# design 1

[config.mk]
export PLATFORM = sky130hd
export DESIGN_NAME = bus_responder
export DESIGN_NICKNAME = d
export VERILOG_FILES = /design/src/rtl/cpu_bus_pkg.sv /design/src/rtl/bus_addr_map.sv /design/src/rtl/bus_responder.sv
export SDC_FILE = /design/constraint.sdc
export NUM_CORES = 1
export LEC_CHECK = 0
export CAP_MARGIN = 20
export CORE_MARGIN = 4
export CORE_UTILIZATION = 48
export CTS_BUF_LIST = sky130_fd_sc_hd__clkbuf_4
export CTS_CLUSTER_SIZE = 28
export DETAILED_ROUTE_END_ITERATION = 16
export PLACE_DENSITY = 0.84
export SETUP_SLACK_MARGIN = 0.3
export SYNTH_ARGS = -nofsm -noshare
export SYNTH_HDL_FRONTEND = slang
export SYNTH_HIERARCHICAL = 1
export SYNTH_SLANG_ARGS = --single-unit
[constraint.sdc]
create_clock -name clk -period 2.67 [get_ports clk]
set_input_delay 0.4005 -clock clk [delete_from_list [all_inputs] [get_ports clk]]
set_output_delay 0.4005 -clock clk [all_outputs]
set_load 0.1 [all_outputs]
[src/rtl/cpu_bus_pkg.sv]
// Shared CPU bus definitions: responder FSM states and address-map constants.
// The vector window (VEC_LO..VEC_HI) keeps its full 24-bit address even in
// 16-bit addressing mode. AB16_BANK is the bank forced onto 16-bit accesses.
package cpu_bus_pkg;

  typedef enum logic [1:0] {
    IDLE,
    WAIT,
    REQ,
    DONE
  } state_t;

  localparam logic [23:0] VEC_LO    = 24'hFFFFF7;
  localparam logic [23:0] VEC_HI    = 24'hFFFFFF;
  localparam logic [7:0]  AB16_BANK = 8'h00;

  // Shared wait/timeout counter width
  localparam int unsigned CNT_W = 6;

endpackage

[src/rtl/bus_addr_map.sv]
// Combinational effective-address and region decode for the CPU bus.
// Ports:
//   ab      in  24  raw CPU address
//   abwdth  in  1   1 = 24-bit addressing, 0 = 16-bit (bank forced)
//   ea      out 24  effective address
//   is_rom  out 1   effective address falls in the ROM bank
module bus_addr_map
  import cpu_bus_pkg::*;
#(
  parameter logic [7:0] ROM_BANK = 8'hFF
) (
  input  logic [23:0] ab,
  input  logic        abwdth,
  output logic [23:0] ea,
  output logic        is_rom
);

  logic [23:0] vec_off;
  logic        is_vec;

  always_comb begin
    // Offset compare keeps the window check correct even when VEC_HI is the
    // top of the address space.
    vec_off = ab - VEC_LO;
    is_vec  = (vec_off <= (VEC_HI - VEC_LO));
    if (abwdth || is_vec) begin
      ea = ab;
    end else begin
      ea = {AB16_BANK, ab[15:0]};
    end
    is_rom = (ea[23:16] == ROM_BANK);
  end

endmodule

[src/rtl/bus_responder.sv]
// CPU-side memory responder. Latches each CPU access, optionally inserts ROM
// wait cycles, runs one req/ack handshake on the external port, and returns
// read data on DI with RDY as the CPU stall.
// Ports:
//   clk        in  1   clock, rising edge
//   RST_N      in  1   async active-low reset
//   AB         in  24  CPU address
//   WE         in  1   CPU write strobe
//   DO         in  8   CPU write data
//   ABWDTH     in  1   1 = 24-bit addressing, 0 = 16-bit
//   DI         out 8   read data to CPU
//   RDY        out 1   access complete / CPU may advance
//   mem_req    out 1   external request, held until mem_ack
//   mem_we     out 1   external write qualifier
//   mem_addr   out 24  effective address
//   mem_wdata  out 8   external write data
//   mem_rdata  in  8   external read data
//   mem_ack    in  1   one-cycle completion pulse
//   bus_err    out 1   sticky timeout flag
module bus_responder
  import cpu_bus_pkg::*;
#(
  parameter logic [7:0]  ROM_BANK = 8'hFF,
  parameter int unsigned ROM_WAIT = 2,
  parameter int unsigned ACK_TMO  = 63
) (
  input  logic        clk,
  input  logic        RST_N,
  input  logic [23:0] AB,
  input  logic        WE,
  input  logic [7:0]  DO,
  input  logic        ABWDTH,
  output logic [7:0]  DI,
  output logic        RDY,
  output logic        mem_req,
  output logic        mem_we,
  output logic [23:0] mem_addr,
  output logic [7:0]  mem_wdata,
  input  logic [7:0]  mem_rdata,
  input  logic        mem_ack,
  output logic        bus_err
);

  state_t           state, state_n;
  logic [CNT_W-1:0] cnt, cnt_n;
  logic [23:0]      ea;
  logic             is_rom;
  logic             latch;
  logic             take_ack;
  logic             tmo;

  bus_addr_map #(
    .ROM_BANK (ROM_BANK)
  ) u_map (
    .ab     (AB),
    .abwdth (ABWDTH),
    .ea     (ea),
    .is_rom (is_rom)
  );

  always_comb begin
    state_n  = state;
    cnt_n    = cnt;
    latch    = 1'b0;
    take_ack = 1'b0;
    tmo      = 1'b0;
    case (state)
      IDLE: begin
        // RDY=0 only on the first cycle after reset; no access is taken then.
        if (RDY) begin
          latch = 1'b1;
          if (is_rom && WE) begin
            state_n = DONE;
          end else if (is_rom && (ROM_WAIT != 0)) begin
            state_n = WAIT;
            cnt_n   = CNT_W'(ROM_WAIT - 1);
          end else begin
            state_n = REQ;
            cnt_n   = '0;
          end
        end
      end
      WAIT: begin
        if (cnt == '0) begin
          state_n = REQ;
          cnt_n   = '0;
        end else begin
          cnt_n = cnt - 1'b1;
        end
      end
      REQ: begin
        // Counter now counts REQ cycles without an ack.
        if (mem_ack) begin
          take_ack = 1'b1;
          state_n  = DONE;
        end else if (cnt == CNT_W'(ACK_TMO - 1)) begin
          tmo     = 1'b1;
          state_n = DONE;
        end else begin
          cnt_n = cnt + 1'b1;
        end
      end
      DONE: begin
        state_n = IDLE;
      end
      default: begin
        state_n = IDLE;
      end
    endcase
  end

  always_ff @(posedge clk or negedge RST_N) begin
    if (!RST_N) begin
      state     <= IDLE;
      cnt       <= '0;
      RDY       <= 1'b0;
      mem_req   <= 1'b0;
      mem_we    <= 1'b0;
      mem_addr  <= '0;
      mem_wdata <= '0;
      DI        <= '0;
      bus_err   <= 1'b0;
    end else begin
      state   <= state_n;
      cnt     <= cnt_n;
      RDY     <= (state_n == IDLE) || (state_n == DONE);
      mem_req <= (state_n == REQ);
      if (latch) begin
        mem_addr  <= ea;
        mem_we    <= WE;
        mem_wdata <= DO;
      end
      if (take_ack && !mem_we) begin
        DI <= mem_rdata;
      end
      if (tmo) begin
        bus_err <= 1'b1;
        DI      <= 8'hFF;
      end
    end
  end

endmodule

# design 2

**src/rtl/prog_clock_divider.sv**
```systemverilog
`default_nettype none
// ============================================================================
// Module      : prog_clock_divider
// Description : Multi-channel run-time programmable clock divider. Each
//               channel divides fast_clock by its own divisor N and emits a
//               registered divided clock (low floor(N/2) cycles, high the
//               rest) plus a one-cycle tick strobe per period. A new divisor
//               is staged in a shadow register and only takes over at the
//               channel's period boundary, so outputs never glitch.
// Revision    : 1.0 - initial release
// ----------------------------------------------------------------------------
// Parameters:
//   CHANNELS    - number of independent channels (1..8)
//   WIDTH       - counter / divisor width, max divisor 2^WIDTH-1
//   DIV_DEFAULT - divisor loaded at reset (values below 2 become 2)
//   CH_W        - width of the channel-select port
// Ports:
//   fast_clock  in   source clock, rising-edge logic
//   rst         in   asynchronous active-low reset
//   align       in   phase-align all channels (PROG_CLOCK_DIVIDER_ALIGN_EN only)
//   enable      in   per-channel run enable
//   div_load    in   single-cycle divisor write strobe
//   div_ch      in   channel addressed by div_load
//   div_value   in   new divisor (0 and 1 become 2)
//   clk_out     out  divided clocks, registered
//   tick        out  one-cycle strobe while a channel's count is 0
//   pending     out  a loaded divisor is waiting for the period boundary
// Optional feature macro: PROG_CLOCK_DIVIDER_ALIGN_EN
// ============================================================================
module prog_clock_divider #(
    parameter int CHANNELS    = 2,
    parameter int WIDTH       = 24,
    parameter int DIV_DEFAULT = 8,
    parameter int CH_W        = (CHANNELS > 1) ? $clog2(CHANNELS) : 1
) (
    input  logic                fast_clock,
    input  logic                rst,
`ifdef PROG_CLOCK_DIVIDER_ALIGN_EN
    input  logic                align,
`endif
    input  logic [CHANNELS-1:0] enable,
    input  logic                div_load,
    input  logic [CH_W-1:0]     div_ch,
    input  logic [WIDTH-1:0]    div_value,
    output logic [CHANNELS-1:0] clk_out,
    output logic [CHANNELS-1:0] tick,
    output logic [CHANNELS-1:0] pending
);

    // Divisors of 0 or 1 cannot produce a clock, so they are raised to 2.
    localparam logic [WIDTH-1:0] c_DIV_RESET =
        (DIV_DEFAULT < 2) ? WIDTH'(2) : WIDTH'(DIV_DEFAULT);

    function automatic logic [WIDTH-1:0] f_clamp(input logic [WIDTH-1:0] v);
        return (v < WIDTH'(2)) ? WIDTH'(2) : v;
    endfunction

    logic             w_align;
    logic [WIDTH-1:0] w_load_val;

`ifdef PROG_CLOCK_DIVIDER_ALIGN_EN
    assign w_align = align;
`else
    assign w_align = 1'b0;
`endif

    assign w_load_val = f_clamp(div_value);

    for (genvar gi = 0; gi < CHANNELS; gi++) begin : g_ch
        logic [WIDTH-1:0] r_count;
        logic [WIDTH-1:0] r_div;
        logic [WIDTH-1:0] r_shadow;
        logic             r_pending;
        logic             r_clk;
        logic             r_tick;

        logic             w_load_hit;
        logic             w_wrap;
        logic             w_apply;
        logic [WIDTH-1:0] w_next;
        logic [WIDTH-1:0] w_half;

        // Out-of-range div_ch matches no channel, so such writes vanish.
        assign w_load_hit = div_load && (div_ch == CH_W'(gi));
        assign w_wrap     = (r_count == (r_div - WIDTH'(1)));
        assign w_next     = w_wrap ? '0 : (r_count + WIDTH'(1));
        assign w_half     = r_div >> 1;
        // A load on the wrap edge wins over the apply: the fresh value must
        // not be skipped, so the old divisor runs one more period.
        assign w_apply    = enable[gi] && w_wrap && r_pending && !w_load_hit;

        always_ff @(posedge fast_clock or negedge rst) begin
            if (!rst) begin
                r_count   <= '0;
                r_div     <= c_DIV_RESET;
                r_shadow  <= c_DIV_RESET;
                r_pending <= 1'b0;
                r_clk     <= 1'b0;
                r_tick    <= 1'b0;
            end else if (w_align) begin
                // Restart in phase; a staged divisor takes effect now and a
                // same-edge load is staged on top of it for the next boundary.
                r_count <= '0;
                r_clk   <= 1'b0;
                r_tick  <= 1'b0;
                if (r_pending) begin
                    r_div <= r_shadow;
                end
                r_pending <= w_load_hit;
                if (w_load_hit) begin
                    r_shadow <= w_load_val;
                end
            end else begin
                if (enable[gi]) begin
                    r_count <= w_next;
                    // Comparing the next count keeps clk_out aligned with
                    // the count it is registered alongside.
                    r_clk   <= (w_next >= w_half);
                    r_tick  <= w_wrap;
                end else begin
                    r_tick  <= 1'b0;
                end

                if (w_load_hit) begin
                    r_shadow  <= w_load_val;
                    r_pending <= 1'b1;
                end else if (w_apply) begin
                    r_div     <= r_shadow;
                    r_pending <= 1'b0;
                end
            end
        end

        assign clk_out[gi] = r_clk;
        assign tick[gi]    = r_tick;
        assign pending[gi] = r_pending;
    end : g_ch

endmodule : prog_clock_divider
`default_nettype wire

```
**config.mk**
```make
export PLATFORM = sky130hd
export DESIGN_NAME = prog_clock_divider
export DESIGN_NICKNAME = d
export VERILOG_FILES = /design/src/rtl/prog_clock_divider.sv
export SDC_FILE = /design/constraint.sdc
export NUM_CORES = 1
export LEC_CHECK = 0
export ABC_AREA = 1
export CORE_MARGIN = 1.5
export CORE_UTILIZATION = 57
export DETAILED_ROUTE_END_ITERATION = 8
export GPL_TIMING_DRIVEN = 0
export PLACE_DENSITY = 0.78
export SLEW_MARGIN = 20
export SYNTH_ARGS = -nofsm -noshare
export SYNTH_HDL_FRONTEND = slang
export SYNTH_SLANG_ARGS = --single-unit
```
**constraint.sdc**
```tcl
create_clock -name fast_clock -period 3.2 [get_ports fast_clock]
set_input_delay 0.32 -clock fast_clock [delete_from_list [all_inputs] [get_ports fast_clock]]
set_output_delay 0.32 -clock fast_clock [all_outputs]
set_load 0.02 [all_outputs]
```
# design 3

## src/rtl/defuzzy_pkg.sv

```systemverilog
// Shared constants and FSM state type for the interval type-2 centroid defuzzifier.
package defuzzy_pkg;
  localparam int W               = 8;
  localparam int W_NUM           = 21;
  localparam int W_DEN           = 13;
  localparam int N_REGRAS_PADRAO = 9;

  typedef enum logic [1:0] {
    OCIOSO,
    ACUMULA,
    DIVIDE,
    SAIDA
  } estado_t;
endpackage

```

## src/rtl/divisor_serial.sv

```systemverilog
// Restoring divider, one quotient bit per clock; the start edge already produces the MSB.
module divisor_serial (
  input  logic                           clk,
  input  logic                           rst_n,
  input  logic                           i_start,
  input  logic [defuzzy_pkg::W_NUM-1:0]  i_dividendo,
  input  logic [defuzzy_pkg::W_DEN-1:0]  i_divisor,
  output logic                           o_done,
  output logic [defuzzy_pkg::W_NUM-1:0]  o_quociente
);
  import defuzzy_pkg::*;

  localparam int W_CNT = $clog2(W_NUM);

  typedef struct packed {
    logic [W_DEN-1:0] resto;
    logic [W_NUM-1:0] quoc;
  } passo_t;

  logic [W_DEN-1:0] r_resto;
  logic [W_NUM-1:0] r_quoc;
  logic [W_DEN-1:0] r_div;
  logic [W_CNT-1:0] r_cnt;
  logic             r_ativo;
  logic             r_done;
  passo_t           w_passo_ini;
  passo_t           w_passo;

  function automatic passo_t passo(input logic [W_DEN-1:0] resto,
                                   input logic [W_NUM-1:0] quoc,
                                   input logic [W_DEN-1:0] div);
    logic [W_DEN:0]   desloc;
    logic [W_DEN+1:0] teste;
    passo_t           r;
    desloc = {resto, quoc[W_NUM-1]};
    teste  = {1'b0, desloc} - {2'b00, div};
    // Borrow out of the trial subtraction means the divisor did not fit.
    if (teste[W_DEN+1]) r.resto = desloc[W_DEN-1:0];
    else                r.resto = teste[W_DEN-1:0];
    r.quoc = {quoc[W_NUM-2:0], ~teste[W_DEN+1]};
    return r;
  endfunction

  assign w_passo_ini = passo('0, i_dividendo, i_divisor);
  assign w_passo     = passo(r_resto, r_quoc, r_div);

  // NOTE: clocked state uses non-blocking assignments so every register samples pre-edge values.
  always_ff @(posedge clk or negedge rst_n) begin
    if (!rst_n) begin
      r_resto <= '0;
      r_quoc  <= '0;
      r_div   <= '0;
      r_cnt   <= '0;
      r_ativo <= 1'b0;
      r_done  <= 1'b0;
    end else if (i_start) begin
      r_resto <= w_passo_ini.resto;
      r_quoc  <= w_passo_ini.quoc;
      r_div   <= i_divisor;
      r_cnt   <= W_CNT'(W_NUM - 1);
      r_ativo <= 1'b1;
      r_done  <= 1'b0;
    end else if (r_ativo) begin
      r_resto <= w_passo.resto;
      r_quoc  <= w_passo.quoc;
      r_cnt   <= r_cnt - W_CNT'(1);
      if (r_cnt == W_CNT'(1)) begin
        r_ativo <= 1'b0;
        r_done  <= 1'b1;
      end
    end else begin
      r_done <= 1'b0;
    end
  end

  assign o_done      = r_done;
  assign o_quociente = r_quoc;
endmodule

```

## src/rtl/defuzzy_centroide.sv

```systemverilog
// Centroid defuzzifier: accumulates (up+low) and (up+low)*pos over N_REGRAS terms, then divides.
module defuzzy_centroide #(
  parameter int N_REGRAS = defuzzy_pkg::N_REGRAS_PADRAO,
  parameter int W        = defuzzy_pkg::W
) (
  input  logic         clk_0,
  input  logic         Srst,
  input  logic         inicio,
  input  logic         regra_valida,
  input  logic [W-1:0] forca_up,
  input  logic [W-1:0] forca_low,
  input  logic [W-1:0] pos_consequente,
  output logic [W-1:0] saida_defuzzy,
  output logic         saida_valida,
  output logic         ocupado,
  output logic         erro_zero
);
  import defuzzy_pkg::*;

  localparam int W_CNT = $clog2(N_REGRAS + 1);

  estado_t          r_estado;
  logic [W_NUM-1:0] r_num;
  logic [W_DEN-1:0] r_den;
  logic [W_CNT-1:0] r_cnt;
  logic [W-1:0]     r_saida;
  logic             r_valida;
  logic             r_ocupado;
  logic             r_erro;

  logic [W:0]       w_soma;
  logic [W_NUM-1:0] w_num_prox;
  logic [W_DEN-1:0] w_den_prox;
  logic             w_ultimo;
  logic             w_aceita;
  logic             w_start;
  logic             w_done;
  logic [W_NUM-1:0] w_quoc;
  logic [W-1:0]     w_quoc_sat;

  assign w_soma     = {1'b0, forca_up} + {1'b0, forca_low};
  assign w_num_prox = r_num + W_NUM'(w_soma) * W_NUM'(pos_consequente);
  assign w_den_prox = r_den + W_DEN'(w_soma);
  assign w_ultimo   = (r_cnt == W_CNT'(N_REGRAS - 1));
  assign w_aceita   = (r_estado == ACUMULA) && !inicio && regra_valida;
  // Divider is launched on the same edge that absorbs the last term, using the updated sums.
  assign w_start    = w_aceita && w_ultimo && (w_den_prox != '0);
  assign w_quoc_sat = (w_quoc > W_NUM'((2 ** W) - 1)) ? '1 : w_quoc[W-1:0];

  divisor_serial u_divisor (
    .clk         (clk_0),
    .rst_n       (Srst),
    .i_start     (w_start),
    .i_dividendo (w_num_prox + W_NUM'(w_den_prox >> 1)),
    .i_divisor   (w_den_prox),
    .o_done      (w_done),
    .o_quociente (w_quoc)
  );

  always_ff @(posedge clk_0 or negedge Srst) begin
    if (!Srst) begin
      r_estado  <= OCIOSO;
      r_num     <= '0;
      r_den     <= '0;
      r_cnt     <= '0;
      r_saida   <= '0;
      r_valida  <= 1'b0;
      r_ocupado <= 1'b0;
      r_erro    <= 1'b0;
    end else begin
      r_valida <= 1'b0;
      case (r_estado)
        OCIOSO: begin
          if (inicio) begin
            r_num     <= '0;
            r_den     <= '0;
            r_cnt     <= '0;
            r_ocupado <= 1'b1;
            r_estado  <= ACUMULA;
          end
        end
        ACUMULA: begin
          if (inicio) begin
            r_num <= '0;
            r_den <= '0;
            r_cnt <= '0;
          end else if (regra_valida) begin
            r_num <= w_num_prox;
            r_den <= w_den_prox;
            r_cnt <= r_cnt + W_CNT'(1);
            if (w_ultimo) r_estado <= (w_den_prox != '0) ? DIVIDE : SAIDA;
          end
        end
        DIVIDE: begin
          if (w_done) r_estado <= SAIDA;
        end
        SAIDA: begin
          r_valida  <= 1'b1;
          r_ocupado <= 1'b0;
          r_estado  <= OCIOSO;
          if (r_den == '0) begin
            r_saida <= '0;
            r_erro  <= 1'b1;
          end else begin
            r_saida <= w_quoc_sat;
            r_erro  <= 1'b0;
          end
        end
        default: r_estado <= OCIOSO;
      endcase
    end
  end

  assign saida_defuzzy = r_saida;
  assign saida_valida  = r_valida;
  assign ocupado       = r_ocupado;
  assign erro_zero     = r_erro;
endmodule

```

## config.mk

```make
export PLATFORM = sky130hd
export DESIGN_NAME = defuzzy_centroide
export DESIGN_NICKNAME = d
export VERILOG_FILES = /design/src/rtl/defuzzy_pkg.sv /design/src/rtl/divisor_serial.sv /design/src/rtl/defuzzy_centroide.sv
export SDC_FILE = /design/constraint.sdc
export NUM_CORES = 1
export LEC_CHECK = 0
export ABC_AREA = 1
export CORE_ASPECT_RATIO = 0.5
export CORE_MARGIN = 2
export CORE_UTILIZATION = 50
export DETAILED_ROUTE_END_ITERATION = 10
export DONT_BUFFER_PORTS = 1
export PLACE_DENSITY_LB_ADDON = 0.3
export SYNTH_ARGS = -nofsm -noshare
export SYNTH_HDL_FRONTEND = slang
export SYNTH_HIERARCHICAL = 1
export SYNTH_SLANG_ARGS = --single-unit
```

## constraint.sdc

```tcl
create_clock -name clk_0 -period 6 [get_ports clk_0]
set_input_delay 1.5 -clock clk_0 [delete_from_list [all_inputs] [get_ports clk_0]]
set_output_delay 1.5 -clock clk_0 [all_outputs]
set_load 0.02 [all_outputs]
```

# design 4

## config.mk

```make
export PLATFORM = sky130hd
export DESIGN_NAME = lab_tt_scanner
export DESIGN_NICKNAME = d
export VERILOG_FILES = /design/src/rtl/lab_tt_scanner.sv
export SDC_FILE = /design/constraint.sdc
export NUM_CORES = 1
export LEC_CHECK = 0
export CAP_MARGIN = 20
export CELL_PAD_IN_SITES_DETAIL_PLACEMENT = 1
export CELL_PAD_IN_SITES_GLOBAL_PLACEMENT = 1
export CORE_MARGIN = 2
export CORE_UTILIZATION = 36
export DETAILED_ROUTE_END_ITERATION = 8
export GPL_TIMING_DRIVEN = 0
export PLACE_DENSITY_LB_ADDON = 0.1
export SLEW_MARGIN = 20
export SYNTH_ARGS = -nofsm -noshare
export SYNTH_HDL_FRONTEND = slang
export SYNTH_SLANG_ARGS = --single-unit
export TNS_END_PERCENT = 10
```

## constraint.sdc

```tcl
create_clock -name clk -period 2.65 [get_ports clk]
set_clock_uncertainty 0.2 [all_clocks]
set_input_delay 0.3975 -clock clk [delete_from_list [all_inputs] [get_ports clk]]
set_output_delay 0.3975 -clock clk [all_outputs]
set_load 0.01 [all_outputs]
```

## src/rtl/lab_tt_scanner.sv

```systemverilog
// rtl/lab_tt_scanner.sv - sweeps all N_IN-bit vectors into a combinational DUT and checks its truth table
// Optional first-mismatch capture ports are enabled by defining LAB_SCAN_FIRST_ERR_EN.
module lab_tt_scanner #(
  parameter int N_IN   = 4,
  parameter int SETTLE = 2
) (
  input  logic                 clk,
  input  logic                 rst,
  input  logic                 start,
  input  logic [2**N_IN-1:0]   exp_tt,
  output logic [N_IN-1:0]      stim,
  input  logic                 resp,
  output logic                 busy,
  output logic                 done,
  output logic [2**N_IN-1:0]   tt,
  output logic [N_IN:0]        err_cnt,
  output logic                 pass
`ifdef LAB_SCAN_FIRST_ERR_EN
  ,
  output logic [N_IN-1:0]      first_err,
  output logic                 first_err_vld
`endif
);

  typedef enum logic [1:0] {IDLE, DRIVE, DONE} state_t;

  localparam logic [3:0]      SETTLE_V = 4'(SETTLE);
  localparam logic [N_IN-1:0] STIM_MAX = {N_IN{1'b1}};

  state_t              state, state_nxt;
  logic [3:0]          settle;
  logic [2**N_IN-1:0]  exp_q;
  logic                sample, last, mismatch;

  assign sample   = (settle == SETTLE_V);
  assign last     = sample && (stim == STIM_MAX);
  assign mismatch = (resp != exp_q[stim]);

  always_ff @(posedge clk or posedge rst) begin
    if (rst) state <= IDLE;
    else     state <= state_nxt;
  end

  always_comb begin
    state_nxt = state;
    case (state)
      IDLE:    if (start) state_nxt = DRIVE;
      DRIVE:   if (last)  state_nxt = DONE;
      DONE:    state_nxt = IDLE;
      default: state_nxt = IDLE;
    endcase
  end

  always_comb begin
    busy = (state == DRIVE);
    done = (state == DONE);
  end

  always_ff @(posedge clk or posedge rst) begin
    if (rst) begin
      stim    <= '0;
      settle  <= '0;
      exp_q   <= '0;
      tt      <= '0;
      err_cnt <= '0;
      pass    <= 1'b0;
`ifdef LAB_SCAN_FIRST_ERR_EN
      first_err     <= '0;
      first_err_vld <= 1'b0;
`endif
    end else begin
      case (state)
        IDLE: begin
          stim <= '0;
          if (start) begin
            settle  <= '0;
            exp_q   <= exp_tt;
            tt      <= '0;
            err_cnt <= '0;
            pass    <= 1'b0;
`ifdef LAB_SCAN_FIRST_ERR_EN
            first_err     <= '0;
            first_err_vld <= 1'b0;
`endif
          end
        end
        DRIVE: begin
          if (sample) begin
            settle     <= '0;
            tt[stim]   <= resp;
            if (mismatch) err_cnt <= err_cnt + 1'b1;
`ifdef LAB_SCAN_FIRST_ERR_EN
            if (mismatch && !first_err_vld) begin
              first_err     <= stim;
              first_err_vld <= 1'b1;
            end
`endif
            // pass must already reflect the final sample when DONE is shown
            if (stim == STIM_MAX) pass <= (err_cnt == '0) && !mismatch;
            else                  stim <= stim + 1'b1;
          end else begin
            settle <= settle + 1'b1;
          end
        end
        DONE:    stim <= '0;
        default: stim <= '0;
      endcase
    end
  end

endmodule

```


==> notes/layouts.md <==
Pictures saved along the way, in no particular order.

Cell sizes after repair.
image #1
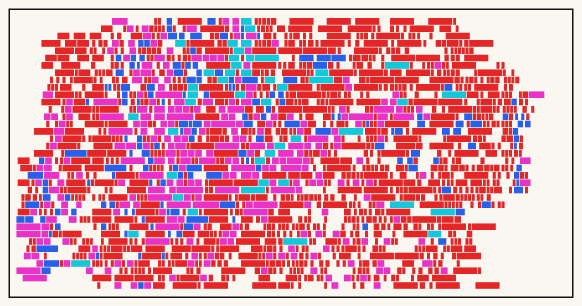
image #2
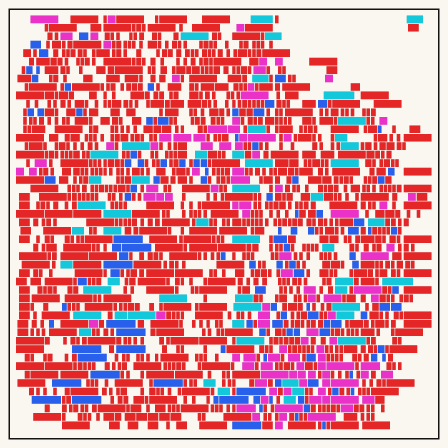
image #3
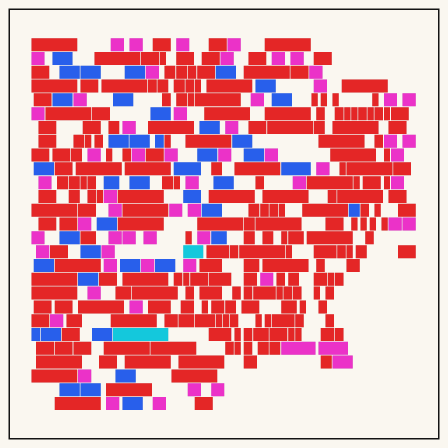
image #4
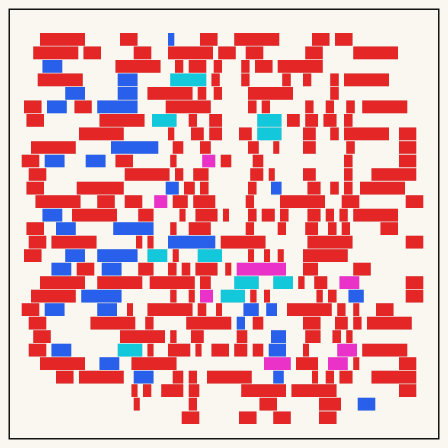
| from | picture |
|---|---|
| design 1 | image #3 |
| design 4 | image #4 |
| design 3 | image #1 |
| design 2 | image #2 |
- fewest cells: image #4

Key to image #2:
legend:
  drive 1 or less:
    color: red
    cells: 1,350
    share: 83%
    most_used: nand2_1
  drive 2:
    color: blue
    cells: 114
    share: 7.0%
    most_used: nor2_2
  drive 3 to 4:
    color: magenta
    cells: 104
    share: 6.4%
    most_used: buf_4
  drive 6 and up:
    color: cyan
    cells: 51
    share: 3.2%
    most_used: clkbuf_16

Design 3, wires at chosen ports, followed through buffers:
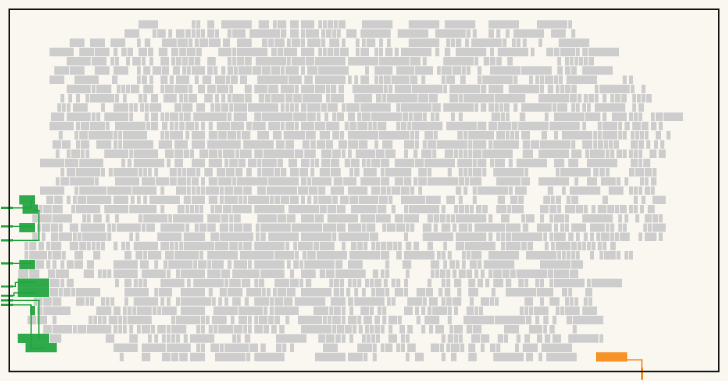
legend:
  `forca_up`:
    color: green
    bits: 8
    direction: input
    edge: left
    end_cells: 9
    wire: 96.3 um
  `saida_valida`:
    color: orange
    bits: 1
    direction: output
    edge: bottom
    end_cells: 1
    wire: 7.50 um
port bufs: 0
Ports: 39

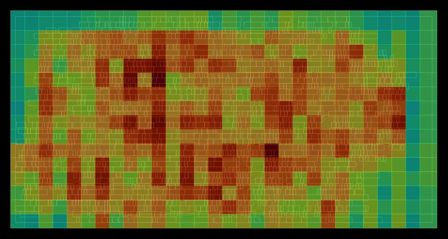
Design 3: routing congestion map
GRT Max-Usage Layer: met2
met1 Track Usage GR: 36.55%
Total GRT Usage: 28.20%
Final Util: 67.76%

==> results_dict.tcl, design 3 <==
# place-and-route summary
set metrics [dict create \
    edf_count 0 \
    reg2reg_depth 37 \
    slew_headroom_pct 33.01 \
    layout.cells.most_common "nand2_1" \
    ff_count 105 \
    yosysSeqAreaShare_pct 25.14 \
    cts_hold_buf 0 \
    postLayoutCellArea_sq_um 13900 \
    grt_pass1_vias 10447 \
    syn_area_sq_um 10450 \
    reg2reg_to "u_divisor/r_resto[0]" \
    cp.depth 47 \
    warnings 37 \
    drc_errors 0 \
    signal_buffers 236 \
    die_h_um 106.2 \
    violations "negative setup slack" \
    aoi_share_pct 9.591 \
    wl_met3_um 1744 \
    dpl.cell_count 1891 \
    setup_slack_ns -1.912 \
    hold_class "reg2reg" \
    seq_area_share_pct 18.91 \
    drt_iter0_drc 696 \
    fin_hold_ws_ns 0.4957 \
    routed.top_layer "met4" \
    whs_endpoint "u_divisor/r_cnt[4]" \
    yosys_cells 1455 \
    die_w_um 208.5 \
    worst-path-buf-inv 9 \
    max_clock_freq_ghz 0.1264 \
    grtUsageMet2_pct 49.38 \
    avgViaCountPerCell 5.269 \
    vias 10311 \
    crit_start "forca_up[0]" \
    inverters 312 \
    rows 37 \
    mux_area_share_pct 0 \
    cts_tree "yes" \
    reg2reg_from "r_num[7]" \
    synth_chip_area_sq_um 10450 \
    synthAdderAreaFrac_pct 22.94 \
    setup_viol 32 \
    area_leaders "dfrtp_1 25%, nand2_1 14%, fa_1 12%, ha_1 11%, inv_1 11%" \
    final_cells 1957 \
    async_reset_ff_share_pct 100.0 \
    outcome "finished, violations left" \
    post_cts_buffers 39 \
]
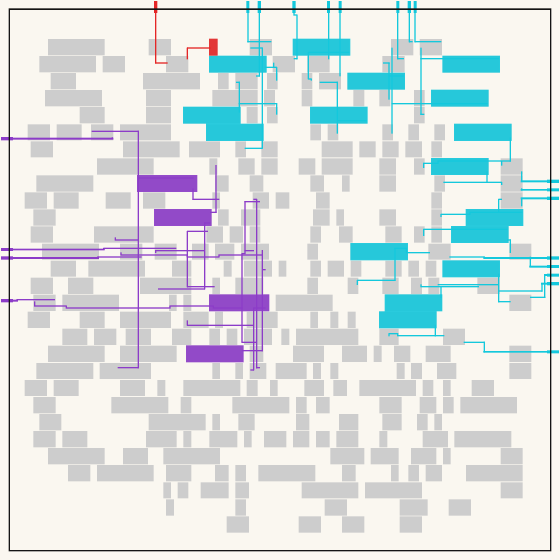
Design 4: wires at chosen ports, followed through buffers
legend:
  `tt`:
    color: cyan
    bits: 16
    direction: output
    edge: 8 right, 8 top
    end_cells: 16
    wire: 379 um
  `rst`:
    color: red
    bits: 1
    direction: input
    edge: top
    end_cells: 1
    wire: 15.4 um
  `stim`:
    color: purple
    bits: 4
    direction: output
    edge: left
    end_cells: 4
    wire: 347 um
port bufs: 47
Ports: 48

==> results_dict.tcl, design 4 <==
# place-and-route summary
set metrics [dict create \
    outcome "finished, violations left" \
    violations "negative setup slack" \
    period_used_pct 101.2 \
    hold_viol 0 \
    setup_slack_ns -0.03183 \
    wl_met1_um 2708 \
    die_h_um 86.16 \
    area_leaders "dfrtp_1 49%, mux2_2 7.9%, o21ai_0 7.4%, a21boi_0 4.6%, mux4_1 4.3%" \
    grt_max_degree 29 \
    wl_per_cell_um 16.97 \
    postLayoutCellArea_sq_um 3156 \
    setup_viol 1 \
    routed.top_layer "met4" \
]
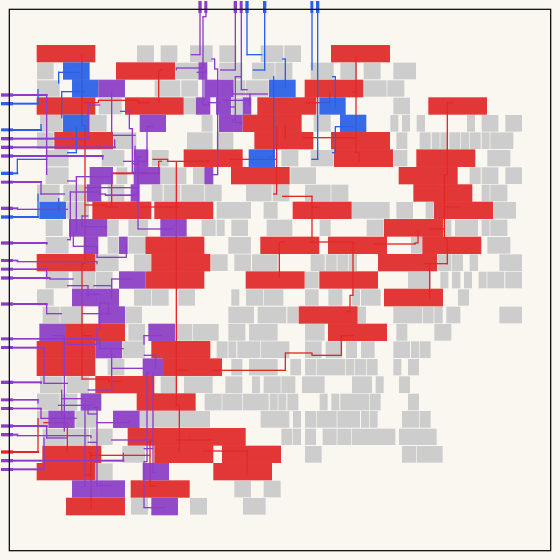
Design 1: wires at chosen ports, followed through buffers
legend:
  `RST_N`:
    color: red
    bits: 1
    direction: input
    edge: left
    end_cells: 52
    wire: 387 um
  `AB`:
    color: purple
    bits: 24
    direction: input
    edge: 20 left, 4 top
    end_cells: 38
    wire: 626 um
  `DO`:
    color: blue
    bits: 8
    direction: input
    edge: 4 top, 4 left
    end_cells: 8
    wire: 130 um
Ports: 89
port bufs: 88

==> results_dict.tcl, design 1 <==
# place-and-route summary
set metrics [dict create \
    worst-path-buf-inv 1 \
    syn2layout_area_growth_pct 28.67 \
    firstDrtPassIters 4 \
    dp.final_hpwl_um 5287 \
    syn_nets 316 \
    fin_nets 390 \
    area_leaders "dfrtp_1 47%, mux2_2 13%, buf_4 4.6%, ha_1 4.0%, nand2_1 4.0%" \
    top_area_share_pct 46.51 \
    postLayoutCellArea_sq_um 3600 \
    drc_errors 0 \
    xor_area_share_pct 0 \
    grt-ovfl-total 0 \
    yosys.area.top_type "dfrtp_1" \
    required_ns 2.94 \
    fillerInstances 450 \
    synth_cells 262 \
    yosysSeqAreaShare_pct 46.51 \
    period_needed_ns 2.144 \
    cpMostUsedCell "ha_1" \
    numClockSinks 52 \
    warnings 32 \
    worst_pin_slew_ns 0.5855 \
    critPathKind "reg2reg" \
    inverters 9 \
    fp-utilization_pct 50.19 \
    reg_top3 "mem_addr: 24 flops, DI: 8 flops, mem_wdata: 8 flops" \
    vias 2295 \
    insertion_delay_ns 0.37 \
    die_w_um 84.35 \
    n_antenna_cell 0 \
    arrival_ns 2.41 \
    buf_share_pct 23.15 \
    layout.cells.most_common "buf_4" \
    outcome "finished clean" \
    async_reset_ff_share_pct 100.0 \
    synth_flops 52 \
    fin_tns_setup_ns 0 \
    synth.distinct_cells 49 \
    wl_met1_um 2717 \
    final-clk-cell-share_pct 2.329 \
    synthAdderAreaFrac_pct 4.025 \
    cp_slowest_cell "dfrtp_1" \
    hold_class "in2async" \
    top_cells_by_count "52 x dfrtp_1, 33 x mux2_2, 30 x nand2_1" \
    aoi_share_pct 11.45 \
    simple_gate_area_share_pct 15.47 \
    top_area_cell_class "sequential cells" \
    reg2reg_to "RDY" \
    comb_share_pct 34.93 \
    cpPeakStageDelay_ns 0.51 \
    n_clock_buffer 5 \
    htreeDepth 2 \
    dp_slack_ns 0.1856 \
    setup_viol 0 \
    regToRegSetupSlack_ns 0.53 \
    reg2reg_from "cnt[0]" \
    worst_setup_path_end_kind "flop" \
    grtUsageMet2_pct 31.78 \
    rsz0062_at_grt "no" \
    syn_area_sq_um 2798 \
]
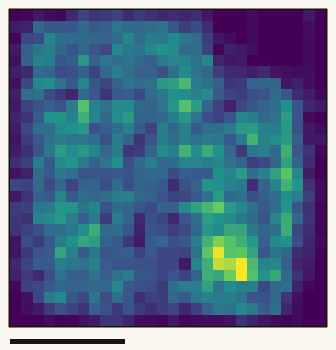
Design 2: routed metal per tile
Scale bar: 50 um. 28 x 28 tiles, from dark purple (low) to yellow (high), scaled to the fullest tile. Values are wire area over tile area, all layers added.
tiles over half the peak: 11%
emptiest ninth of the die: upper right
mean over tiles: 0.25
nearly empty tiles: 8.4%
fullest tile: 0.87
Total GRT Usage: 32.22%
vias: 10,275

==> results_dict.tcl, design 2 <==
# place-and-route summary
set metrics [dict create \
    outcome "finished, violations left" \
    violations "negative setup slack" \
    final-clk-cell-share_pct 4.925 \
    cpMostUsedCell "buf_4" \
    seqCellArea_sq_um 3774 \
    grtUsageMet2_pct 55.19 \
    regToRegSetupSlack_ns -0.34 \
    dp.final_hpwl_um 20820 \
    final_layout_top_logic_cells "451 x nand2_1, 216 x inv_1, 134 x dfrtp_1" \
    nMultiInputCombCells 1067 \
    slew_headroom_pct 54.72 \
    worst_pin_slew_ns 0.6729 \
    avgViaCountPerCell 5.560 \
    reg2reg_to "g_ch[1].r_tick" \
    dp_slack_ns -0.6909 \
    top_area_cell_class "multi-input combinational cells" \
    die_w_um 137.6 \
    edf_count 0 \
    inverters 236 \
    cp.depth 26 \
    yosys_cells 1493 \
    fin_nets 1686 \
    setup_viol 3 \
    worst_setup_path_end_kind "flop" \
    yosys.area.top_type "dfrtp_1" \
    setup_slack_ns -0.3412 \
    xor_area_share_pct 5.171 \
    routed.top_layer "met4" \
    clk_pin_slew_ns 0.07 \
    drc_errors 0 \
    synth_flops 150 \
    reg2reg_from "g_ch[1].r_div[1]" \
    cts_resized 83 \
    met2RoutedLength_um 14480 \
    antenna_left 0 \
    hold_viol 0 \
    n_clock_buffer 17 \
    fin_hold_ws_ns 0.3325 \
    cts_tree "yes" \
    yosysMostFrequentCell "nand2_1" \
    ff_count 150 \
]

# design 5

Design 5, routed metal per tile:
Scale bar: 20 um. 24 x 17 tiles, from dark purple (low) to yellow (high), scaled to the fullest tile. Values are wire area over tile area, all layers added.
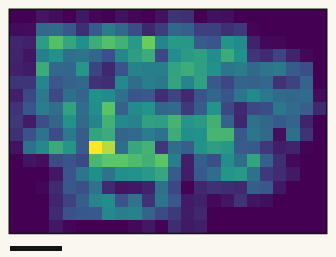

### config.mk
export PLATFORM = sky130hd
export DESIGN_NAME = ir_tx_nec
export DESIGN_NICKNAME = d
export VERILOG_FILES = /design/src/rtl/ir_nec_pkg.sv /design/src/rtl/ir_carrier_gen.sv /design/src/rtl/ir_tx_nec.sv
export SDC_FILE = /design/constraint.sdc
export NUM_CORES = 1
export LEC_CHECK = 0
export CAP_MARGIN = 15
export CORE_ASPECT_RATIO = 0.7
export CORE_UTILIZATION = 40
export DETAILED_ROUTE_END_ITERATION = 7
export GPL_ROUTABILITY_DRIVEN = 0
export SETUP_SLACK_MARGIN = 0.3
export SYNTH_ARGS = -nofsm -noshare
export SYNTH_HDL_FRONTEND = slang
export SYNTH_SLANG_ARGS = --single-unit
### constraint.sdc
create_clock -name clk_in -period 5.45 [get_ports clk_in]
set_input_delay 0.545 -clock clk_in [delete_from_list [all_inputs] [get_ports clk_in]]
set_output_delay 0.545 -clock clk_in [all_outputs]
set_load 0.005 [all_outputs]
### src/rtl/ir_nec_pkg.sv
`default_nettype none
// ============================================================================
//  Module   : ir_nec_pkg
//  Purpose  : NEC IR transmit timing constants, state encoding and helpers.
//  Revision : 1.0
// ============================================================================
package ir_nec_pkg;

    localparam int LEAD_MARK_U  = 16;
    localparam int LEAD_SPACE_U = 8;
    localparam int REP_SPACE_U  = 4;
    localparam int BIT_MARK_U   = 1;
    localparam int ZERO_SPACE_U = 1;
    localparam int ONE_SPACE_U  = 3;
    localparam int STOP_U       = 1;
    localparam int NBITS        = 32;

    typedef logic [2:0] state_t;

    localparam state_t ST_IDLE       = 3'd0;
    localparam state_t ST_LEAD_MARK  = 3'd1;
    localparam state_t ST_LEAD_SPACE = 3'd2;
    localparam state_t ST_BIT_MARK   = 3'd3;
    localparam state_t ST_BIT_SPACE  = 3'd4;
    localparam state_t ST_STOP_MARK  = 3'd5;
    localparam state_t ST_GAP        = 3'd6;

    // Length in units of the segment a state represents (GAP/IDLE are open-ended).
    function automatic logic [4:0] seg_units(input state_t st, input logic rep, input logic bit0);
        logic [4:0] n;
        n = 5'd1;
        case (st)
            ST_LEAD_MARK:  n = 5'(LEAD_MARK_U);
            ST_LEAD_SPACE: n = rep ? 5'(REP_SPACE_U) : 5'(LEAD_SPACE_U);
            ST_BIT_MARK:   n = 5'(BIT_MARK_U);
            ST_BIT_SPACE:  n = bit0 ? 5'(ONE_SPACE_U) : 5'(ZERO_SPACE_U);
            ST_STOP_MARK:  n = 5'(STOP_U);
            default:       n = 5'd1;
        endcase
        return n;
    endfunction

    function automatic logic is_mark(input state_t st);
        return (st == ST_LEAD_MARK) || (st == ST_BIT_MARK) || (st == ST_STOP_MARK);
    endfunction

endpackage
`default_nettype wire

### src/rtl/ir_carrier_gen.sv
`default_nettype none
// ============================================================================
//  Module   : ir_carrier_gen
//  Purpose  : Restartable carrier square wave, held low while disabled.
//  Revision : 1.0
// ============================================================================
module ir_carrier_gen #(
    parameter int CAR_HALF = 316
) (
    input  logic clk_in,
    input  logic rst,
    input  logic restart,
    input  logic enable,
    output logic carrier
);

    localparam int CW = (CAR_HALF > 1) ? $clog2(CAR_HALF) : 1;
    localparam logic [CW-1:0] C_HALF_LAST = CW'(CAR_HALF - 1);

    logic [CW-1:0] cnt_q, cnt_d;
    logic          car_q, car_d;

    // Restart lands the first mark cycle on a high half-period with a fresh count.
    always_comb begin
        cnt_d = cnt_q;
        car_d = car_q;
        if (restart) begin
            cnt_d = '0;
            car_d = 1'b1;
        end else if (enable) begin
            if (cnt_q == C_HALF_LAST) begin
                cnt_d = '0;
                car_d = ~car_q;
            end else begin
                cnt_d = cnt_q + 1'b1;
            end
        end else begin
            cnt_d = '0;
            car_d = 1'b0;
        end
    end

    always_ff @(posedge clk_in) begin
        if (rst) begin
            cnt_q <= '0;
            car_q <= 1'b0;
        end else begin
            cnt_q <= cnt_d;
            car_q <= car_d;
        end
    end

    assign carrier = car_q;

endmodule
`default_nettype wire

### src/rtl/ir_tx_nec.sv
`default_nettype none
// ============================================================================
//  Module   : ir_tx_nec
//  Purpose  : NEC infrared transmitter (data and repeat frames, carrier drive).
//  Revision : 1.0
// ============================================================================
module ir_tx_nec
    import ir_nec_pkg::*;
#(
    parameter int UNIT_CLKS   = 13500,
    parameter int CAR_HALF    = 316,
    parameter int FRAME_UNITS = 192,
    parameter bit IR_INV      = 1'b0
) (
    input  logic       clk_in,
    input  logic       rst,
    input  logic       tx_valid,
    output logic       tx_ready,
    input  logic       tx_repeat,
    input  logic [7:0] tx_addr,
    input  logic [7:0] tx_cmd,
    output logic       ir_env,
    output logic       ir_out,
    output logic       busy,
    output logic       done
);

    localparam int PW = (UNIT_CLKS > 1) ? $clog2(UNIT_CLKS) : 1;
    localparam int FW = $clog2(FRAME_UNITS + 1);
    localparam logic [PW-1:0] C_PRESC_LAST = PW'(UNIT_CLKS - 1);
    localparam logic [FW-1:0] C_FRAME_LAST = FW'(FRAME_UNITS - 1);
    localparam logic [FW-1:0] C_FRAME_FULL = FW'(FRAME_UNITS);
    localparam logic [5:0]    C_NBITS      = 6'(NBITS);

    state_t        state_q, state_d;
    logic [PW-1:0] presc_q, presc_d;
    logic [4:0]    seg_q,   seg_d;
    logic [FW-1:0] frame_q, frame_d;
    logic [31:0]   sr_q,    sr_d;
    logic          rep_q,   rep_d;
    logic [5:0]    bits_q,  bits_d;

    logic       w_busy;
    logic       w_unit_tick;
    logic [4:0] w_seg_len;
    logic       w_seg_end;
    logic       w_gap_end;
    logic [5:0] w_bits_inc;
    logic       w_mark_q;
    logic       w_mark_d;
    logic       w_carrier;

    assign w_busy      = (state_q != ST_IDLE);
    assign w_unit_tick = w_busy && (presc_q == C_PRESC_LAST);
    assign w_seg_len   = seg_units(state_q, rep_q, sr_q[0]);
    assign w_seg_end   = w_unit_tick && (seg_q == (w_seg_len - 5'd1));
    assign w_bits_inc  = bits_q + 6'd1;
    // GAP ends on the tick that brings the frame count to FRAME_UNITS.
    assign w_gap_end   = (state_q == ST_GAP) &&
                         ((w_unit_tick && (frame_q == C_FRAME_LAST)) || (frame_q == C_FRAME_FULL));

    always_comb begin
        state_d = state_q;
        presc_d = presc_q;
        seg_d   = seg_q;
        frame_d = frame_q;
        sr_d    = sr_q;
        rep_d   = rep_q;
        bits_d  = bits_q;

        if (w_busy) begin
            presc_d = w_unit_tick ? '0 : (presc_q + 1'b1);
            if (w_unit_tick && (frame_q != C_FRAME_FULL)) begin
                frame_d = frame_q + 1'b1;
            end
        end

        case (state_q)
            ST_IDLE: begin
                if (tx_valid) begin
                    sr_d    = {~tx_cmd, tx_cmd, ~tx_addr, tx_addr};
                    rep_d   = tx_repeat;
                    presc_d = '0;
                    seg_d   = '0;
                    frame_d = '0;
                    bits_d  = '0;
                    state_d = ST_LEAD_MARK;
                end
            end
            ST_GAP: begin
                if (w_gap_end) begin
                    state_d = ST_IDLE;
                end
            end
            default: begin
                if (w_unit_tick) begin
                    seg_d = w_seg_end ? 5'd0 : (seg_q + 5'd1);
                end
                if (w_seg_end) begin
                    case (state_q)
                        ST_LEAD_MARK:  state_d = ST_LEAD_SPACE;
                        ST_LEAD_SPACE: state_d = rep_q ? ST_STOP_MARK : ST_BIT_MARK;
                        ST_BIT_MARK:   state_d = ST_BIT_SPACE;
                        ST_BIT_SPACE: begin
                            sr_d    = {1'b0, sr_q[31:1]};
                            bits_d  = w_bits_inc;
                            state_d = (w_bits_inc < C_NBITS) ? ST_BIT_MARK : ST_STOP_MARK;
                        end
                        ST_STOP_MARK:  state_d = ST_GAP;
                        default:       state_d = ST_IDLE;
                    endcase
                end
            end
        endcase
    end

    always_ff @(posedge clk_in) begin
        if (rst) begin
            state_q <= ST_IDLE;
            presc_q <= '0;
            seg_q   <= '0;
            frame_q <= '0;
            sr_q    <= '0;
            rep_q   <= 1'b0;
            bits_q  <= '0;
        end else begin
            state_q <= state_d;
            presc_q <= presc_d;
            seg_q   <= seg_d;
            frame_q <= frame_d;
            sr_q    <= sr_d;
            rep_q   <= rep_d;
            bits_q  <= bits_d;
        end
    end

    // Marks never follow marks directly, so every mark entry restarts the carrier.
    assign w_mark_q = is_mark(state_q);
    assign w_mark_d = is_mark(state_d);

    ir_carrier_gen #(
        .CAR_HALF (CAR_HALF)
    ) u_carrier (
        .clk_in  (clk_in),
        .rst     (rst),
        .restart (w_mark_d & ~w_mark_q),
        .enable  (w_mark_d),
        .carrier (w_carrier)
    );

    assign tx_ready = ~w_busy;
    assign busy     = w_busy;
    assign done     = w_gap_end;
    assign ir_env   = w_mark_q;
    assign ir_out   = (w_mark_q & w_carrier) ^ IR_INV;

endmodule
`default_nettype wire

# design 6

## config.mk

```make
export PLATFORM = sky130hd
export DESIGN_NAME = uart_link
export DESIGN_NICKNAME = d
export VERILOG_FILES = /design/src/rtl/uart_pkg.sv /design/src/rtl/uart_sync_fifo.sv /design/src/rtl/uart_link.sv
export SDC_FILE = /design/constraint.sdc
export NUM_CORES = 1
export LEC_CHECK = 0
export CORE_ASPECT_RATIO = 1.4
export CORE_MARGIN = 3
export CORE_UTILIZATION = 62
export CTS_CLUSTER_SIZE = 8
export DETAILED_ROUTE_END_ITERATION = 10
export PLACE_DENSITY = 0.81
export SLEW_MARGIN = 10
export SYNTH_ARGS = -nofsm -noshare
export SYNTH_HDL_FRONTEND = slang
export SYNTH_HIERARCHICAL = 1
export SYNTH_SLANG_ARGS = --single-unit
```

## constraint.sdc

```tcl
create_clock -name clk -period 4.3 [get_ports clk]
set_input_delay 0.645 -clock clk [delete_from_list [all_inputs] [get_ports clk]]
set_output_delay 0.645 -clock clk [all_outputs]
set_load 0.01 [all_outputs]
```

## src/rtl/uart_pkg.sv

```systemverilog
// Shared FSM encodings and helpers for the uart_link UART engine.
// The PARITY encodings are only reached when UART_PARITY_EN is defined.
package uart_pkg;

   typedef enum logic [2:0] {
      TX_IDLE   = 3'd0,
      TX_START  = 3'd1,
      TX_DATA   = 3'd2,
      TX_PARITY = 3'd3,
      TX_STOP   = 3'd4
   } tx_state_e;

   typedef enum logic [2:0] {
      RX_IDLE   = 3'd0,
      RX_START  = 3'd1,
      RX_DATA   = 3'd2,
      RX_PARITY = 3'd3,
      RX_STOP   = 3'd4
   } rx_state_e;

   localparam int unsigned MAX_D_W = 9;

   // Zero-extension to MAX_D_W does not change the XOR reduction.
   function automatic logic parity_bit(input logic [MAX_D_W-1:0] data, input logic odd);
      return (^data) ^ odd;
   endfunction

   function automatic int unsigned level_w(input int unsigned depth);
      return $clog2(depth) + 1;
   endfunction

endpackage

```

## src/rtl/uart_sync_fifo.sv

```systemverilog
// Single-clock first-word fall-through FIFO with occupancy output.
// Full-push and empty-pop are ignored; pointers wrap modulo DEPTH.
module uart_sync_fifo
   import uart_pkg::*;
#(
   parameter  int unsigned D_W   = 8,
   parameter  int unsigned DEPTH = 16,
   localparam int unsigned LVL_W = level_w(DEPTH)
) (
   input  logic             clk_i,
   input  logic             rst_ni,
   input  logic [D_W-1:0]   wr_data_i,
   input  logic             wr_valid_i,
   output logic             wr_ready_o,
   output logic [D_W-1:0]   rd_data_o,
   output logic             rd_valid_o,
   input  logic             rd_ready_i,
   output logic [LVL_W-1:0] level_o
);

   localparam int unsigned PTR_W = $clog2(DEPTH);

   logic [D_W-1:0]   mem_q [DEPTH];
   logic [PTR_W-1:0] wr_ptr_q;
   logic [PTR_W-1:0] rd_ptr_q;
   logic [LVL_W-1:0] cnt_q;
   logic             push;
   logic             pop;

   assign wr_ready_o = (cnt_q != LVL_W'(DEPTH));
   assign rd_valid_o = (cnt_q != '0);
   assign push       = wr_valid_i && wr_ready_o;
   assign pop        = rd_ready_i && rd_valid_o;
   assign rd_data_o  = mem_q[rd_ptr_q];
   assign level_o    = cnt_q;

   always_ff @(posedge clk_i or negedge rst_ni) begin
      if (!rst_ni) begin
         mem_q    <= '{default: '0};
         wr_ptr_q <= '0;
         rd_ptr_q <= '0;
         cnt_q    <= '0;
      end else begin
         if (push) begin
            mem_q[wr_ptr_q] <= wr_data_i;
            wr_ptr_q        <= wr_ptr_q + PTR_W'(1);
         end
         if (pop) begin
            rd_ptr_q <= rd_ptr_q + PTR_W'(1);
         end
         case ({push, pop})
            2'b10:   cnt_q <= cnt_q + LVL_W'(1);
            2'b01:   cnt_q <= cnt_q - LVL_W'(1);
            default: cnt_q <= cnt_q;
         endcase
      end
   end

endmodule

```

## src/rtl/uart_link.sv

```systemverilog
// Full-duplex UART: runtime baud divisor, TX/RX FIFOs, 16x-style oversampled RX, sticky errors.
// Define UART_PARITY_EN to build parity generation/checking; otherwise cfg_par_* are ignored.
module uart_link
   import uart_pkg::*;
#(
   parameter  int unsigned D_W    = 8,
   parameter  int unsigned DEPTH  = 16,
   parameter  int unsigned B_TICK = 16,
   parameter  int unsigned DIV_W  = 16,
   localparam int unsigned LVL_W  = level_w(DEPTH)
) (
   input  logic             clk,
   input  logic             rst,
   input  logic [DIV_W-1:0] cfg_div,
   input  logic             cfg_stop2,
   input  logic             cfg_par_en,
   input  logic             cfg_par_odd,
   input  logic [D_W-1:0]   tx_data,
   input  logic             tx_valid,
   output logic             tx_ready,
   output logic [D_W-1:0]   rx_data,
   output logic             rx_valid,
   input  logic             rx_ready,
   output logic             txd,
   input  logic             rxd,
   output logic             tx_busy,
   input  logic             err_clr,
   output logic             rx_frame_err,
   output logic             rx_par_err,
   output logic             rx_overrun,
   output logic [LVL_W-1:0] tx_level,
   output logic [LVL_W-1:0] rx_level
);

   localparam int unsigned TCNT_W = $clog2(2 * B_TICK);
   localparam int unsigned BCNT_W = $clog2(D_W);
   localparam logic [TCNT_W-1:0] BIT_LAST   = TCNT_W'(B_TICK - 1);
   localparam logic [TCNT_W-1:0] STOP2_LAST = TCNT_W'(2 * B_TICK - 1);
   localparam logic [TCNT_W-1:0] HALF_LAST  = TCNT_W'(B_TICK / 2 - 1);
   localparam logic [BCNT_W-1:0] DATA_LAST  = BCNT_W'(D_W - 1);

   // ---------------- baud tick generator ----------------
   logic [DIV_W-1:0] baud_cnt_q, baud_cnt_d;
   logic [DIV_W-1:0] div_q, div_d;
   logic             tick;

   always_comb begin
      tick       = (baud_cnt_q == div_q);
      baud_cnt_d = baud_cnt_q + DIV_W'(1);
      div_d      = div_q;
      if (tick) begin
         baud_cnt_d = '0;
         div_d      = cfg_div;
      end
   end

   always_ff @(posedge clk or negedge rst) begin
      if (!rst) begin
         baud_cnt_q <= '0;
         div_q      <= '0;
      end else begin
         baud_cnt_q <= baud_cnt_d;
         div_q      <= div_d;
      end
   end

   // ---------------- TX path ----------------
   logic [D_W-1:0] tx_fifo_data;
   logic           tx_fifo_valid;
   logic           tx_pop;

   uart_sync_fifo #(.D_W(D_W), .DEPTH(DEPTH)) u_tx_fifo (
      .clk_i      (clk),
      .rst_ni     (rst),
      .wr_data_i  (tx_data),
      .wr_valid_i (tx_valid),
      .wr_ready_o (tx_ready),
      .rd_data_o  (tx_fifo_data),
      .rd_valid_o (tx_fifo_valid),
      .rd_ready_i (tx_pop),
      .level_o    (tx_level)
   );

   tx_state_e         tx_state_q, tx_state_d;
   logic [TCNT_W-1:0] tx_tcnt_q, tx_tcnt_d;
   logic [BCNT_W-1:0] tx_bcnt_q, tx_bcnt_d;
   logic [D_W-1:0]    tx_shift_q, tx_shift_d;
   logic              tx_stop2_q, tx_stop2_d;
   logic              txd_q, txd_d;
   logic              tx_par_en_q, tx_par_en_d;
   logic              tx_par_q, tx_par_d;
   logic              tx_bit_end, tx_stop_end, tx_load;

   always_comb begin
      tx_state_d  = tx_state_q;
      tx_tcnt_d   = tick ? tx_tcnt_q + TCNT_W'(1) : tx_tcnt_q;
      tx_bcnt_d   = tx_bcnt_q;
      tx_shift_d  = tx_shift_q;
      tx_stop2_d  = tx_stop2_q;
      tx_par_en_d = tx_par_en_q;
      tx_par_d    = tx_par_q;
      tx_load     = 1'b0;
      tx_bit_end  = tick && (tx_tcnt_q == BIT_LAST);
      tx_stop_end = tick && (tx_tcnt_q == (tx_stop2_q ? STOP2_LAST : BIT_LAST));

      case (tx_state_q)
         TX_IDLE:  tx_load = tick && tx_fifo_valid;
         TX_START: begin
            if (tx_bit_end) begin
               tx_state_d = TX_DATA;
               tx_tcnt_d  = '0;
            end
         end
         TX_DATA: begin
            if (tx_bit_end) begin
               tx_tcnt_d  = '0;
               tx_shift_d = tx_shift_q >> 1;
               tx_bcnt_d  = tx_bcnt_q + BCNT_W'(1);
               if (tx_bcnt_q == DATA_LAST) begin
                  tx_state_d = tx_par_en_q ? TX_PARITY : TX_STOP;
               end
            end
         end
`ifdef UART_PARITY_EN
         TX_PARITY: begin
            if (tx_bit_end) begin
               tx_state_d = TX_STOP;
               tx_tcnt_d  = '0;
            end
         end
`endif
         TX_STOP: begin
            // A queued word starts straight from STOP so frames run back to back.
            if (tx_stop_end) begin
               tx_load    = tx_fifo_valid;
               tx_state_d = TX_IDLE;
            end
         end
         default: tx_state_d = TX_IDLE;
      endcase

      if (tx_load) begin
         tx_state_d = TX_START;
         tx_tcnt_d  = '0;
         tx_bcnt_d  = '0;
         tx_shift_d = tx_fifo_data;
         tx_stop2_d = cfg_stop2;
`ifdef UART_PARITY_EN
         tx_par_en_d = cfg_par_en;
         tx_par_d    = parity_bit(MAX_D_W'(tx_fifo_data), cfg_par_odd);
`else
         tx_par_en_d = 1'b0;
         tx_par_d    = 1'b0;
`endif
      end
      tx_pop = tx_load;

      case (tx_state_d)
         TX_START:  txd_d = 1'b0;
         TX_DATA:   txd_d = tx_shift_d[0];
         TX_PARITY: txd_d = tx_par_d;
         default:   txd_d = 1'b1;
      endcase
   end

   always_ff @(posedge clk or negedge rst) begin
      if (!rst) begin
         tx_state_q  <= TX_IDLE;
         tx_tcnt_q   <= '0;
         tx_bcnt_q   <= '0;
         tx_shift_q  <= '0;
         tx_stop2_q  <= 1'b0;
         tx_par_en_q <= 1'b0;
         tx_par_q    <= 1'b0;
         txd_q       <= 1'b1;
      end else begin
         tx_state_q  <= tx_state_d;
         tx_tcnt_q   <= tx_tcnt_d;
         tx_bcnt_q   <= tx_bcnt_d;
         tx_shift_q  <= tx_shift_d;
         tx_stop2_q  <= tx_stop2_d;
         tx_par_en_q <= tx_par_en_d;
         tx_par_q    <= tx_par_d;
         txd_q       <= txd_d;
      end
   end

   assign txd     = txd_q;
   assign tx_busy = (tx_state_q != TX_IDLE) || tx_fifo_valid;

   // ---------------- RX path ----------------
   logic [1:0]        rx_sync_q;
   logic              rxs;
   rx_state_e         rx_state_q, rx_state_d;
   logic [TCNT_W-1:0] rx_tcnt_q, rx_tcnt_d;
   logic [BCNT_W-1:0] rx_bcnt_q, rx_bcnt_d;
   logic [D_W-1:0]    rx_shift_q, rx_shift_d;
   logic              rx_brk_q, rx_brk_d;
   logic              rx_par_en_q, rx_par_en_d;
   logic              rx_par_odd_q, rx_par_odd_d;
   logic              rx_par_bit_q, rx_par_bit_d;
   logic              frame_err_q, frame_err_d;
   logic              par_err_q, par_err_d;
   logic              overrun_q, overrun_d;
   logic              rx_bit_end, rx_push, rx_fifo_ready;
   logic              set_frame, set_par, set_ovr;

   assign rxs = rx_sync_q[1];

   uart_sync_fifo #(.D_W(D_W), .DEPTH(DEPTH)) u_rx_fifo (
      .clk_i      (clk),
      .rst_ni     (rst),
      .wr_data_i  (rx_shift_q),
      .wr_valid_i (rx_push),
      .wr_ready_o (rx_fifo_ready),
      .rd_data_o  (rx_data),
      .rd_valid_o (rx_valid),
      .rd_ready_i (rx_ready),
      .level_o    (rx_level)
   );

   always_comb begin
      rx_state_d   = rx_state_q;
      rx_tcnt_d    = tick ? rx_tcnt_q + TCNT_W'(1) : rx_tcnt_q;
      rx_bcnt_d    = rx_bcnt_q;
      rx_shift_d   = rx_shift_q;
      rx_brk_d     = rx_brk_q;
      rx_par_en_d  = rx_par_en_q;
      rx_par_odd_d = rx_par_odd_q;
      rx_par_bit_d = rx_par_bit_q;
      rx_push      = 1'b0;
      set_frame    = 1'b0;
      set_par      = 1'b0;
      set_ovr      = 1'b0;
      rx_bit_end   = tick && (rx_tcnt_q == BIT_LAST);

      case (rx_state_q)
         RX_IDLE: begin
            // After a framing error the line must return high before re-arming.
            if (rx_brk_q) begin
               if (rxs) rx_brk_d = 1'b0;
            end else if (tick && !rxs) begin
               rx_state_d = RX_START;
               rx_tcnt_d  = '0;
`ifdef UART_PARITY_EN
               rx_par_en_d  = cfg_par_en;
               rx_par_odd_d = cfg_par_odd;
`endif
            end
         end
         RX_START: begin
            if (tick && rx_tcnt_q == HALF_LAST) begin
               rx_tcnt_d  = '0;
               rx_bcnt_d  = '0;
               rx_state_d = rxs ? RX_IDLE : RX_DATA;
            end
         end
         RX_DATA: begin
            if (rx_bit_end) begin
               rx_tcnt_d  = '0;
               rx_shift_d = {rxs, rx_shift_q[D_W-1:1]};
               rx_bcnt_d  = rx_bcnt_q + BCNT_W'(1);
               if (rx_bcnt_q == DATA_LAST) begin
                  rx_state_d = rx_par_en_q ? RX_PARITY : RX_STOP;
               end
            end
         end
`ifdef UART_PARITY_EN
         RX_PARITY: begin
            if (rx_bit_end) begin
               rx_tcnt_d    = '0;
               rx_par_bit_d = rxs;
               rx_state_d   = RX_STOP;
            end
         end
`endif
         RX_STOP: begin
            if (rx_bit_end) begin
               rx_tcnt_d  = '0;
               rx_state_d = RX_IDLE;
               if (!rxs) begin
                  set_frame = 1'b1;
                  rx_brk_d  = 1'b1;
               end else if (rx_par_en_q &&
                            (rx_par_bit_q != parity_bit(MAX_D_W'(rx_shift_q), rx_par_odd_q))) begin
                  set_par = 1'b1;
               end else if (!rx_fifo_ready) begin
                  set_ovr = 1'b1;
               end else begin
                  rx_push = 1'b1;
               end
            end
         end
         default: rx_state_d = RX_IDLE;
      endcase

      frame_err_d = set_frame || (frame_err_q && !err_clr);
      par_err_d   = set_par   || (par_err_q   && !err_clr);
      overrun_d   = set_ovr   || (overrun_q   && !err_clr);
   end

   always_ff @(posedge clk or negedge rst) begin
      if (!rst) begin
         rx_sync_q    <= 2'b11;
         rx_state_q   <= RX_IDLE;
         rx_tcnt_q    <= '0;
         rx_bcnt_q    <= '0;
         rx_shift_q   <= '0;
         rx_brk_q     <= 1'b0;
         rx_par_en_q  <= 1'b0;
         rx_par_odd_q <= 1'b0;
         rx_par_bit_q <= 1'b0;
         frame_err_q  <= 1'b0;
         par_err_q    <= 1'b0;
         overrun_q    <= 1'b0;
      end else begin
         rx_sync_q    <= {rx_sync_q[0], rxd};
         rx_state_q   <= rx_state_d;
         rx_tcnt_q    <= rx_tcnt_d;
         rx_bcnt_q    <= rx_bcnt_d;
         rx_shift_q   <= rx_shift_d;
         rx_brk_q     <= rx_brk_d;
         rx_par_en_q  <= rx_par_en_d;
         rx_par_odd_q <= rx_par_odd_d;
         rx_par_bit_q <= rx_par_bit_d;
         frame_err_q  <= frame_err_d;
         par_err_q    <= par_err_d;
         overrun_q    <= overrun_d;
      end
   end

   assign rx_frame_err = frame_err_q;
   assign rx_overrun   = overrun_q;
`ifdef UART_PARITY_EN
   assign rx_par_err = par_err_q;
`else
   logic unused_cfg;
   assign unused_cfg = ^{cfg_par_en, cfg_par_odd, par_err_q};
   assign rx_par_err = 1'b0;
`endif

endmodule

```

Design 5, placed cells, one color a class:
Scale bar: 20 um.
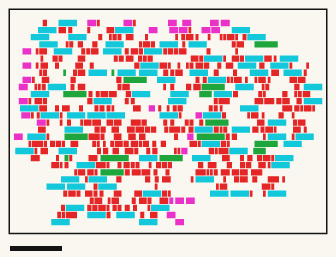
legend:
  clock drivers and dummy loads:
    color: green
    cells: 16
    share_of_their_area: 7.4%
  flip-flops:
    color: cyan
    cells: 79
    share_of_their_area: 36%
  all other logic:
    color: red
    cells: 366
    share_of_their_area: 51%
  other buffers and delay cells:
    color: magenta
    cells: 28
    share_of_their_area: 6.0%
FP Rows: 29
Seq/total area: 34.66%

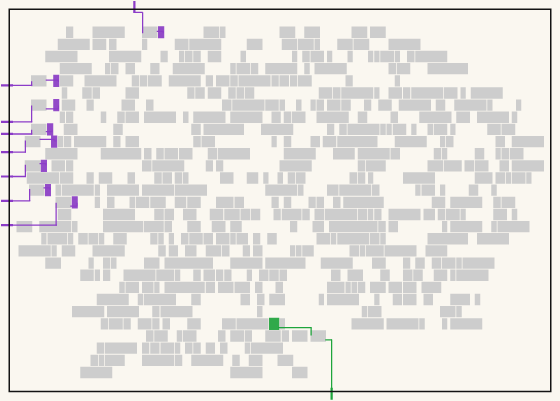
Design 5: wires at chosen ports, followed through buffers
legend:
  `ir_out`:
    color: green
    bits: 1
    direction: output
    edge: bottom
    end_cells: 1
    wire: 21.5 um
  `tx_addr`:
    color: purple
    bits: 8
    direction: input
    edge: 7 left, 1 top
    end_cells: 8
    wire: 77.0 um
port bufs: 24
Ports: 25

## Picture notes: 'routed metal per tile' of design 5
densest ninth of the die: center
emptiest ninth of the die: lower right
fullest tile: 0.55
tiles over half the peak: 15%
mean over tiles: 0.14
Total GRT Usage: 19.60%
vias: 3,396
routed len/inst: 15.19 um
final wirelength: 9314 um

==> results_dict.tcl, design 5 <==
# place-and-route summary
set metrics [dict create \
    outcome "finished clean" \
    die_h_um 85.21 \
    setup_slack_ns 1.512 \
    yosys_warnings 0 \
    worst_setup_path_end_kind "flop" \
    power_mw 1.419 \
    seqCellArea_sq_um 1582 \
    routed.top_layer "met4" \
    htreeDepth 3 \
    synthAdderAreaFrac_pct 2.214 \
    power_leader "the clock network" \
    pwr-share-clk_pct 46.4 \
    cpPeakStageDelay_ns 0.94 \
    cts_tree "yes" \
    mux_area_share_pct 2.119 \
    arrival_ns 4.10 \
    fin_tns_setup_ns 0 \
    power_switching_share_pct 23.45 \
    critPathKind "reg2reg" \
    whs_endpoint "sr_q[27]" \
    grt_pass1_vias 3170 \
    signal_buffers 28 \
    synth_cells 476 \
    clk_path_buf_depth 2 \
    post_cts_buffers 0 \
    p_per_area_nw_per_um2 311.0 \
    syn_nets 503 \
    top_area_share_pct 39.97 \
    largest_register_ff_count 32 \
    final_layout_top_logic_cells "79 x dfxtp_1, 54 x nand2_1, 37 x nor2_1" \
    cts_inserted_buffers 9 \
    fillerInstances 882 \
    maxSlewViolCount 0 \
    postLayoutCellArea_sq_um 4563 \
    synth_flops 79 \
    cp-start-kind "flop" \
    grt_pass1_wl_um 15750 \
    hold_viol 0 \
    period_needed_ns 3.938 \
    numClockSinks 79 \
    root_buffer "clkbuf_16" \
    peakVddDrop_mv 0.1514 \
    reg_top3 "sr_q: 32 flops, presc_q: 14 flops, u_carrier.cnt_q: 9 flops" \
    buf_share_pct 5.813 \
]
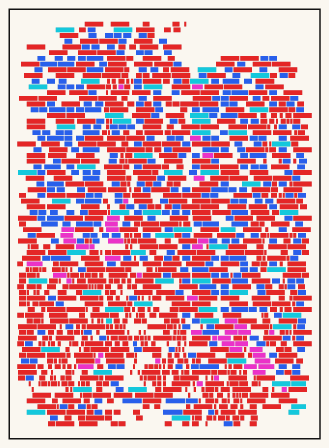
Design 6: cell sizes after repair
legend:
  drive 3 to 4:
    color: magenta
    cells: 47
    share: 3.5%
    most_used: nand3_4
  drive 1 or less:
    color: red
    cells: 887
    share: 67%
    most_used: dfrtp_1
  drive 6 and up:
    color: cyan
    cells: 57
    share: 4.3%
    most_used: clkbuf_16
  drive 2:
    color: blue
    cells: 336
    share: 25%
    most_used: mux2_2
Non-clock buffers: 70
Final WS setup: 0.5048 ns
Syn-to-layout area delta: 12.37%
final instance area: 19,490 sq um

==> results_dict.tcl, design 6 <==
# place-and-route summary
set metrics [dict create \
    pwr-share-comb_pct 23.7 \
    outcome "finished clean" \
    ff_count 359 \
    htreeDepth 2 \
    grt_pass1_vias 11081 \
    grt_usage_pct 23.65 \
    fin_tns_setup_ns 0 \
    reg2reg_to "u_tx_fifo/level_o[4]" \
    p_comb_mw 2.51 \
    area_leaders "dfrtp_1 51%, mux2_2 18%, mux4_2 4.2%, mux2i_1 3.5%, ha_1 1.9%" \
    dpl.cell_count 1620 \
    final_cells 1692 \
    edf_count 0 \
    hold_class "in2async" \
    die_w_um 147.4 \
    root_buffer "clkbuf_16" \
    final_layout_top_logic_cells "354 x dfrtp_1, 283 x mux2_2, 61 x mux2i_1" \
    port_buffers 54 \
    wl_met3_um 1039 \
    fillerInstances 1845 \
    maxSlewViolCount 0 \
    seqCellArea_sq_um 8990 \
    buf_share_pct 3.671 \
    inverters 23 \
    yosys.area.top_type "dfrtp_1" \
]

# design 7

Design 7, routing congestion map:
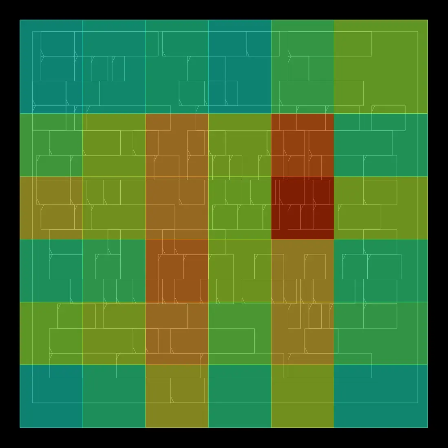

File: src/rtl/nor_tree_pkg.sv
// Shared sizing helpers for the pipelined OR/NOR reduction tree.
package nor_tree_pkg;

   localparam int unsigned MaxN = 64;

   // Ceil-log in base r, never below 1 so a 2-input tree still gets one register stage.
   function automatic int unsigned clog_radix(int unsigned n, int unsigned r);
      int unsigned w = n;
      int unsigned l = 0;
      for (int j = 0; j < 64; j++) begin
         if (w > 1) begin
            w = (w + r - 1) / r;
            l++;
         end
      end
      return (l == 0) ? 1 : l;
   endfunction

   function automatic int unsigned level_width(int unsigned n, int unsigned r, int unsigned k);
      int unsigned w = n;
      for (int unsigned j = 0; j < k; j++) begin
         w = (w + r - 1) / r;
      end
      return w;
   endfunction

endpackage

File: src/rtl/nor_tree_level.sv
// One tree level: zero-padded RADIX-wide OR groups, registered with valid and polarity.
module nor_tree_level #(
   parameter int unsigned  WIN   = 9,
   parameter int unsigned  RADIX = 3,
   localparam int unsigned WOUT  = (WIN + RADIX - 1) / RADIX
) (
   input  logic            clk_i,
   input  logic            rst_ni,
   input  logic            en_i,
   input  logic            v_i,
   input  logic            pol_i,
   input  logic [WIN-1:0]  d_i,
   output logic            v_o,
   output logic            pol_o,
   output logic [WOUT-1:0] d_o
);

   localparam int unsigned PW = WOUT * RADIX;

   logic [PW-1:0]   pad;
   logic [WOUT-1:0] d_d, d_q;
   logic            v_q, pol_q;

   assign pad = PW'(d_i);

   always_comb begin
      d_d = '0;
      for (int g = 0; g < WOUT; g++) begin
         d_d[g] = |pad[g*RADIX +: RADIX];
      end
   end

   // Data advances on every enabled cycle; its value only matters when v_q is set.
   always_ff @(posedge clk_i or negedge rst_ni) begin
      if (!rst_ni) begin
         d_q   <= '0;
         v_q   <= 1'b0;
         pol_q <= 1'b0;
      end else if (en_i) begin
         d_q   <= d_d;
         v_q   <= v_i;
         pol_q <= pol_i;
      end
   end

   assign d_o   = d_q;
   assign v_o   = v_q;
   assign pol_o = pol_q;

endmodule

File: src/rtl/nor_tree_pipe.sv
// Pipelined N-input NOR/OR reduction with valid/stall pipeline and saturating result counter.
module nor_tree_pipe
   import nor_tree_pkg::*;
#(
   parameter int unsigned N     = 9,
   parameter int unsigned RADIX = 3,
   parameter int unsigned CW    = 8
) (
   input  logic          ck,
   input  logic          nrst,
   input  logic          en,
   input  logic          vi,
   input  logic [N-1:0]  i,
   input  logic          pol,
   input  logic          clr,
   output logic          vo,
   output logic          nq,
   output logic [CW-1:0] cnt
);

   localparam int unsigned   LEVELS = clog_radix(N, RADIX);
   localparam logic [CW-1:0] CntMax = {CW{1'b1}};

   if (N < 2 || N > MaxN || RADIX < 2 || RADIX > 4 || CW < 1 || CW > 16) begin : g_param_check
      $fatal(1, "nor_tree_pipe: illegal parameters N=%0d RADIX=%0d CW=%0d", N, RADIX, CW);
   end

   // Index 0 is the raw input; index k is the output of register level k.
   logic [MaxN-1:0] lvl_data [LEVELS];
   logic            lvl_v    [LEVELS];
   logic            lvl_pol  [LEVELS];

   assign lvl_data[0] = MaxN'(i);
   assign lvl_v[0]    = vi;
   assign lvl_pol[0]  = pol;

   for (genvar k = 1; k < LEVELS; k++) begin : g_level
      localparam int unsigned WIN  = level_width(N, RADIX, k - 1);
      localparam int unsigned WOUT = level_width(N, RADIX, k);

      logic [WOUT-1:0] lvl_q;

      nor_tree_level #(
         .WIN   (WIN),
         .RADIX (RADIX)
      ) u_level (
         .clk_i  (ck),
         .rst_ni (nrst),
         .en_i   (en),
         .v_i    (lvl_v[k-1]),
         .pol_i  (lvl_pol[k-1]),
         .d_i    (lvl_data[k-1][WIN-1:0]),
         .v_o    (lvl_v[k]),
         .pol_o  (lvl_pol[k]),
         .d_o    (lvl_q)
      );

      assign lvl_data[k] = MaxN'(lvl_q);
   end

   logic          v_last, pol_last, res;
   logic          vo_d, vo_q, nq_d, nq_q;
   logic [CW-1:0] cnt_d, cnt_q;

   // Bits above the last level's width are tied to zero, so a full-width OR is exact.
   assign v_last   = lvl_v[LEVELS-1];
   assign pol_last = lvl_pol[LEVELS-1];
   assign res      = (|lvl_data[LEVELS-1]) ^ ~pol_last;

   always_comb begin
      vo_d  = vo_q;
      nq_d  = nq_q;
      cnt_d = cnt_q;
      if (en) begin
         vo_d = v_last;
         if (v_last) begin
            nq_d = res;
         end
      end
      if (clr) begin
         cnt_d = '0;
      end else if (en && v_last && res && (cnt_q != CntMax)) begin
         cnt_d = cnt_q + 1'b1;
      end
   end

   always_ff @(posedge ck or negedge nrst) begin
      if (!nrst) begin
         vo_q  <= 1'b0;
         nq_q  <= 1'b0;
         cnt_q <= '0;
      end else begin
         vo_q  <= vo_d;
         nq_q  <= nq_d;
         cnt_q <= cnt_d;
      end
   end

   assign vo  = vo_q;
   assign nq  = nq_q;
   assign cnt = cnt_q;

endmodule

File: config.mk
export PLATFORM = sky130hd
export DESIGN_NAME = nor_tree_pipe
export DESIGN_NICKNAME = d
export VERILOG_FILES = /design/src/rtl/nor_tree_pkg.sv /design/src/rtl/nor_tree_level.sv /design/src/rtl/nor_tree_pipe.sv
export SDC_FILE = /design/constraint.sdc
export NUM_CORES = 1
export LEC_CHECK = 0
export ABC_CLOCK_PERIOD_IN_PS = 2200
export CORE_UTILIZATION = 40
export DETAILED_ROUTE_END_ITERATION = 8
export PLACE_DENSITY = 0.77
export SLEW_MARGIN = 10
export SYNTH_ARGS = -nofsm -noshare
export SYNTH_HDL_FRONTEND = slang
export SYNTH_SLANG_ARGS = --single-unit
File: constraint.sdc
create_clock -name ck -period 2.2 [get_ports ck]
set_clock_uncertainty 0.15 [all_clocks]
set_input_delay 0.55 -clock ck [delete_from_list [all_inputs] [get_ports ck]]
set_output_delay 0.55 -clock ck [all_outputs]
set_load 0.03 [all_outputs]
# design 8

$ cat src/rtl/bcd_serial_add_ctrl.sv
// ---------------------------------------------------------------------------
// bcd_serial_add_ctrl
//
// Digit-serial BCD adder controller. A request accepted in IDLE latches both
// operands and the carry-in, then adds one BCD digit per cycle (least
// significant first) while the running sum is built up in a register. An
// operand containing a non-BCD digit skips the addition entirely and reports
// err with a zero result.
//
// Ports
//   Clock   : single clock, rising edge
//   Resetn  : synchronous active-low reset
//   start   : request, only looked at while idle
//   A, B    : BCD operands, digit i in bits [4i+3:4i]
//   cin     : carry into digit 0
//   busy    : high whenever an operation is in flight (ADD or DONE)
//   done    : one-cycle pulse, result valid
//   sum     : registered BCD result
//   cout    : registered carry out of the top digit
//   err     : last accepted request had an illegal operand digit
// ---------------------------------------------------------------------------
module bcd_serial_add_ctrl #(
    parameter int NDIG = 4
) (
    input  logic              Clock,
    input  logic              Resetn,
    input  logic              start,
    input  logic [4*NDIG-1:0] A,
    input  logic [4*NDIG-1:0] B,
    input  logic              cin,
    output logic              busy,
    output logic              done,
    output logic [4*NDIG-1:0] sum,
    output logic              cout,
    output logic              err
);

    localparam int              W        = 4 * NDIG;
    localparam int              IDXW     = 3;
    localparam logic [IDXW-1:0] LAST_IDX = IDXW'(NDIG - 1);
    localparam logic [W-1:0]    NIB_MASK = W'(4'hF);

    typedef enum logic [1:0] {
        S_IDLE = 2'd0,
        S_ADD  = 2'd1,
        S_DONE = 2'd2
    } state_t;

    // True when any nibble of the operand is above 9.
    function automatic logic bcd_has_bad_digit(input logic [W-1:0] v);
        logic bad;
        bad = 1'b0;
        for (int i = 0; i < NDIG; i++) begin
            bad = bad | (4'(v >> (4 * i)) > 4'd9);
        end
        return bad;
    endfunction

    // One BCD digit add: returns {carry_out, digit}.
    function automatic logic [4:0] bcd_digit_add(input logic [3:0] a,
                                                 input logic [3:0] b,
                                                 input logic       c);
        logic [4:0] t;
        t = {1'b0, a} + {1'b0, b} + {4'd0, c};
        if (t > 5'd9) begin
            return {1'b1, 4'(t - 5'd10)};
        end else begin
            return {1'b0, t[3:0]};
        end
    endfunction

    state_t          state_q;
    logic [W-1:0]    a_q;
    logic [W-1:0]    b_q;
    logic [W-1:0]    sum_q;
    logic            carry_q;
    logic            busy_q;
    logic            done_q;
    logic            cout_q;
    logic            err_q;
    logic [IDXW-1:0] idx_q;

    logic [IDXW+1:0] bitpos_s;
    logic [3:0]      digit_a_s;
    logic [3:0]      digit_b_s;
    logic [4:0]      digit_res_s;
    logic [W-1:0]    sum_d;
    logic            operand_bad_s;

    // Pick the digit pair at the current index and merge its result into the sum.
    always_comb begin
        bitpos_s      = {idx_q, 2'b00};
        digit_a_s     = 4'(a_q >> bitpos_s);
        digit_b_s     = 4'(b_q >> bitpos_s);
        digit_res_s   = bcd_digit_add(digit_a_s, digit_b_s, carry_q);
        // Only the nibble at the index is replaced; higher nibbles keep their cleared zero.
        sum_d         = (sum_q & ~(NIB_MASK << bitpos_s)) | (W'(digit_res_s[3:0]) << bitpos_s);
        operand_bad_s = bcd_has_bad_digit(A) | bcd_has_bad_digit(B);
    end

    // Control FSM with all datapath and output registers.
    always_ff @(posedge Clock) begin
        if (!Resetn) begin
            state_q <= S_IDLE;
            a_q     <= '0;
            b_q     <= '0;
            sum_q   <= '0;
            carry_q <= 1'b0;
            busy_q  <= 1'b0;
            done_q  <= 1'b0;
            cout_q  <= 1'b0;
            err_q   <= 1'b0;
            idx_q   <= '0;
        end else begin
            done_q <= 1'b0;
            case (state_q)
                S_IDLE: begin
                    if (start) begin
                        a_q     <= A;
                        b_q     <= B;
                        carry_q <= cin;
                        idx_q   <= '0;
                        sum_q   <= '0;
                        cout_q  <= 1'b0;
                        busy_q  <= 1'b1;
                        if (operand_bad_s) begin
                            err_q   <= 1'b1;
                            state_q <= S_DONE;
                        end else begin
                            err_q   <= 1'b0;
                            state_q <= S_ADD;
                        end
                    end
                end
                S_ADD: begin
                    sum_q   <= sum_d;
                    carry_q <= digit_res_s[4];
                    if (idx_q == LAST_IDX) begin
                        cout_q  <= digit_res_s[4];
                        state_q <= S_DONE;
                    end else begin
                        idx_q <= idx_q + 3'd1;
                    end
                end
                S_DONE: begin
                    // done is registered, so the pulse appears in the cycle after DONE.
                    done_q  <= 1'b1;
                    busy_q  <= 1'b0;
                    state_q <= S_IDLE;
                end
                default: begin
                    busy_q  <= 1'b0;
                    state_q <= S_IDLE;
                end
            endcase
        end
    end

    assign busy = busy_q;
    assign done = done_q;
    assign sum  = sum_q;
    assign cout = cout_q;
    assign err  = err_q;

endmodule

$ cat config.mk
export PLATFORM = sky130hd
export DESIGN_NAME = bcd_serial_add_ctrl
export DESIGN_NICKNAME = d
export VERILOG_FILES = /design/src/rtl/bcd_serial_add_ctrl.sv
export SDC_FILE = /design/constraint.sdc
export NUM_CORES = 1
export LEC_CHECK = 0
export ABC_AREA = 1
export CAP_MARGIN = 20
export CORE_MARGIN = 2
export CORE_UTILIZATION = 40
export CTS_BUF_LIST = sky130_fd_sc_hd__clkbuf_4 sky130_fd_sc_hd__clkbuf_8 sky130_fd_sc_hd__clkbuf_16
export DETAILED_ROUTE_END_ITERATION = 16
export DONT_BUFFER_PORTS = 1
export GPL_ROUTABILITY_DRIVEN = 1
export GPL_TIMING_DRIVEN = 0
export PLACE_DENSITY = 0.63
export SYNTH_ARGS = -nofsm -noshare
export SYNTH_HDL_FRONTEND = slang
export SYNTH_SLANG_ARGS = --single-unit
$ cat constraint.sdc
create_clock -name Clock -period 3.92 [get_ports Clock]
set_clock_uncertainty 0.2 [all_clocks]
set_input_delay 0.784 -clock Clock [delete_from_list [all_inputs] [get_ports Clock]]
set_output_delay 0.784 -clock Clock [all_outputs]
set_load 0.05 [all_outputs]
# design 9

==> src/rtl/pipeline_ctrl_pkg.sv <==
// Shared types and constants for the pipeline sequencer: FSM states and
// EX-stage forwarding selects, plus the per-operand forwarding rule.
package pipeline_ctrl_pkg;

    typedef enum logic [1:0] {
        RUN      = 2'd0,
        MEM_WAIT = 2'd1,
        ERROR    = 2'd2
    } hz_state_e;

    localparam logic [1:0] FWD_RF  = 2'b00;
    localparam logic [1:0] FWD_WB  = 2'b01;
    localparam logic [1:0] FWD_MEM = 2'b10;

    // The memory stage holds the younger result, so it beats writeback.
    function automatic logic [1:0] fwd_sel(
        input logic [4:0] rs_e,
        input logic [4:0] rd_m,
        input logic       we_m,
        input logic [4:0] rd_w,
        input logic       we_w
    );
        if (we_m && (rd_m != 5'd0) && (rd_m == rs_e)) begin
            return FWD_MEM;
        end else if (we_w && (rd_w != 5'd0) && (rd_w == rs_e)) begin
            return FWD_WB;
        end
        return FWD_RF;
    endfunction

endpackage

==> src/rtl/forward_unit.sv <==
// Purely combinational EX-stage operand forwarding selects.
module forward_unit
    import pipeline_ctrl_pkg::*;
(
    input  logic [4:0] rs1_e,
    input  logic [4:0] rs2_e,
    input  logic [4:0] rd_m,
    input  logic       reg_write_en_m,
    input  logic [4:0] rd_w,
    input  logic       reg_write_en_w,
    output logic [1:0] forward_a_e,
    output logic [1:0] forward_b_e
);

    assign forward_a_e = fwd_sel(rs1_e, rd_m, reg_write_en_m, rd_w, reg_write_en_w);
    assign forward_b_e = fwd_sel(rs2_e, rd_m, reg_write_en_m, rd_w, reg_write_en_w);

endmodule

==> src/rtl/hazard_controller.sv <==
// Five-stage pipeline sequencer: load-use stalls, decode redirects, memory
// ready handshake with timeout watchdog, forwarding selects, stall counter.
module hazard_controller
    import pipeline_ctrl_pkg::*;
#(
    parameter int unsigned MEM_TIMEOUT = 16,
    parameter int unsigned CNT_W       = 32
) (
    input  logic             clk,
    input  logic             rst,
    input  logic [4:0]       Rs1D,
    input  logic [4:0]       Rs2D,
    input  logic [4:0]       Rs1E,
    input  logic [4:0]       Rs2E,
    input  logic [4:0]       RdE,
    input  logic             MemReadEnE,
    input  logic [4:0]       RdM,
    input  logic             RegWriteEnM,
    input  logic [4:0]       RdW,
    input  logic             RegWriteEnW,
    input  logic             PCSrcD,
    input  logic             DMemReqM,
    input  logic             DMemReadyM,
    output logic             StallF,
    output logic             StallD,
    output logic             StallE,
    output logic             StallM,
    output logic             FlushD,
    output logic             FlushE,
    output logic             FlushW,
    output logic [1:0]       ForwardAE,
    output logic [1:0]       ForwardBE,
    output logic             MemErr,
    output logic [CNT_W-1:0] StallCycles
);

    localparam int unsigned WAIT_W    = (MEM_TIMEOUT > 1) ? $clog2(MEM_TIMEOUT) : 1;
    localparam int unsigned EXPIRE_AT = (MEM_TIMEOUT > 0) ? MEM_TIMEOUT - 1 : 0;
    localparam logic [WAIT_W-1:0] EXPIRE_CNT = WAIT_W'(EXPIRE_AT);

    hz_state_e          state_q, state_d;
    logic [WAIT_W-1:0]  wait_cnt_q, wait_cnt_d;
    logic               mem_err_q, mem_err_d;
    logic [CNT_W-1:0]   stall_cycles_q, stall_cycles_d;

    logic       req_pend;
    logic       expire;
    logic       mem_stall;
    logic       load_use;
    logic [1:0] fwd_a, fwd_b;

    assign req_pend  = DMemReqM && !DMemReadyM;
    assign expire    = (MEM_TIMEOUT != 0) && req_pend && (wait_cnt_q == EXPIRE_CNT);
    assign mem_stall = req_pend || (state_q == ERROR);
    assign load_use  = MemReadEnE && (RdE != 5'd0) && ((RdE == Rs1D) || (RdE == Rs2D));

    // NOTE: every signal assigned in an always_comb gets a default first, so no
    // path through the block leaves it unassigned and no latch is inferred.
    always_comb begin
        StallF = 1'b0;
        StallD = 1'b0;
        StallE = 1'b0;
        StallM = 1'b0;
        FlushD = 1'b0;
        FlushE = 1'b0;
        FlushW = 1'b0;
        if (rst) begin
            if (mem_stall) begin
                StallF = 1'b1;
                StallD = 1'b1;
                StallE = 1'b1;
                StallM = 1'b1;
                FlushW = 1'b1;
            end else if (load_use) begin
                StallF = 1'b1;
                StallD = 1'b1;
                FlushE = 1'b1;
            end else if (PCSrcD) begin
                FlushD = 1'b1;
            end
        end
    end

    forward_unit u_forward_unit (
        .rs1_e          (Rs1E),
        .rs2_e          (Rs2E),
        .rd_m           (RdM),
        .reg_write_en_m (RegWriteEnM),
        .rd_w           (RdW),
        .reg_write_en_w (RegWriteEnW),
        .forward_a_e    (fwd_a),
        .forward_b_e    (fwd_b)
    );

    assign ForwardAE = rst ? fwd_a : FWD_RF;
    assign ForwardBE = rst ? fwd_b : FWD_RF;

    // Ready arriving in the expiry cycle clears req_pend, so it beats the timeout.
    always_comb begin
        state_d = state_q;
        unique case (state_q)
            RUN: begin
                if (expire)        state_d = ERROR;
                else if (req_pend) state_d = MEM_WAIT;
            end
            MEM_WAIT: begin
                if (DMemReadyM)    state_d = RUN;
                else if (expire)   state_d = ERROR;
            end
            ERROR:   state_d = ERROR;
            default: state_d = RUN;
        endcase

        mem_err_d = mem_err_q || (state_d == ERROR);

        wait_cnt_d = '0;
        if (req_pend) begin
            wait_cnt_d = (wait_cnt_q == '1) ? wait_cnt_q : wait_cnt_q + WAIT_W'(1);
        end

        stall_cycles_d = stall_cycles_q;
        if (StallF && (stall_cycles_q != '1)) begin
            stall_cycles_d = stall_cycles_q + CNT_W'(1);
        end
    end

    // NOTE: sequential state uses non-blocking assignments so every flop samples
    // the pre-edge values regardless of statement order.
    always_ff @(posedge clk or negedge rst) begin
        if (!rst) begin
            state_q        <= RUN;
            wait_cnt_q     <= '0;
            mem_err_q      <= 1'b0;
            stall_cycles_q <= '0;
        end else begin
            state_q        <= state_d;
            wait_cnt_q     <= wait_cnt_d;
            mem_err_q      <= mem_err_d;
            stall_cycles_q <= stall_cycles_d;
        end
    end

    assign MemErr      = mem_err_q;
    assign StallCycles = stall_cycles_q;

endmodule

==> config.mk <==
export PLATFORM = sky130hd
export DESIGN_NAME = hazard_controller
export DESIGN_NICKNAME = d
export VERILOG_FILES = /design/src/rtl/pipeline_ctrl_pkg.sv /design/src/rtl/forward_unit.sv /design/src/rtl/hazard_controller.sv
export SDC_FILE = /design/constraint.sdc
export NUM_CORES = 1
export LEC_CHECK = 0
export CAP_MARGIN = 0
export CORE_MARGIN = 5
export CORE_UTILIZATION = 49
export DETAILED_ROUTE_END_ITERATION = 8
export GPL_ROUTABILITY_DRIVEN = 0
export PLACE_DENSITY_LB_ADDON = 0.25
export SETUP_SLACK_MARGIN = 0.4
export SYNTH_ARGS = -nofsm -noshare
export SYNTH_HDL_FRONTEND = slang
export SYNTH_SLANG_ARGS = --single-unit
==> constraint.sdc <==
create_clock -name clk -period 3.6 [get_ports clk]
set_input_delay 0.54 -clock clk [delete_from_list [all_inputs] [get_ports clk]]
set_output_delay 0.54 -clock clk [all_outputs]
set_load 0.01 [all_outputs]
# design 10

==> config.mk <==
export PLATFORM = sky130hd
export DESIGN_NAME = dir_input_conditioner
export DESIGN_NICKNAME = d
export VERILOG_FILES = /design/src/rtl/snake_pkg.sv /design/src/rtl/btn_debounce.sv /design/src/rtl/dir_input_conditioner.sv
export SDC_FILE = /design/constraint.sdc
export NUM_CORES = 1
export LEC_CHECK = 0
export CORE_MARGIN = 4
export CORE_UTILIZATION = 60
export DETAILED_ROUTE_END_ITERATION = 10
export PLACE_DENSITY = 0.77
export SKIP_CTS_REPAIR_TIMING = 1
export SLEW_MARGIN = 20
export SYNTH_ARGS = -nofsm -noshare
export SYNTH_HDL_FRONTEND = slang
export SYNTH_SLANG_ARGS = --single-unit
export TNS_END_PERCENT = 1
==> constraint.sdc <==
create_clock -name clk -period 6.9 [get_ports clk]
set_input_delay 1.035 -clock clk [delete_from_list [all_inputs] [get_ports clk]]
set_output_delay 1.035 -clock clk [all_outputs]
set_load 0.02 [all_outputs]
==> src/rtl/snake_pkg.sv <==
// Direction encoding shared by the snake input conditioner and the snake controller.
package snake_pkg;

  typedef enum logic [1:0] {
    DIR_RIGHT = 2'b00,
    DIR_LEFT  = 2'b01,
    DIR_UP    = 2'b10,
    DIR_DOWN  = 2'b11
  } dir_e;

  // Opposite directions differ only in the low bit of their code.
  function automatic dir_e oppositeDir(input dir_e d);
    return dir_e'({d[1], ~d[0]});
  endfunction

  function automatic int cntWidth(input int n);
    return (n > 1) ? $clog2(n) : 1;
  endfunction

endpackage

==> src/rtl/btn_debounce.sv <==
// One push-button: two-flop synchronizer, stable-count debouncer and a
// single-cycle press pulse on each debounced 0->1 transition.
module btn_debounce
  import snake_pkg::*;
#(
  parameter int DEBOUNCE_CYCLES = 2_500_000
) (
  input  logic clk,
  input  logic rst,
  input  logic btn_i,
  output logic press_o
);

  localparam int            CW      = cntWidth(DEBOUNCE_CYCLES);
  localparam logic [CW-1:0] CNT_MAX = CW'(DEBOUNCE_CYCLES - 1);

  logic          sync1_q, sync2_q;
  logic          level_q, level_d;
  logic          press_q, press_d;
  logic [CW-1:0] cnt_q, cnt_d;

  // Any cycle where the synced input agrees with the accepted level restarts the count.
  always_comb begin
    cnt_d   = '0;
    level_d = level_q;
    if (sync2_q != level_q) begin
      if (cnt_q == CNT_MAX) begin
        level_d = ~level_q;
      end else begin
        cnt_d = cnt_q + 1'b1;
      end
    end
    press_d = level_d & ~level_q;
  end

  always_ff @(posedge clk or posedge rst) begin
    if (rst) begin
      sync1_q <= 1'b0;
      sync2_q <= 1'b0;
      level_q <= 1'b0;
      press_q <= 1'b0;
      cnt_q   <= '0;
    end else begin
      sync1_q <= btn_i;
      sync2_q <= sync1_q;
      level_q <= level_d;
      press_q <= press_d;
      cnt_q   <= cnt_d;
    end
  end

  assign press_o = press_q;

endmodule

==> src/rtl/dir_input_conditioner.sv <==
// Turns four bouncing direction buttons into a filtered pending direction request,
// a committed heading and the periodic move tick for the snake controller.
module dir_input_conditioner
  import snake_pkg::*;
#(
  parameter int DEBOUNCE_CYCLES = 2_500_000,
  parameter int TICK_DIV        = 12_500_000
) (
  input  logic       clk,
  input  logic       rst,
  input  logic       btn_u,
  input  logic       btn_d,
  input  logic       btn_l,
  input  logic       btn_r,
  output logic       up,
  output logic       down,
  output logic       left,
  output logic       right,
  output logic       move_tick,
  output logic [1:0] heading
);

  localparam int            TW       = cntWidth(TICK_DIV);
  localparam logic [TW-1:0] TICK_MAX = TW'(TICK_DIV - 1);

  logic [3:0]    press;
  logic          evtValid;
  dir_e          evtDir;
  dir_e          refDir;
  logic          moveTick;
  logic [TW-1:0] tickCnt_q, tickCnt_d;
  dir_e          heading_q, heading_d;
  dir_e          pendDir_q, pendDir_d;
  logic          pendValid_q, pendValid_d;
  logic [3:0]    dirOh_q, dirOh_d;

  btn_debounce #(.DEBOUNCE_CYCLES(DEBOUNCE_CYCLES)) uDebR (
    .clk(clk), .rst(rst), .btn_i(btn_r), .press_o(press[DIR_RIGHT]));
  btn_debounce #(.DEBOUNCE_CYCLES(DEBOUNCE_CYCLES)) uDebL (
    .clk(clk), .rst(rst), .btn_i(btn_l), .press_o(press[DIR_LEFT]));
  btn_debounce #(.DEBOUNCE_CYCLES(DEBOUNCE_CYCLES)) uDebU (
    .clk(clk), .rst(rst), .btn_i(btn_u), .press_o(press[DIR_UP]));
  btn_debounce #(.DEBOUNCE_CYCLES(DEBOUNCE_CYCLES)) uDebD (
    .clk(clk), .rst(rst), .btn_i(btn_d), .press_o(press[DIR_DOWN]));

  always_comb begin
    evtValid = 1'b1;
    evtDir   = DIR_RIGHT;
    if      (press[DIR_RIGHT]) evtDir = DIR_RIGHT;
    else if (press[DIR_LEFT])  evtDir = DIR_LEFT;
    else if (press[DIR_UP])    evtDir = DIR_UP;
    else if (press[DIR_DOWN])  evtDir = DIR_DOWN;
    else                       evtValid = 1'b0;
  end

  assign moveTick = (tickCnt_q == TICK_MAX);

  // A press landing on a tick is judged against the heading that tick commits.
  always_comb begin
    refDir      = (moveTick && pendValid_q) ? pendDir_q : heading_q;
    heading_d   = heading_q;
    pendValid_d = pendValid_q;
    pendDir_d   = pendDir_q;
    tickCnt_d   = moveTick ? '0 : tickCnt_q + 1'b1;
    if (moveTick && pendValid_q) begin
      heading_d   = pendDir_q;
      pendValid_d = 1'b0;
    end
    if (evtValid && (evtDir != oppositeDir(refDir))) begin
      pendValid_d = 1'b1;
      pendDir_d   = evtDir;
    end
    dirOh_d = pendValid_d ? (4'b0001 << pendDir_d) : 4'b0000;
  end

  always_ff @(posedge clk or posedge rst) begin
    if (rst) begin
      tickCnt_q   <= '0;
      heading_q   <= DIR_RIGHT;
      pendDir_q   <= DIR_RIGHT;
      pendValid_q <= 1'b0;
      dirOh_q     <= 4'b0000;
    end else begin
      tickCnt_q   <= tickCnt_d;
      heading_q   <= heading_d;
      pendDir_q   <= pendDir_d;
      pendValid_q <= pendValid_d;
      dirOh_q     <= dirOh_d;
    end
  end

  assign right     = dirOh_q[DIR_RIGHT];
  assign left      = dirOh_q[DIR_LEFT];
  assign up        = dirOh_q[DIR_UP];
  assign down      = dirOh_q[DIR_DOWN];
  assign move_tick = moveTick;
  assign heading   = heading_q;

endmodule

Design 8, placed cells, one color a class:
Scale bar: 20 um.
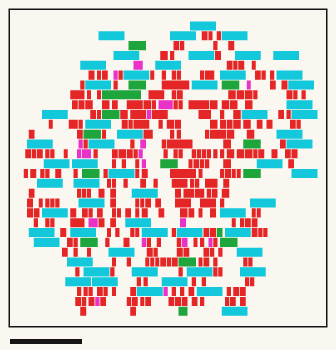
legend:
  other buffers and delay cells:
    color: magenta
    cells: 18
    share_of_their_area: 3.0%
  all other logic:
    color: red
    cells: 305
    share_of_their_area: 51%
  clock drivers and dummy loads:
    color: green
    cells: 15
    share_of_their_area: 7.0%
  flip-flops:
    color: cyan
    cells: 58
    share_of_their_area: 39%
FP Rows: 30
Final Util: 45.65%

==> results_dict.tcl, design 8 <==
# place-and-route summary
set metrics [dict create \
    fp-utilization_pct 41.15 \
    holdCritStartpoint "a_q[15]" \
    cp-start-kind "flop" \
    fillerInstances 708 \
    comb_area_sq_um 1439 \
    regToRegSetupSlack_ns 0.34 \
    avgViaCountPerCell 5.330 \
    power_switching_share_pct 28.18 \
    wl_met1_um 3342 \
    worst_setup_path_end_kind "flop" \
    setup_viol 0 \
    outcome "finished clean" \
    comb_share_pct 46.65 \
    yosysSeqAreaShare_pct 41.76 \
    warnings 29 \
    slew_headroom_pct 64.97 \
    yosys.area.top_type "dfxtp_1" \
    htreeDepth 3 \
    ff_count 58 \
    final_layout_top_logic_cells "102 x nor2_1, 58 x dfxtp_1, 57 x o21ai_0" \
    power_mw 1.468 \
    crit_fanout 10 \
    arrival_ns 3.66 \
    die_h_um 87.37 \
    top_area_cell_class "multi-input combinational cells" \
    grt_pass1_vias 2439 \
    grt_max_degree 12 \
    ff_type "dfxtp_1" \
    p_int_mw 1.054 \
    reg2reg_to "sum[6]" \
    fin_nets 439 \
    grt_pass1_wl_um 11490 \
    grt_util_met1_pct 26.45 \
    reg2reg_from "idx_q[0]" \
    seq_area_share_pct 37.65 \
    yosysMostFrequentCell "nor2_1" \
    cts_tree "yes" \
    place.gp.congestion 0.8410 \
    top_logic_kind "simple AND/OR/NAND/NOR gates" \
    synth_cells 382 \
    fin_hold_ws_ns 0.2792 \
    core_sq_um 6756 \
    area_leaders "dfxtp_1 42%, nor2_1 14%, o21ai_0 10%, a21oi_1 4.9%, nand2_1 4.3%" \
    switching_power_mw 0.4136 \
    port_buffers 0 \
    powerClk_mw 0.577 \
    cts_hold_buf 0 \
    pwr-share-comb_pct 16.0 \
]
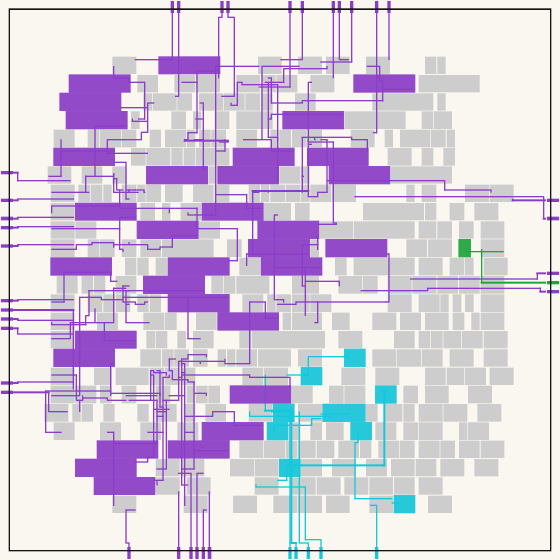
Design 9: wires at chosen ports, followed through buffers
legend:
  `StallCycles`:
    color: purple
    bits: 32
    direction: output
    edge: 11 left, 11 top, 6 bottom, 4 right
    end_cells: 32
    wire: 1,410 um
  `Rs2E`:
    color: cyan
    bits: 5
    direction: input
    edge: bottom
    end_cells: 10
    wire: 186 um
  `PCSrcD`:
    color: green
    bits: 1
    direction: input
    edge: right
    end_cells: 1
    wire: 19.9 um
port bufs: 86
Ports: 87

==> results_dict.tcl, design 9 <==
# place-and-route summary
set metrics [dict create \
    yosys_cells 255 \
    seq_area_share_pct 28.39 \
    required_ns 3.06 \
    top_cells_by_count "50 x xor2_1, 39 x dfrtp_1, 28 x nor3_1" \
    yosys_warnings 0 \
    crit_start "RdM[1]" \
    yosysMostFrequentCell "xor2_1" \
    ff_type "dfrtp_1" \
    cts_tree "yes" \
    yosysSeqAreaShare_pct 40.29 \
    signal_buffers 89 \
    seqPwrFrac_pct 43.3 \
    outcome "finished clean" \
    routed.top_layer "met4" \
    async_reset_ff_share_pct 100.0 \
    cp_cell_sequence "clkdlybuf4s50_1 > or4_1 > o21ai_1 > nor4_1 > nor3_1 > clkdlybuf4s50_1" \
    grtUsageMet2_pct 33.86 \
    dp.final_hpwl_um 4864 \
    top_area_share_pct 40.29 \
    comb_area_sq_um 1361 \
    grt-ovfl-total 0 \
    p_comb_mw 0.441 \
    yosys.area.top_type "dfrtp_1" \
    n_antenna_cell 0 \
    p_int_mw 0.9585 \
    drc_errors 0 \
    avgViaCountPerCell 5.435 \
    p_leak_nw 1.437 \
    clk_pin_slew_ns 0.08 \
    edf_count 0 \
    synth.distinct_cells 35 \
    largest_register_ff_count 32 \
    synth_cells 255 \
    cts_resized 1 \
    arrival_ns 2.60 \
    chip_area_sq_um 6450 \
    setup_slack_ns 0.4630 \
    power_leader "registers" \
    firstDrtPassIters 4 \
    syn_area_per_cell_sq_um 9.499 \
    clk_path_buf_depth 2 \
    rsz0062_at_grt "no" \
    dp_slack_ns 0.3304 \
    n_clock_buffer 5 \
    top_area_cell_class "multi-input combinational cells" \
    peakVddDrop_mv 0.3295 \
    power_mw 1.416 \
    wl_per_cell_um 15.60 \
    root_buffer "clkbuf_8" \
    pwr-share-comb_pct 31.2 \
    post_cts_buffers 0 \
    num_tap_cells 67 \
    warnings 26 \
    postLayoutCellArea_sq_um 3437 \
    maxSlewViolCount 0 \
    grt_util_met1_pct 29.32 \
    synthAdderAreaFrac_pct 1.033 \
]
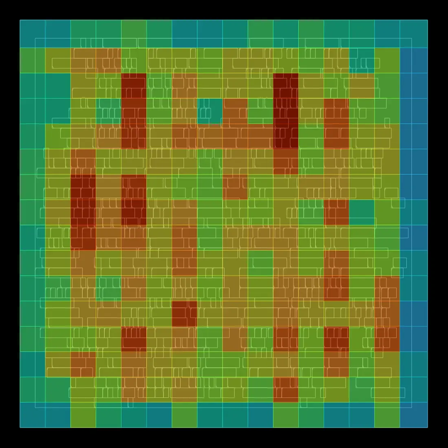
Design 10: routing congestion map
Final Util: 70.08%
routed len/inst: 14.71 um

==> results_dict.tcl, design 10 <==
# place-and-route summary
set metrics [dict create \
    path_delay_family "simple AND/OR/NAND/NOR gates" \
    p_per_area_nw_per_um2 242.3 \
    drt_iter0_drc 224 \
    maxSlewViolCount 0 \
    avgViaCountPerCell 5.518 \
    ios 13 \
    async_reset_ff_share_pct 100.0 \
    ff_type "dfrtp_1" \
    final-clk-cell-share_pct 8.163 \
    slew_headroom_pct 48.19 \
    grt_pass1_wl_um 20720 \
    firstDrtPassIters 4 \
    final_cells 792 \
    numClockSinks 137 \
    regMostFlops "tickCnt_q" \
    worst_setup_path_end_kind "output port" \
    syn_area_sq_um 6374 \
    cts_inserted_buffers 17 \
    routed_wl_um 11650 \
    wl_met1_um 5543 \
    grtUsageMet2_pct 32.56 \
    rsz0062_at_grt "no" \
    chip_area_sq_um 12340 \
    power_switching_share_pct 21.63 \
    outcome "finished clean" \
    core_sq_um 10320 \
    edf_count 0 \
    fin_tns_setup_ns 0 \
    reg2reg_to "dirOh_q[2]" \
    cp.depth 4 \
    mux_area_share_pct 0.9423 \
    yosys.area.top_type "dfrtp_1" \
    fp-utilization_pct 61.74 \
    hold_class "reg2reg" \
    period_used_pct 49.17 \
    inverters 11 \
    synth_cells 620 \
    ff_count 137 \
    top_area_share_pct 53.79 \
    crit_start "tickCnt_q[6]" \
    top_area_cell_class "sequential cells" \
    grt_util_met1_pct 27.14 \
    final.setup_skew_ns 0.01039 \
    seqPwrFrac_pct 46.7 \
    routed.top_layer "met4" \
    port_buffers 12 \
]
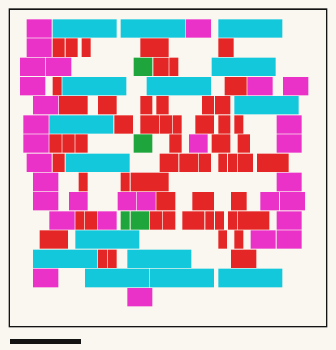
Design 7: placed cells, one color a class
Scale bar: 10 um.
legend:
  other buffers and delay cells:
    color: magenta
    cells: 30
    share_of_their_area: 28%
  all other logic:
    color: red
    cells: 57
    share_of_their_area: 34%
  clock drivers and dummy loads:
    color: green
    cells: 4
    share_of_their_area: 2.5%
  flip-flops:
    color: cyan
    cells: 15
    share_of_their_area: 36%
Seq/total area: 35.13%
final instance area: 1069 sq um

About 'routing congestion map' of design 7:
GRT Max-Usage Layer: met2
met1 Track Usage GR: 20.26%
Total GRT Usage: 16.69%
M3 GR Usage: 2.800%

==> results_dict.tcl, design 7 <==
# place-and-route summary
set metrics [dict create \
    largest_register_ff_count 8 \
    outcome "finished clean" \
    fin_tns_setup_ns 0 \
    dpl.cell_count 127 \
    rows 15 \
    p_per_area_nw_per_um2 518.5 \
    place.gp.congestion 0.7921 \
    firstDrtPassIters 4 \
    cp-endpoint "cnt[6]" \
    ff_type "dfrtp_1" \
    edf_count 0 \
    clk_pin_slew_ns 0.09 \
    yosys.area.top_type "dfrtp_1" \
    port_buffers 24 \
    comb_share_pct 31.38 \
    core_sq_um 1727 \
    yosys_cells 75 \
    routed_wl_um 1616 \
    fin_hold_ws_ns 0.3647 \
    num_tap_cells 25 \
    reg2reg_from "g_level[1].u_level.d_o[1]" \
    fin_nets 123 \
    cts_hold_buf 0 \
    n_clock_buffer 4 \
    signal_buffers 30 \
    htreeDepth 1 \
    yosysSeqAreaShare_pct 51.28 \
    seqCellArea_sq_um 375.4 \
    worst_setup_path_end_kind "flop" \
    syn2layout_area_growth_pct 45.98 \
    cts_tree "yes" \
    max_clock_freq_ghz 0.4672 \
    setup_viol 0 \
    inverters 4 \
    fillerInstances 148 \
    worst_pin_slew_ns 0.4434 \
    mux_area_share_pct 5.983 \
    comb_area_sq_um 335.3 \
    wl_met1_um 714 \
    min_path_cells 2 \
    pwr-share-comb_pct 18.5 \
    synth.distinct_cells 25 \
    die_h_um 44.78 \
    xor_area_share_pct 0 \
    power_mw 0.5541 \
    syn_area_per_cell_sq_um 9.759 \
    pwr-share-clk_pct 27.4 \
    numClockSinks 15 \
    grt-ovfl-total 0 \
    n_antenna_cell 0 \
    slew_headroom_pct 70.13 \
    wl_met3_um 79 \
    ios 25 \
    powerClk_mw 0.152 \
    fp-utilization_pct 42.39 \
    top_logic_kind "simple AND/OR/NAND/NOR gates" \
    cp_cell_sequence "or4_1 > a21o_4 > buf_4 > nor4_1 > a211oi_2" \
    clk_path_buf_depth 2 \
    final_core_util_pct 61.88 \
    period_used_pct 97.30 \
    required_ns 2.20 \
    cp-start-kind "flop" \
    async_reset_ff_share_pct 100.0 \
    power_leader "registers" \
    layout.cells.most_common "clkdlybuf4s50_1" \
    worst-path-buf-inv 1 \
]


==> layout pictures side by side <==
Placed cells, one color a class.
shot_01.png
Scale bar: 20 um.
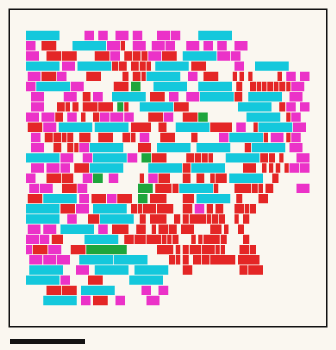
shot_02.png
Scale bar: 20 um.
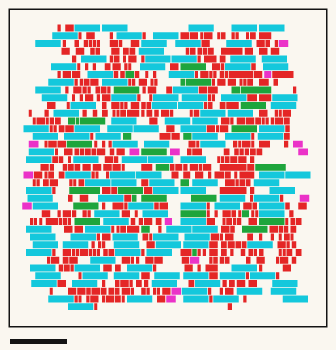
shot_03.png
Scale bar: 20 um.
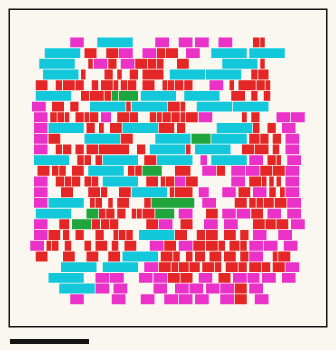
shot_04.png
Scale bar: 50 um.
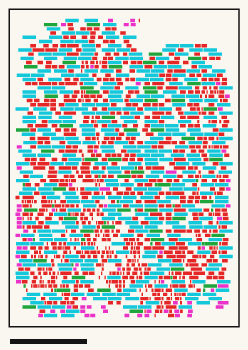
shot_05.png
Scale bar: 20 um.
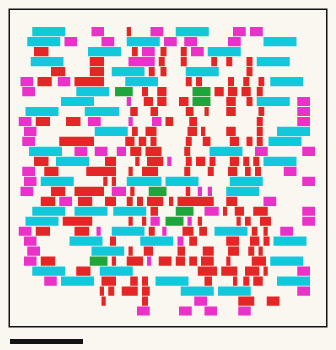
shot_06.png
Scale bar: 50 um.
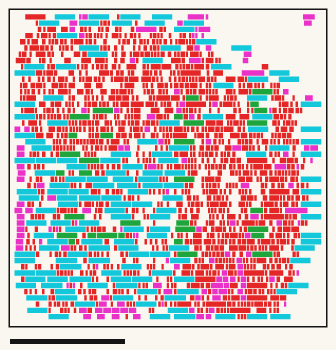
design 2: shot_06.png
design 9: shot_03.png
design 1: shot_01.png
design 6: shot_04.png
design 10: shot_02.png
design 4: shot_05.png


==> layout pictures side by side <==
Wires at chosen ports, followed through buffers.
picture 1
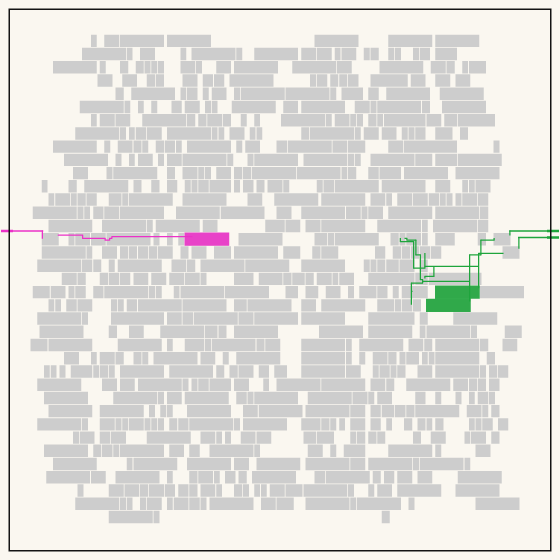
picture 2
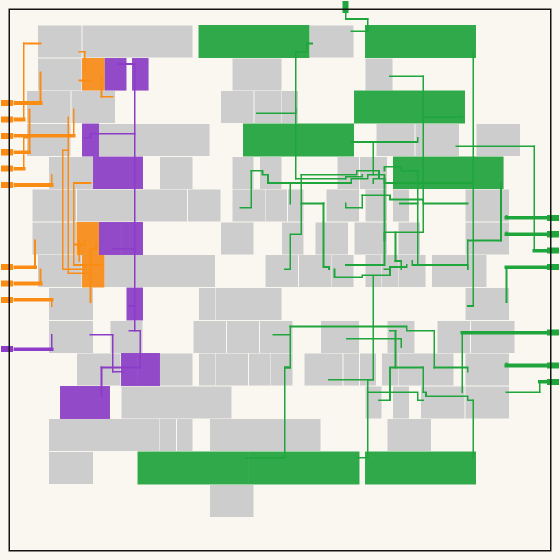
picture 3
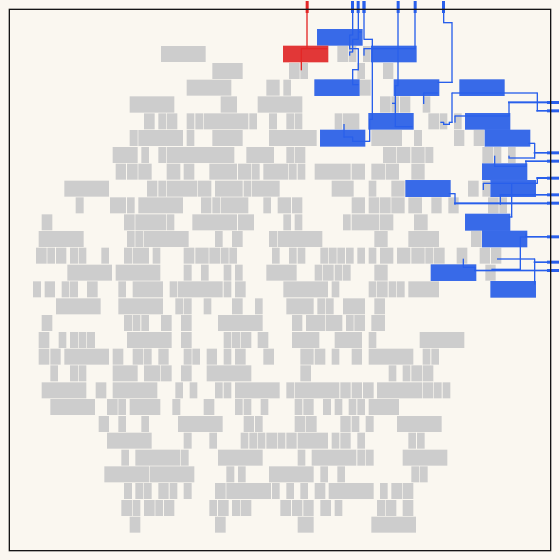
picture 4
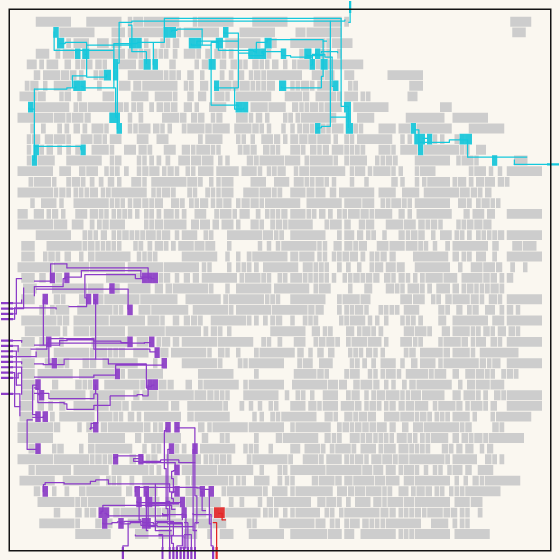
picture 5
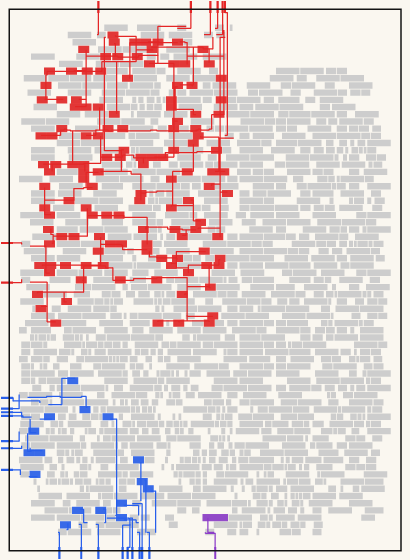
Picture 1 is design 10.
Picture 2 is design 7.
Picture 3 is design 8.
Picture 4 is design 2.
Picture 5 is design 6.
The one with the fewest cells is picture 2.

Key to picture 5:
legend:
  `rxd`:
    color: purple
    bits: 1
    direction: input
    edge: bottom
    end_cells: 1
    wire: 17.7 um
  `cfg_div`:
    color: blue
    bits: 16
    direction: input
    edge: 9 bottom, 7 left
    end_cells: 16
    wire: 361 um
  `tx_data`:
    color: red
    bits: 8
    direction: input
    edge: 6 top, 2 left
    end_cells: 128
    wire: 1,420 um

Power and IR drop assume default switching activity.
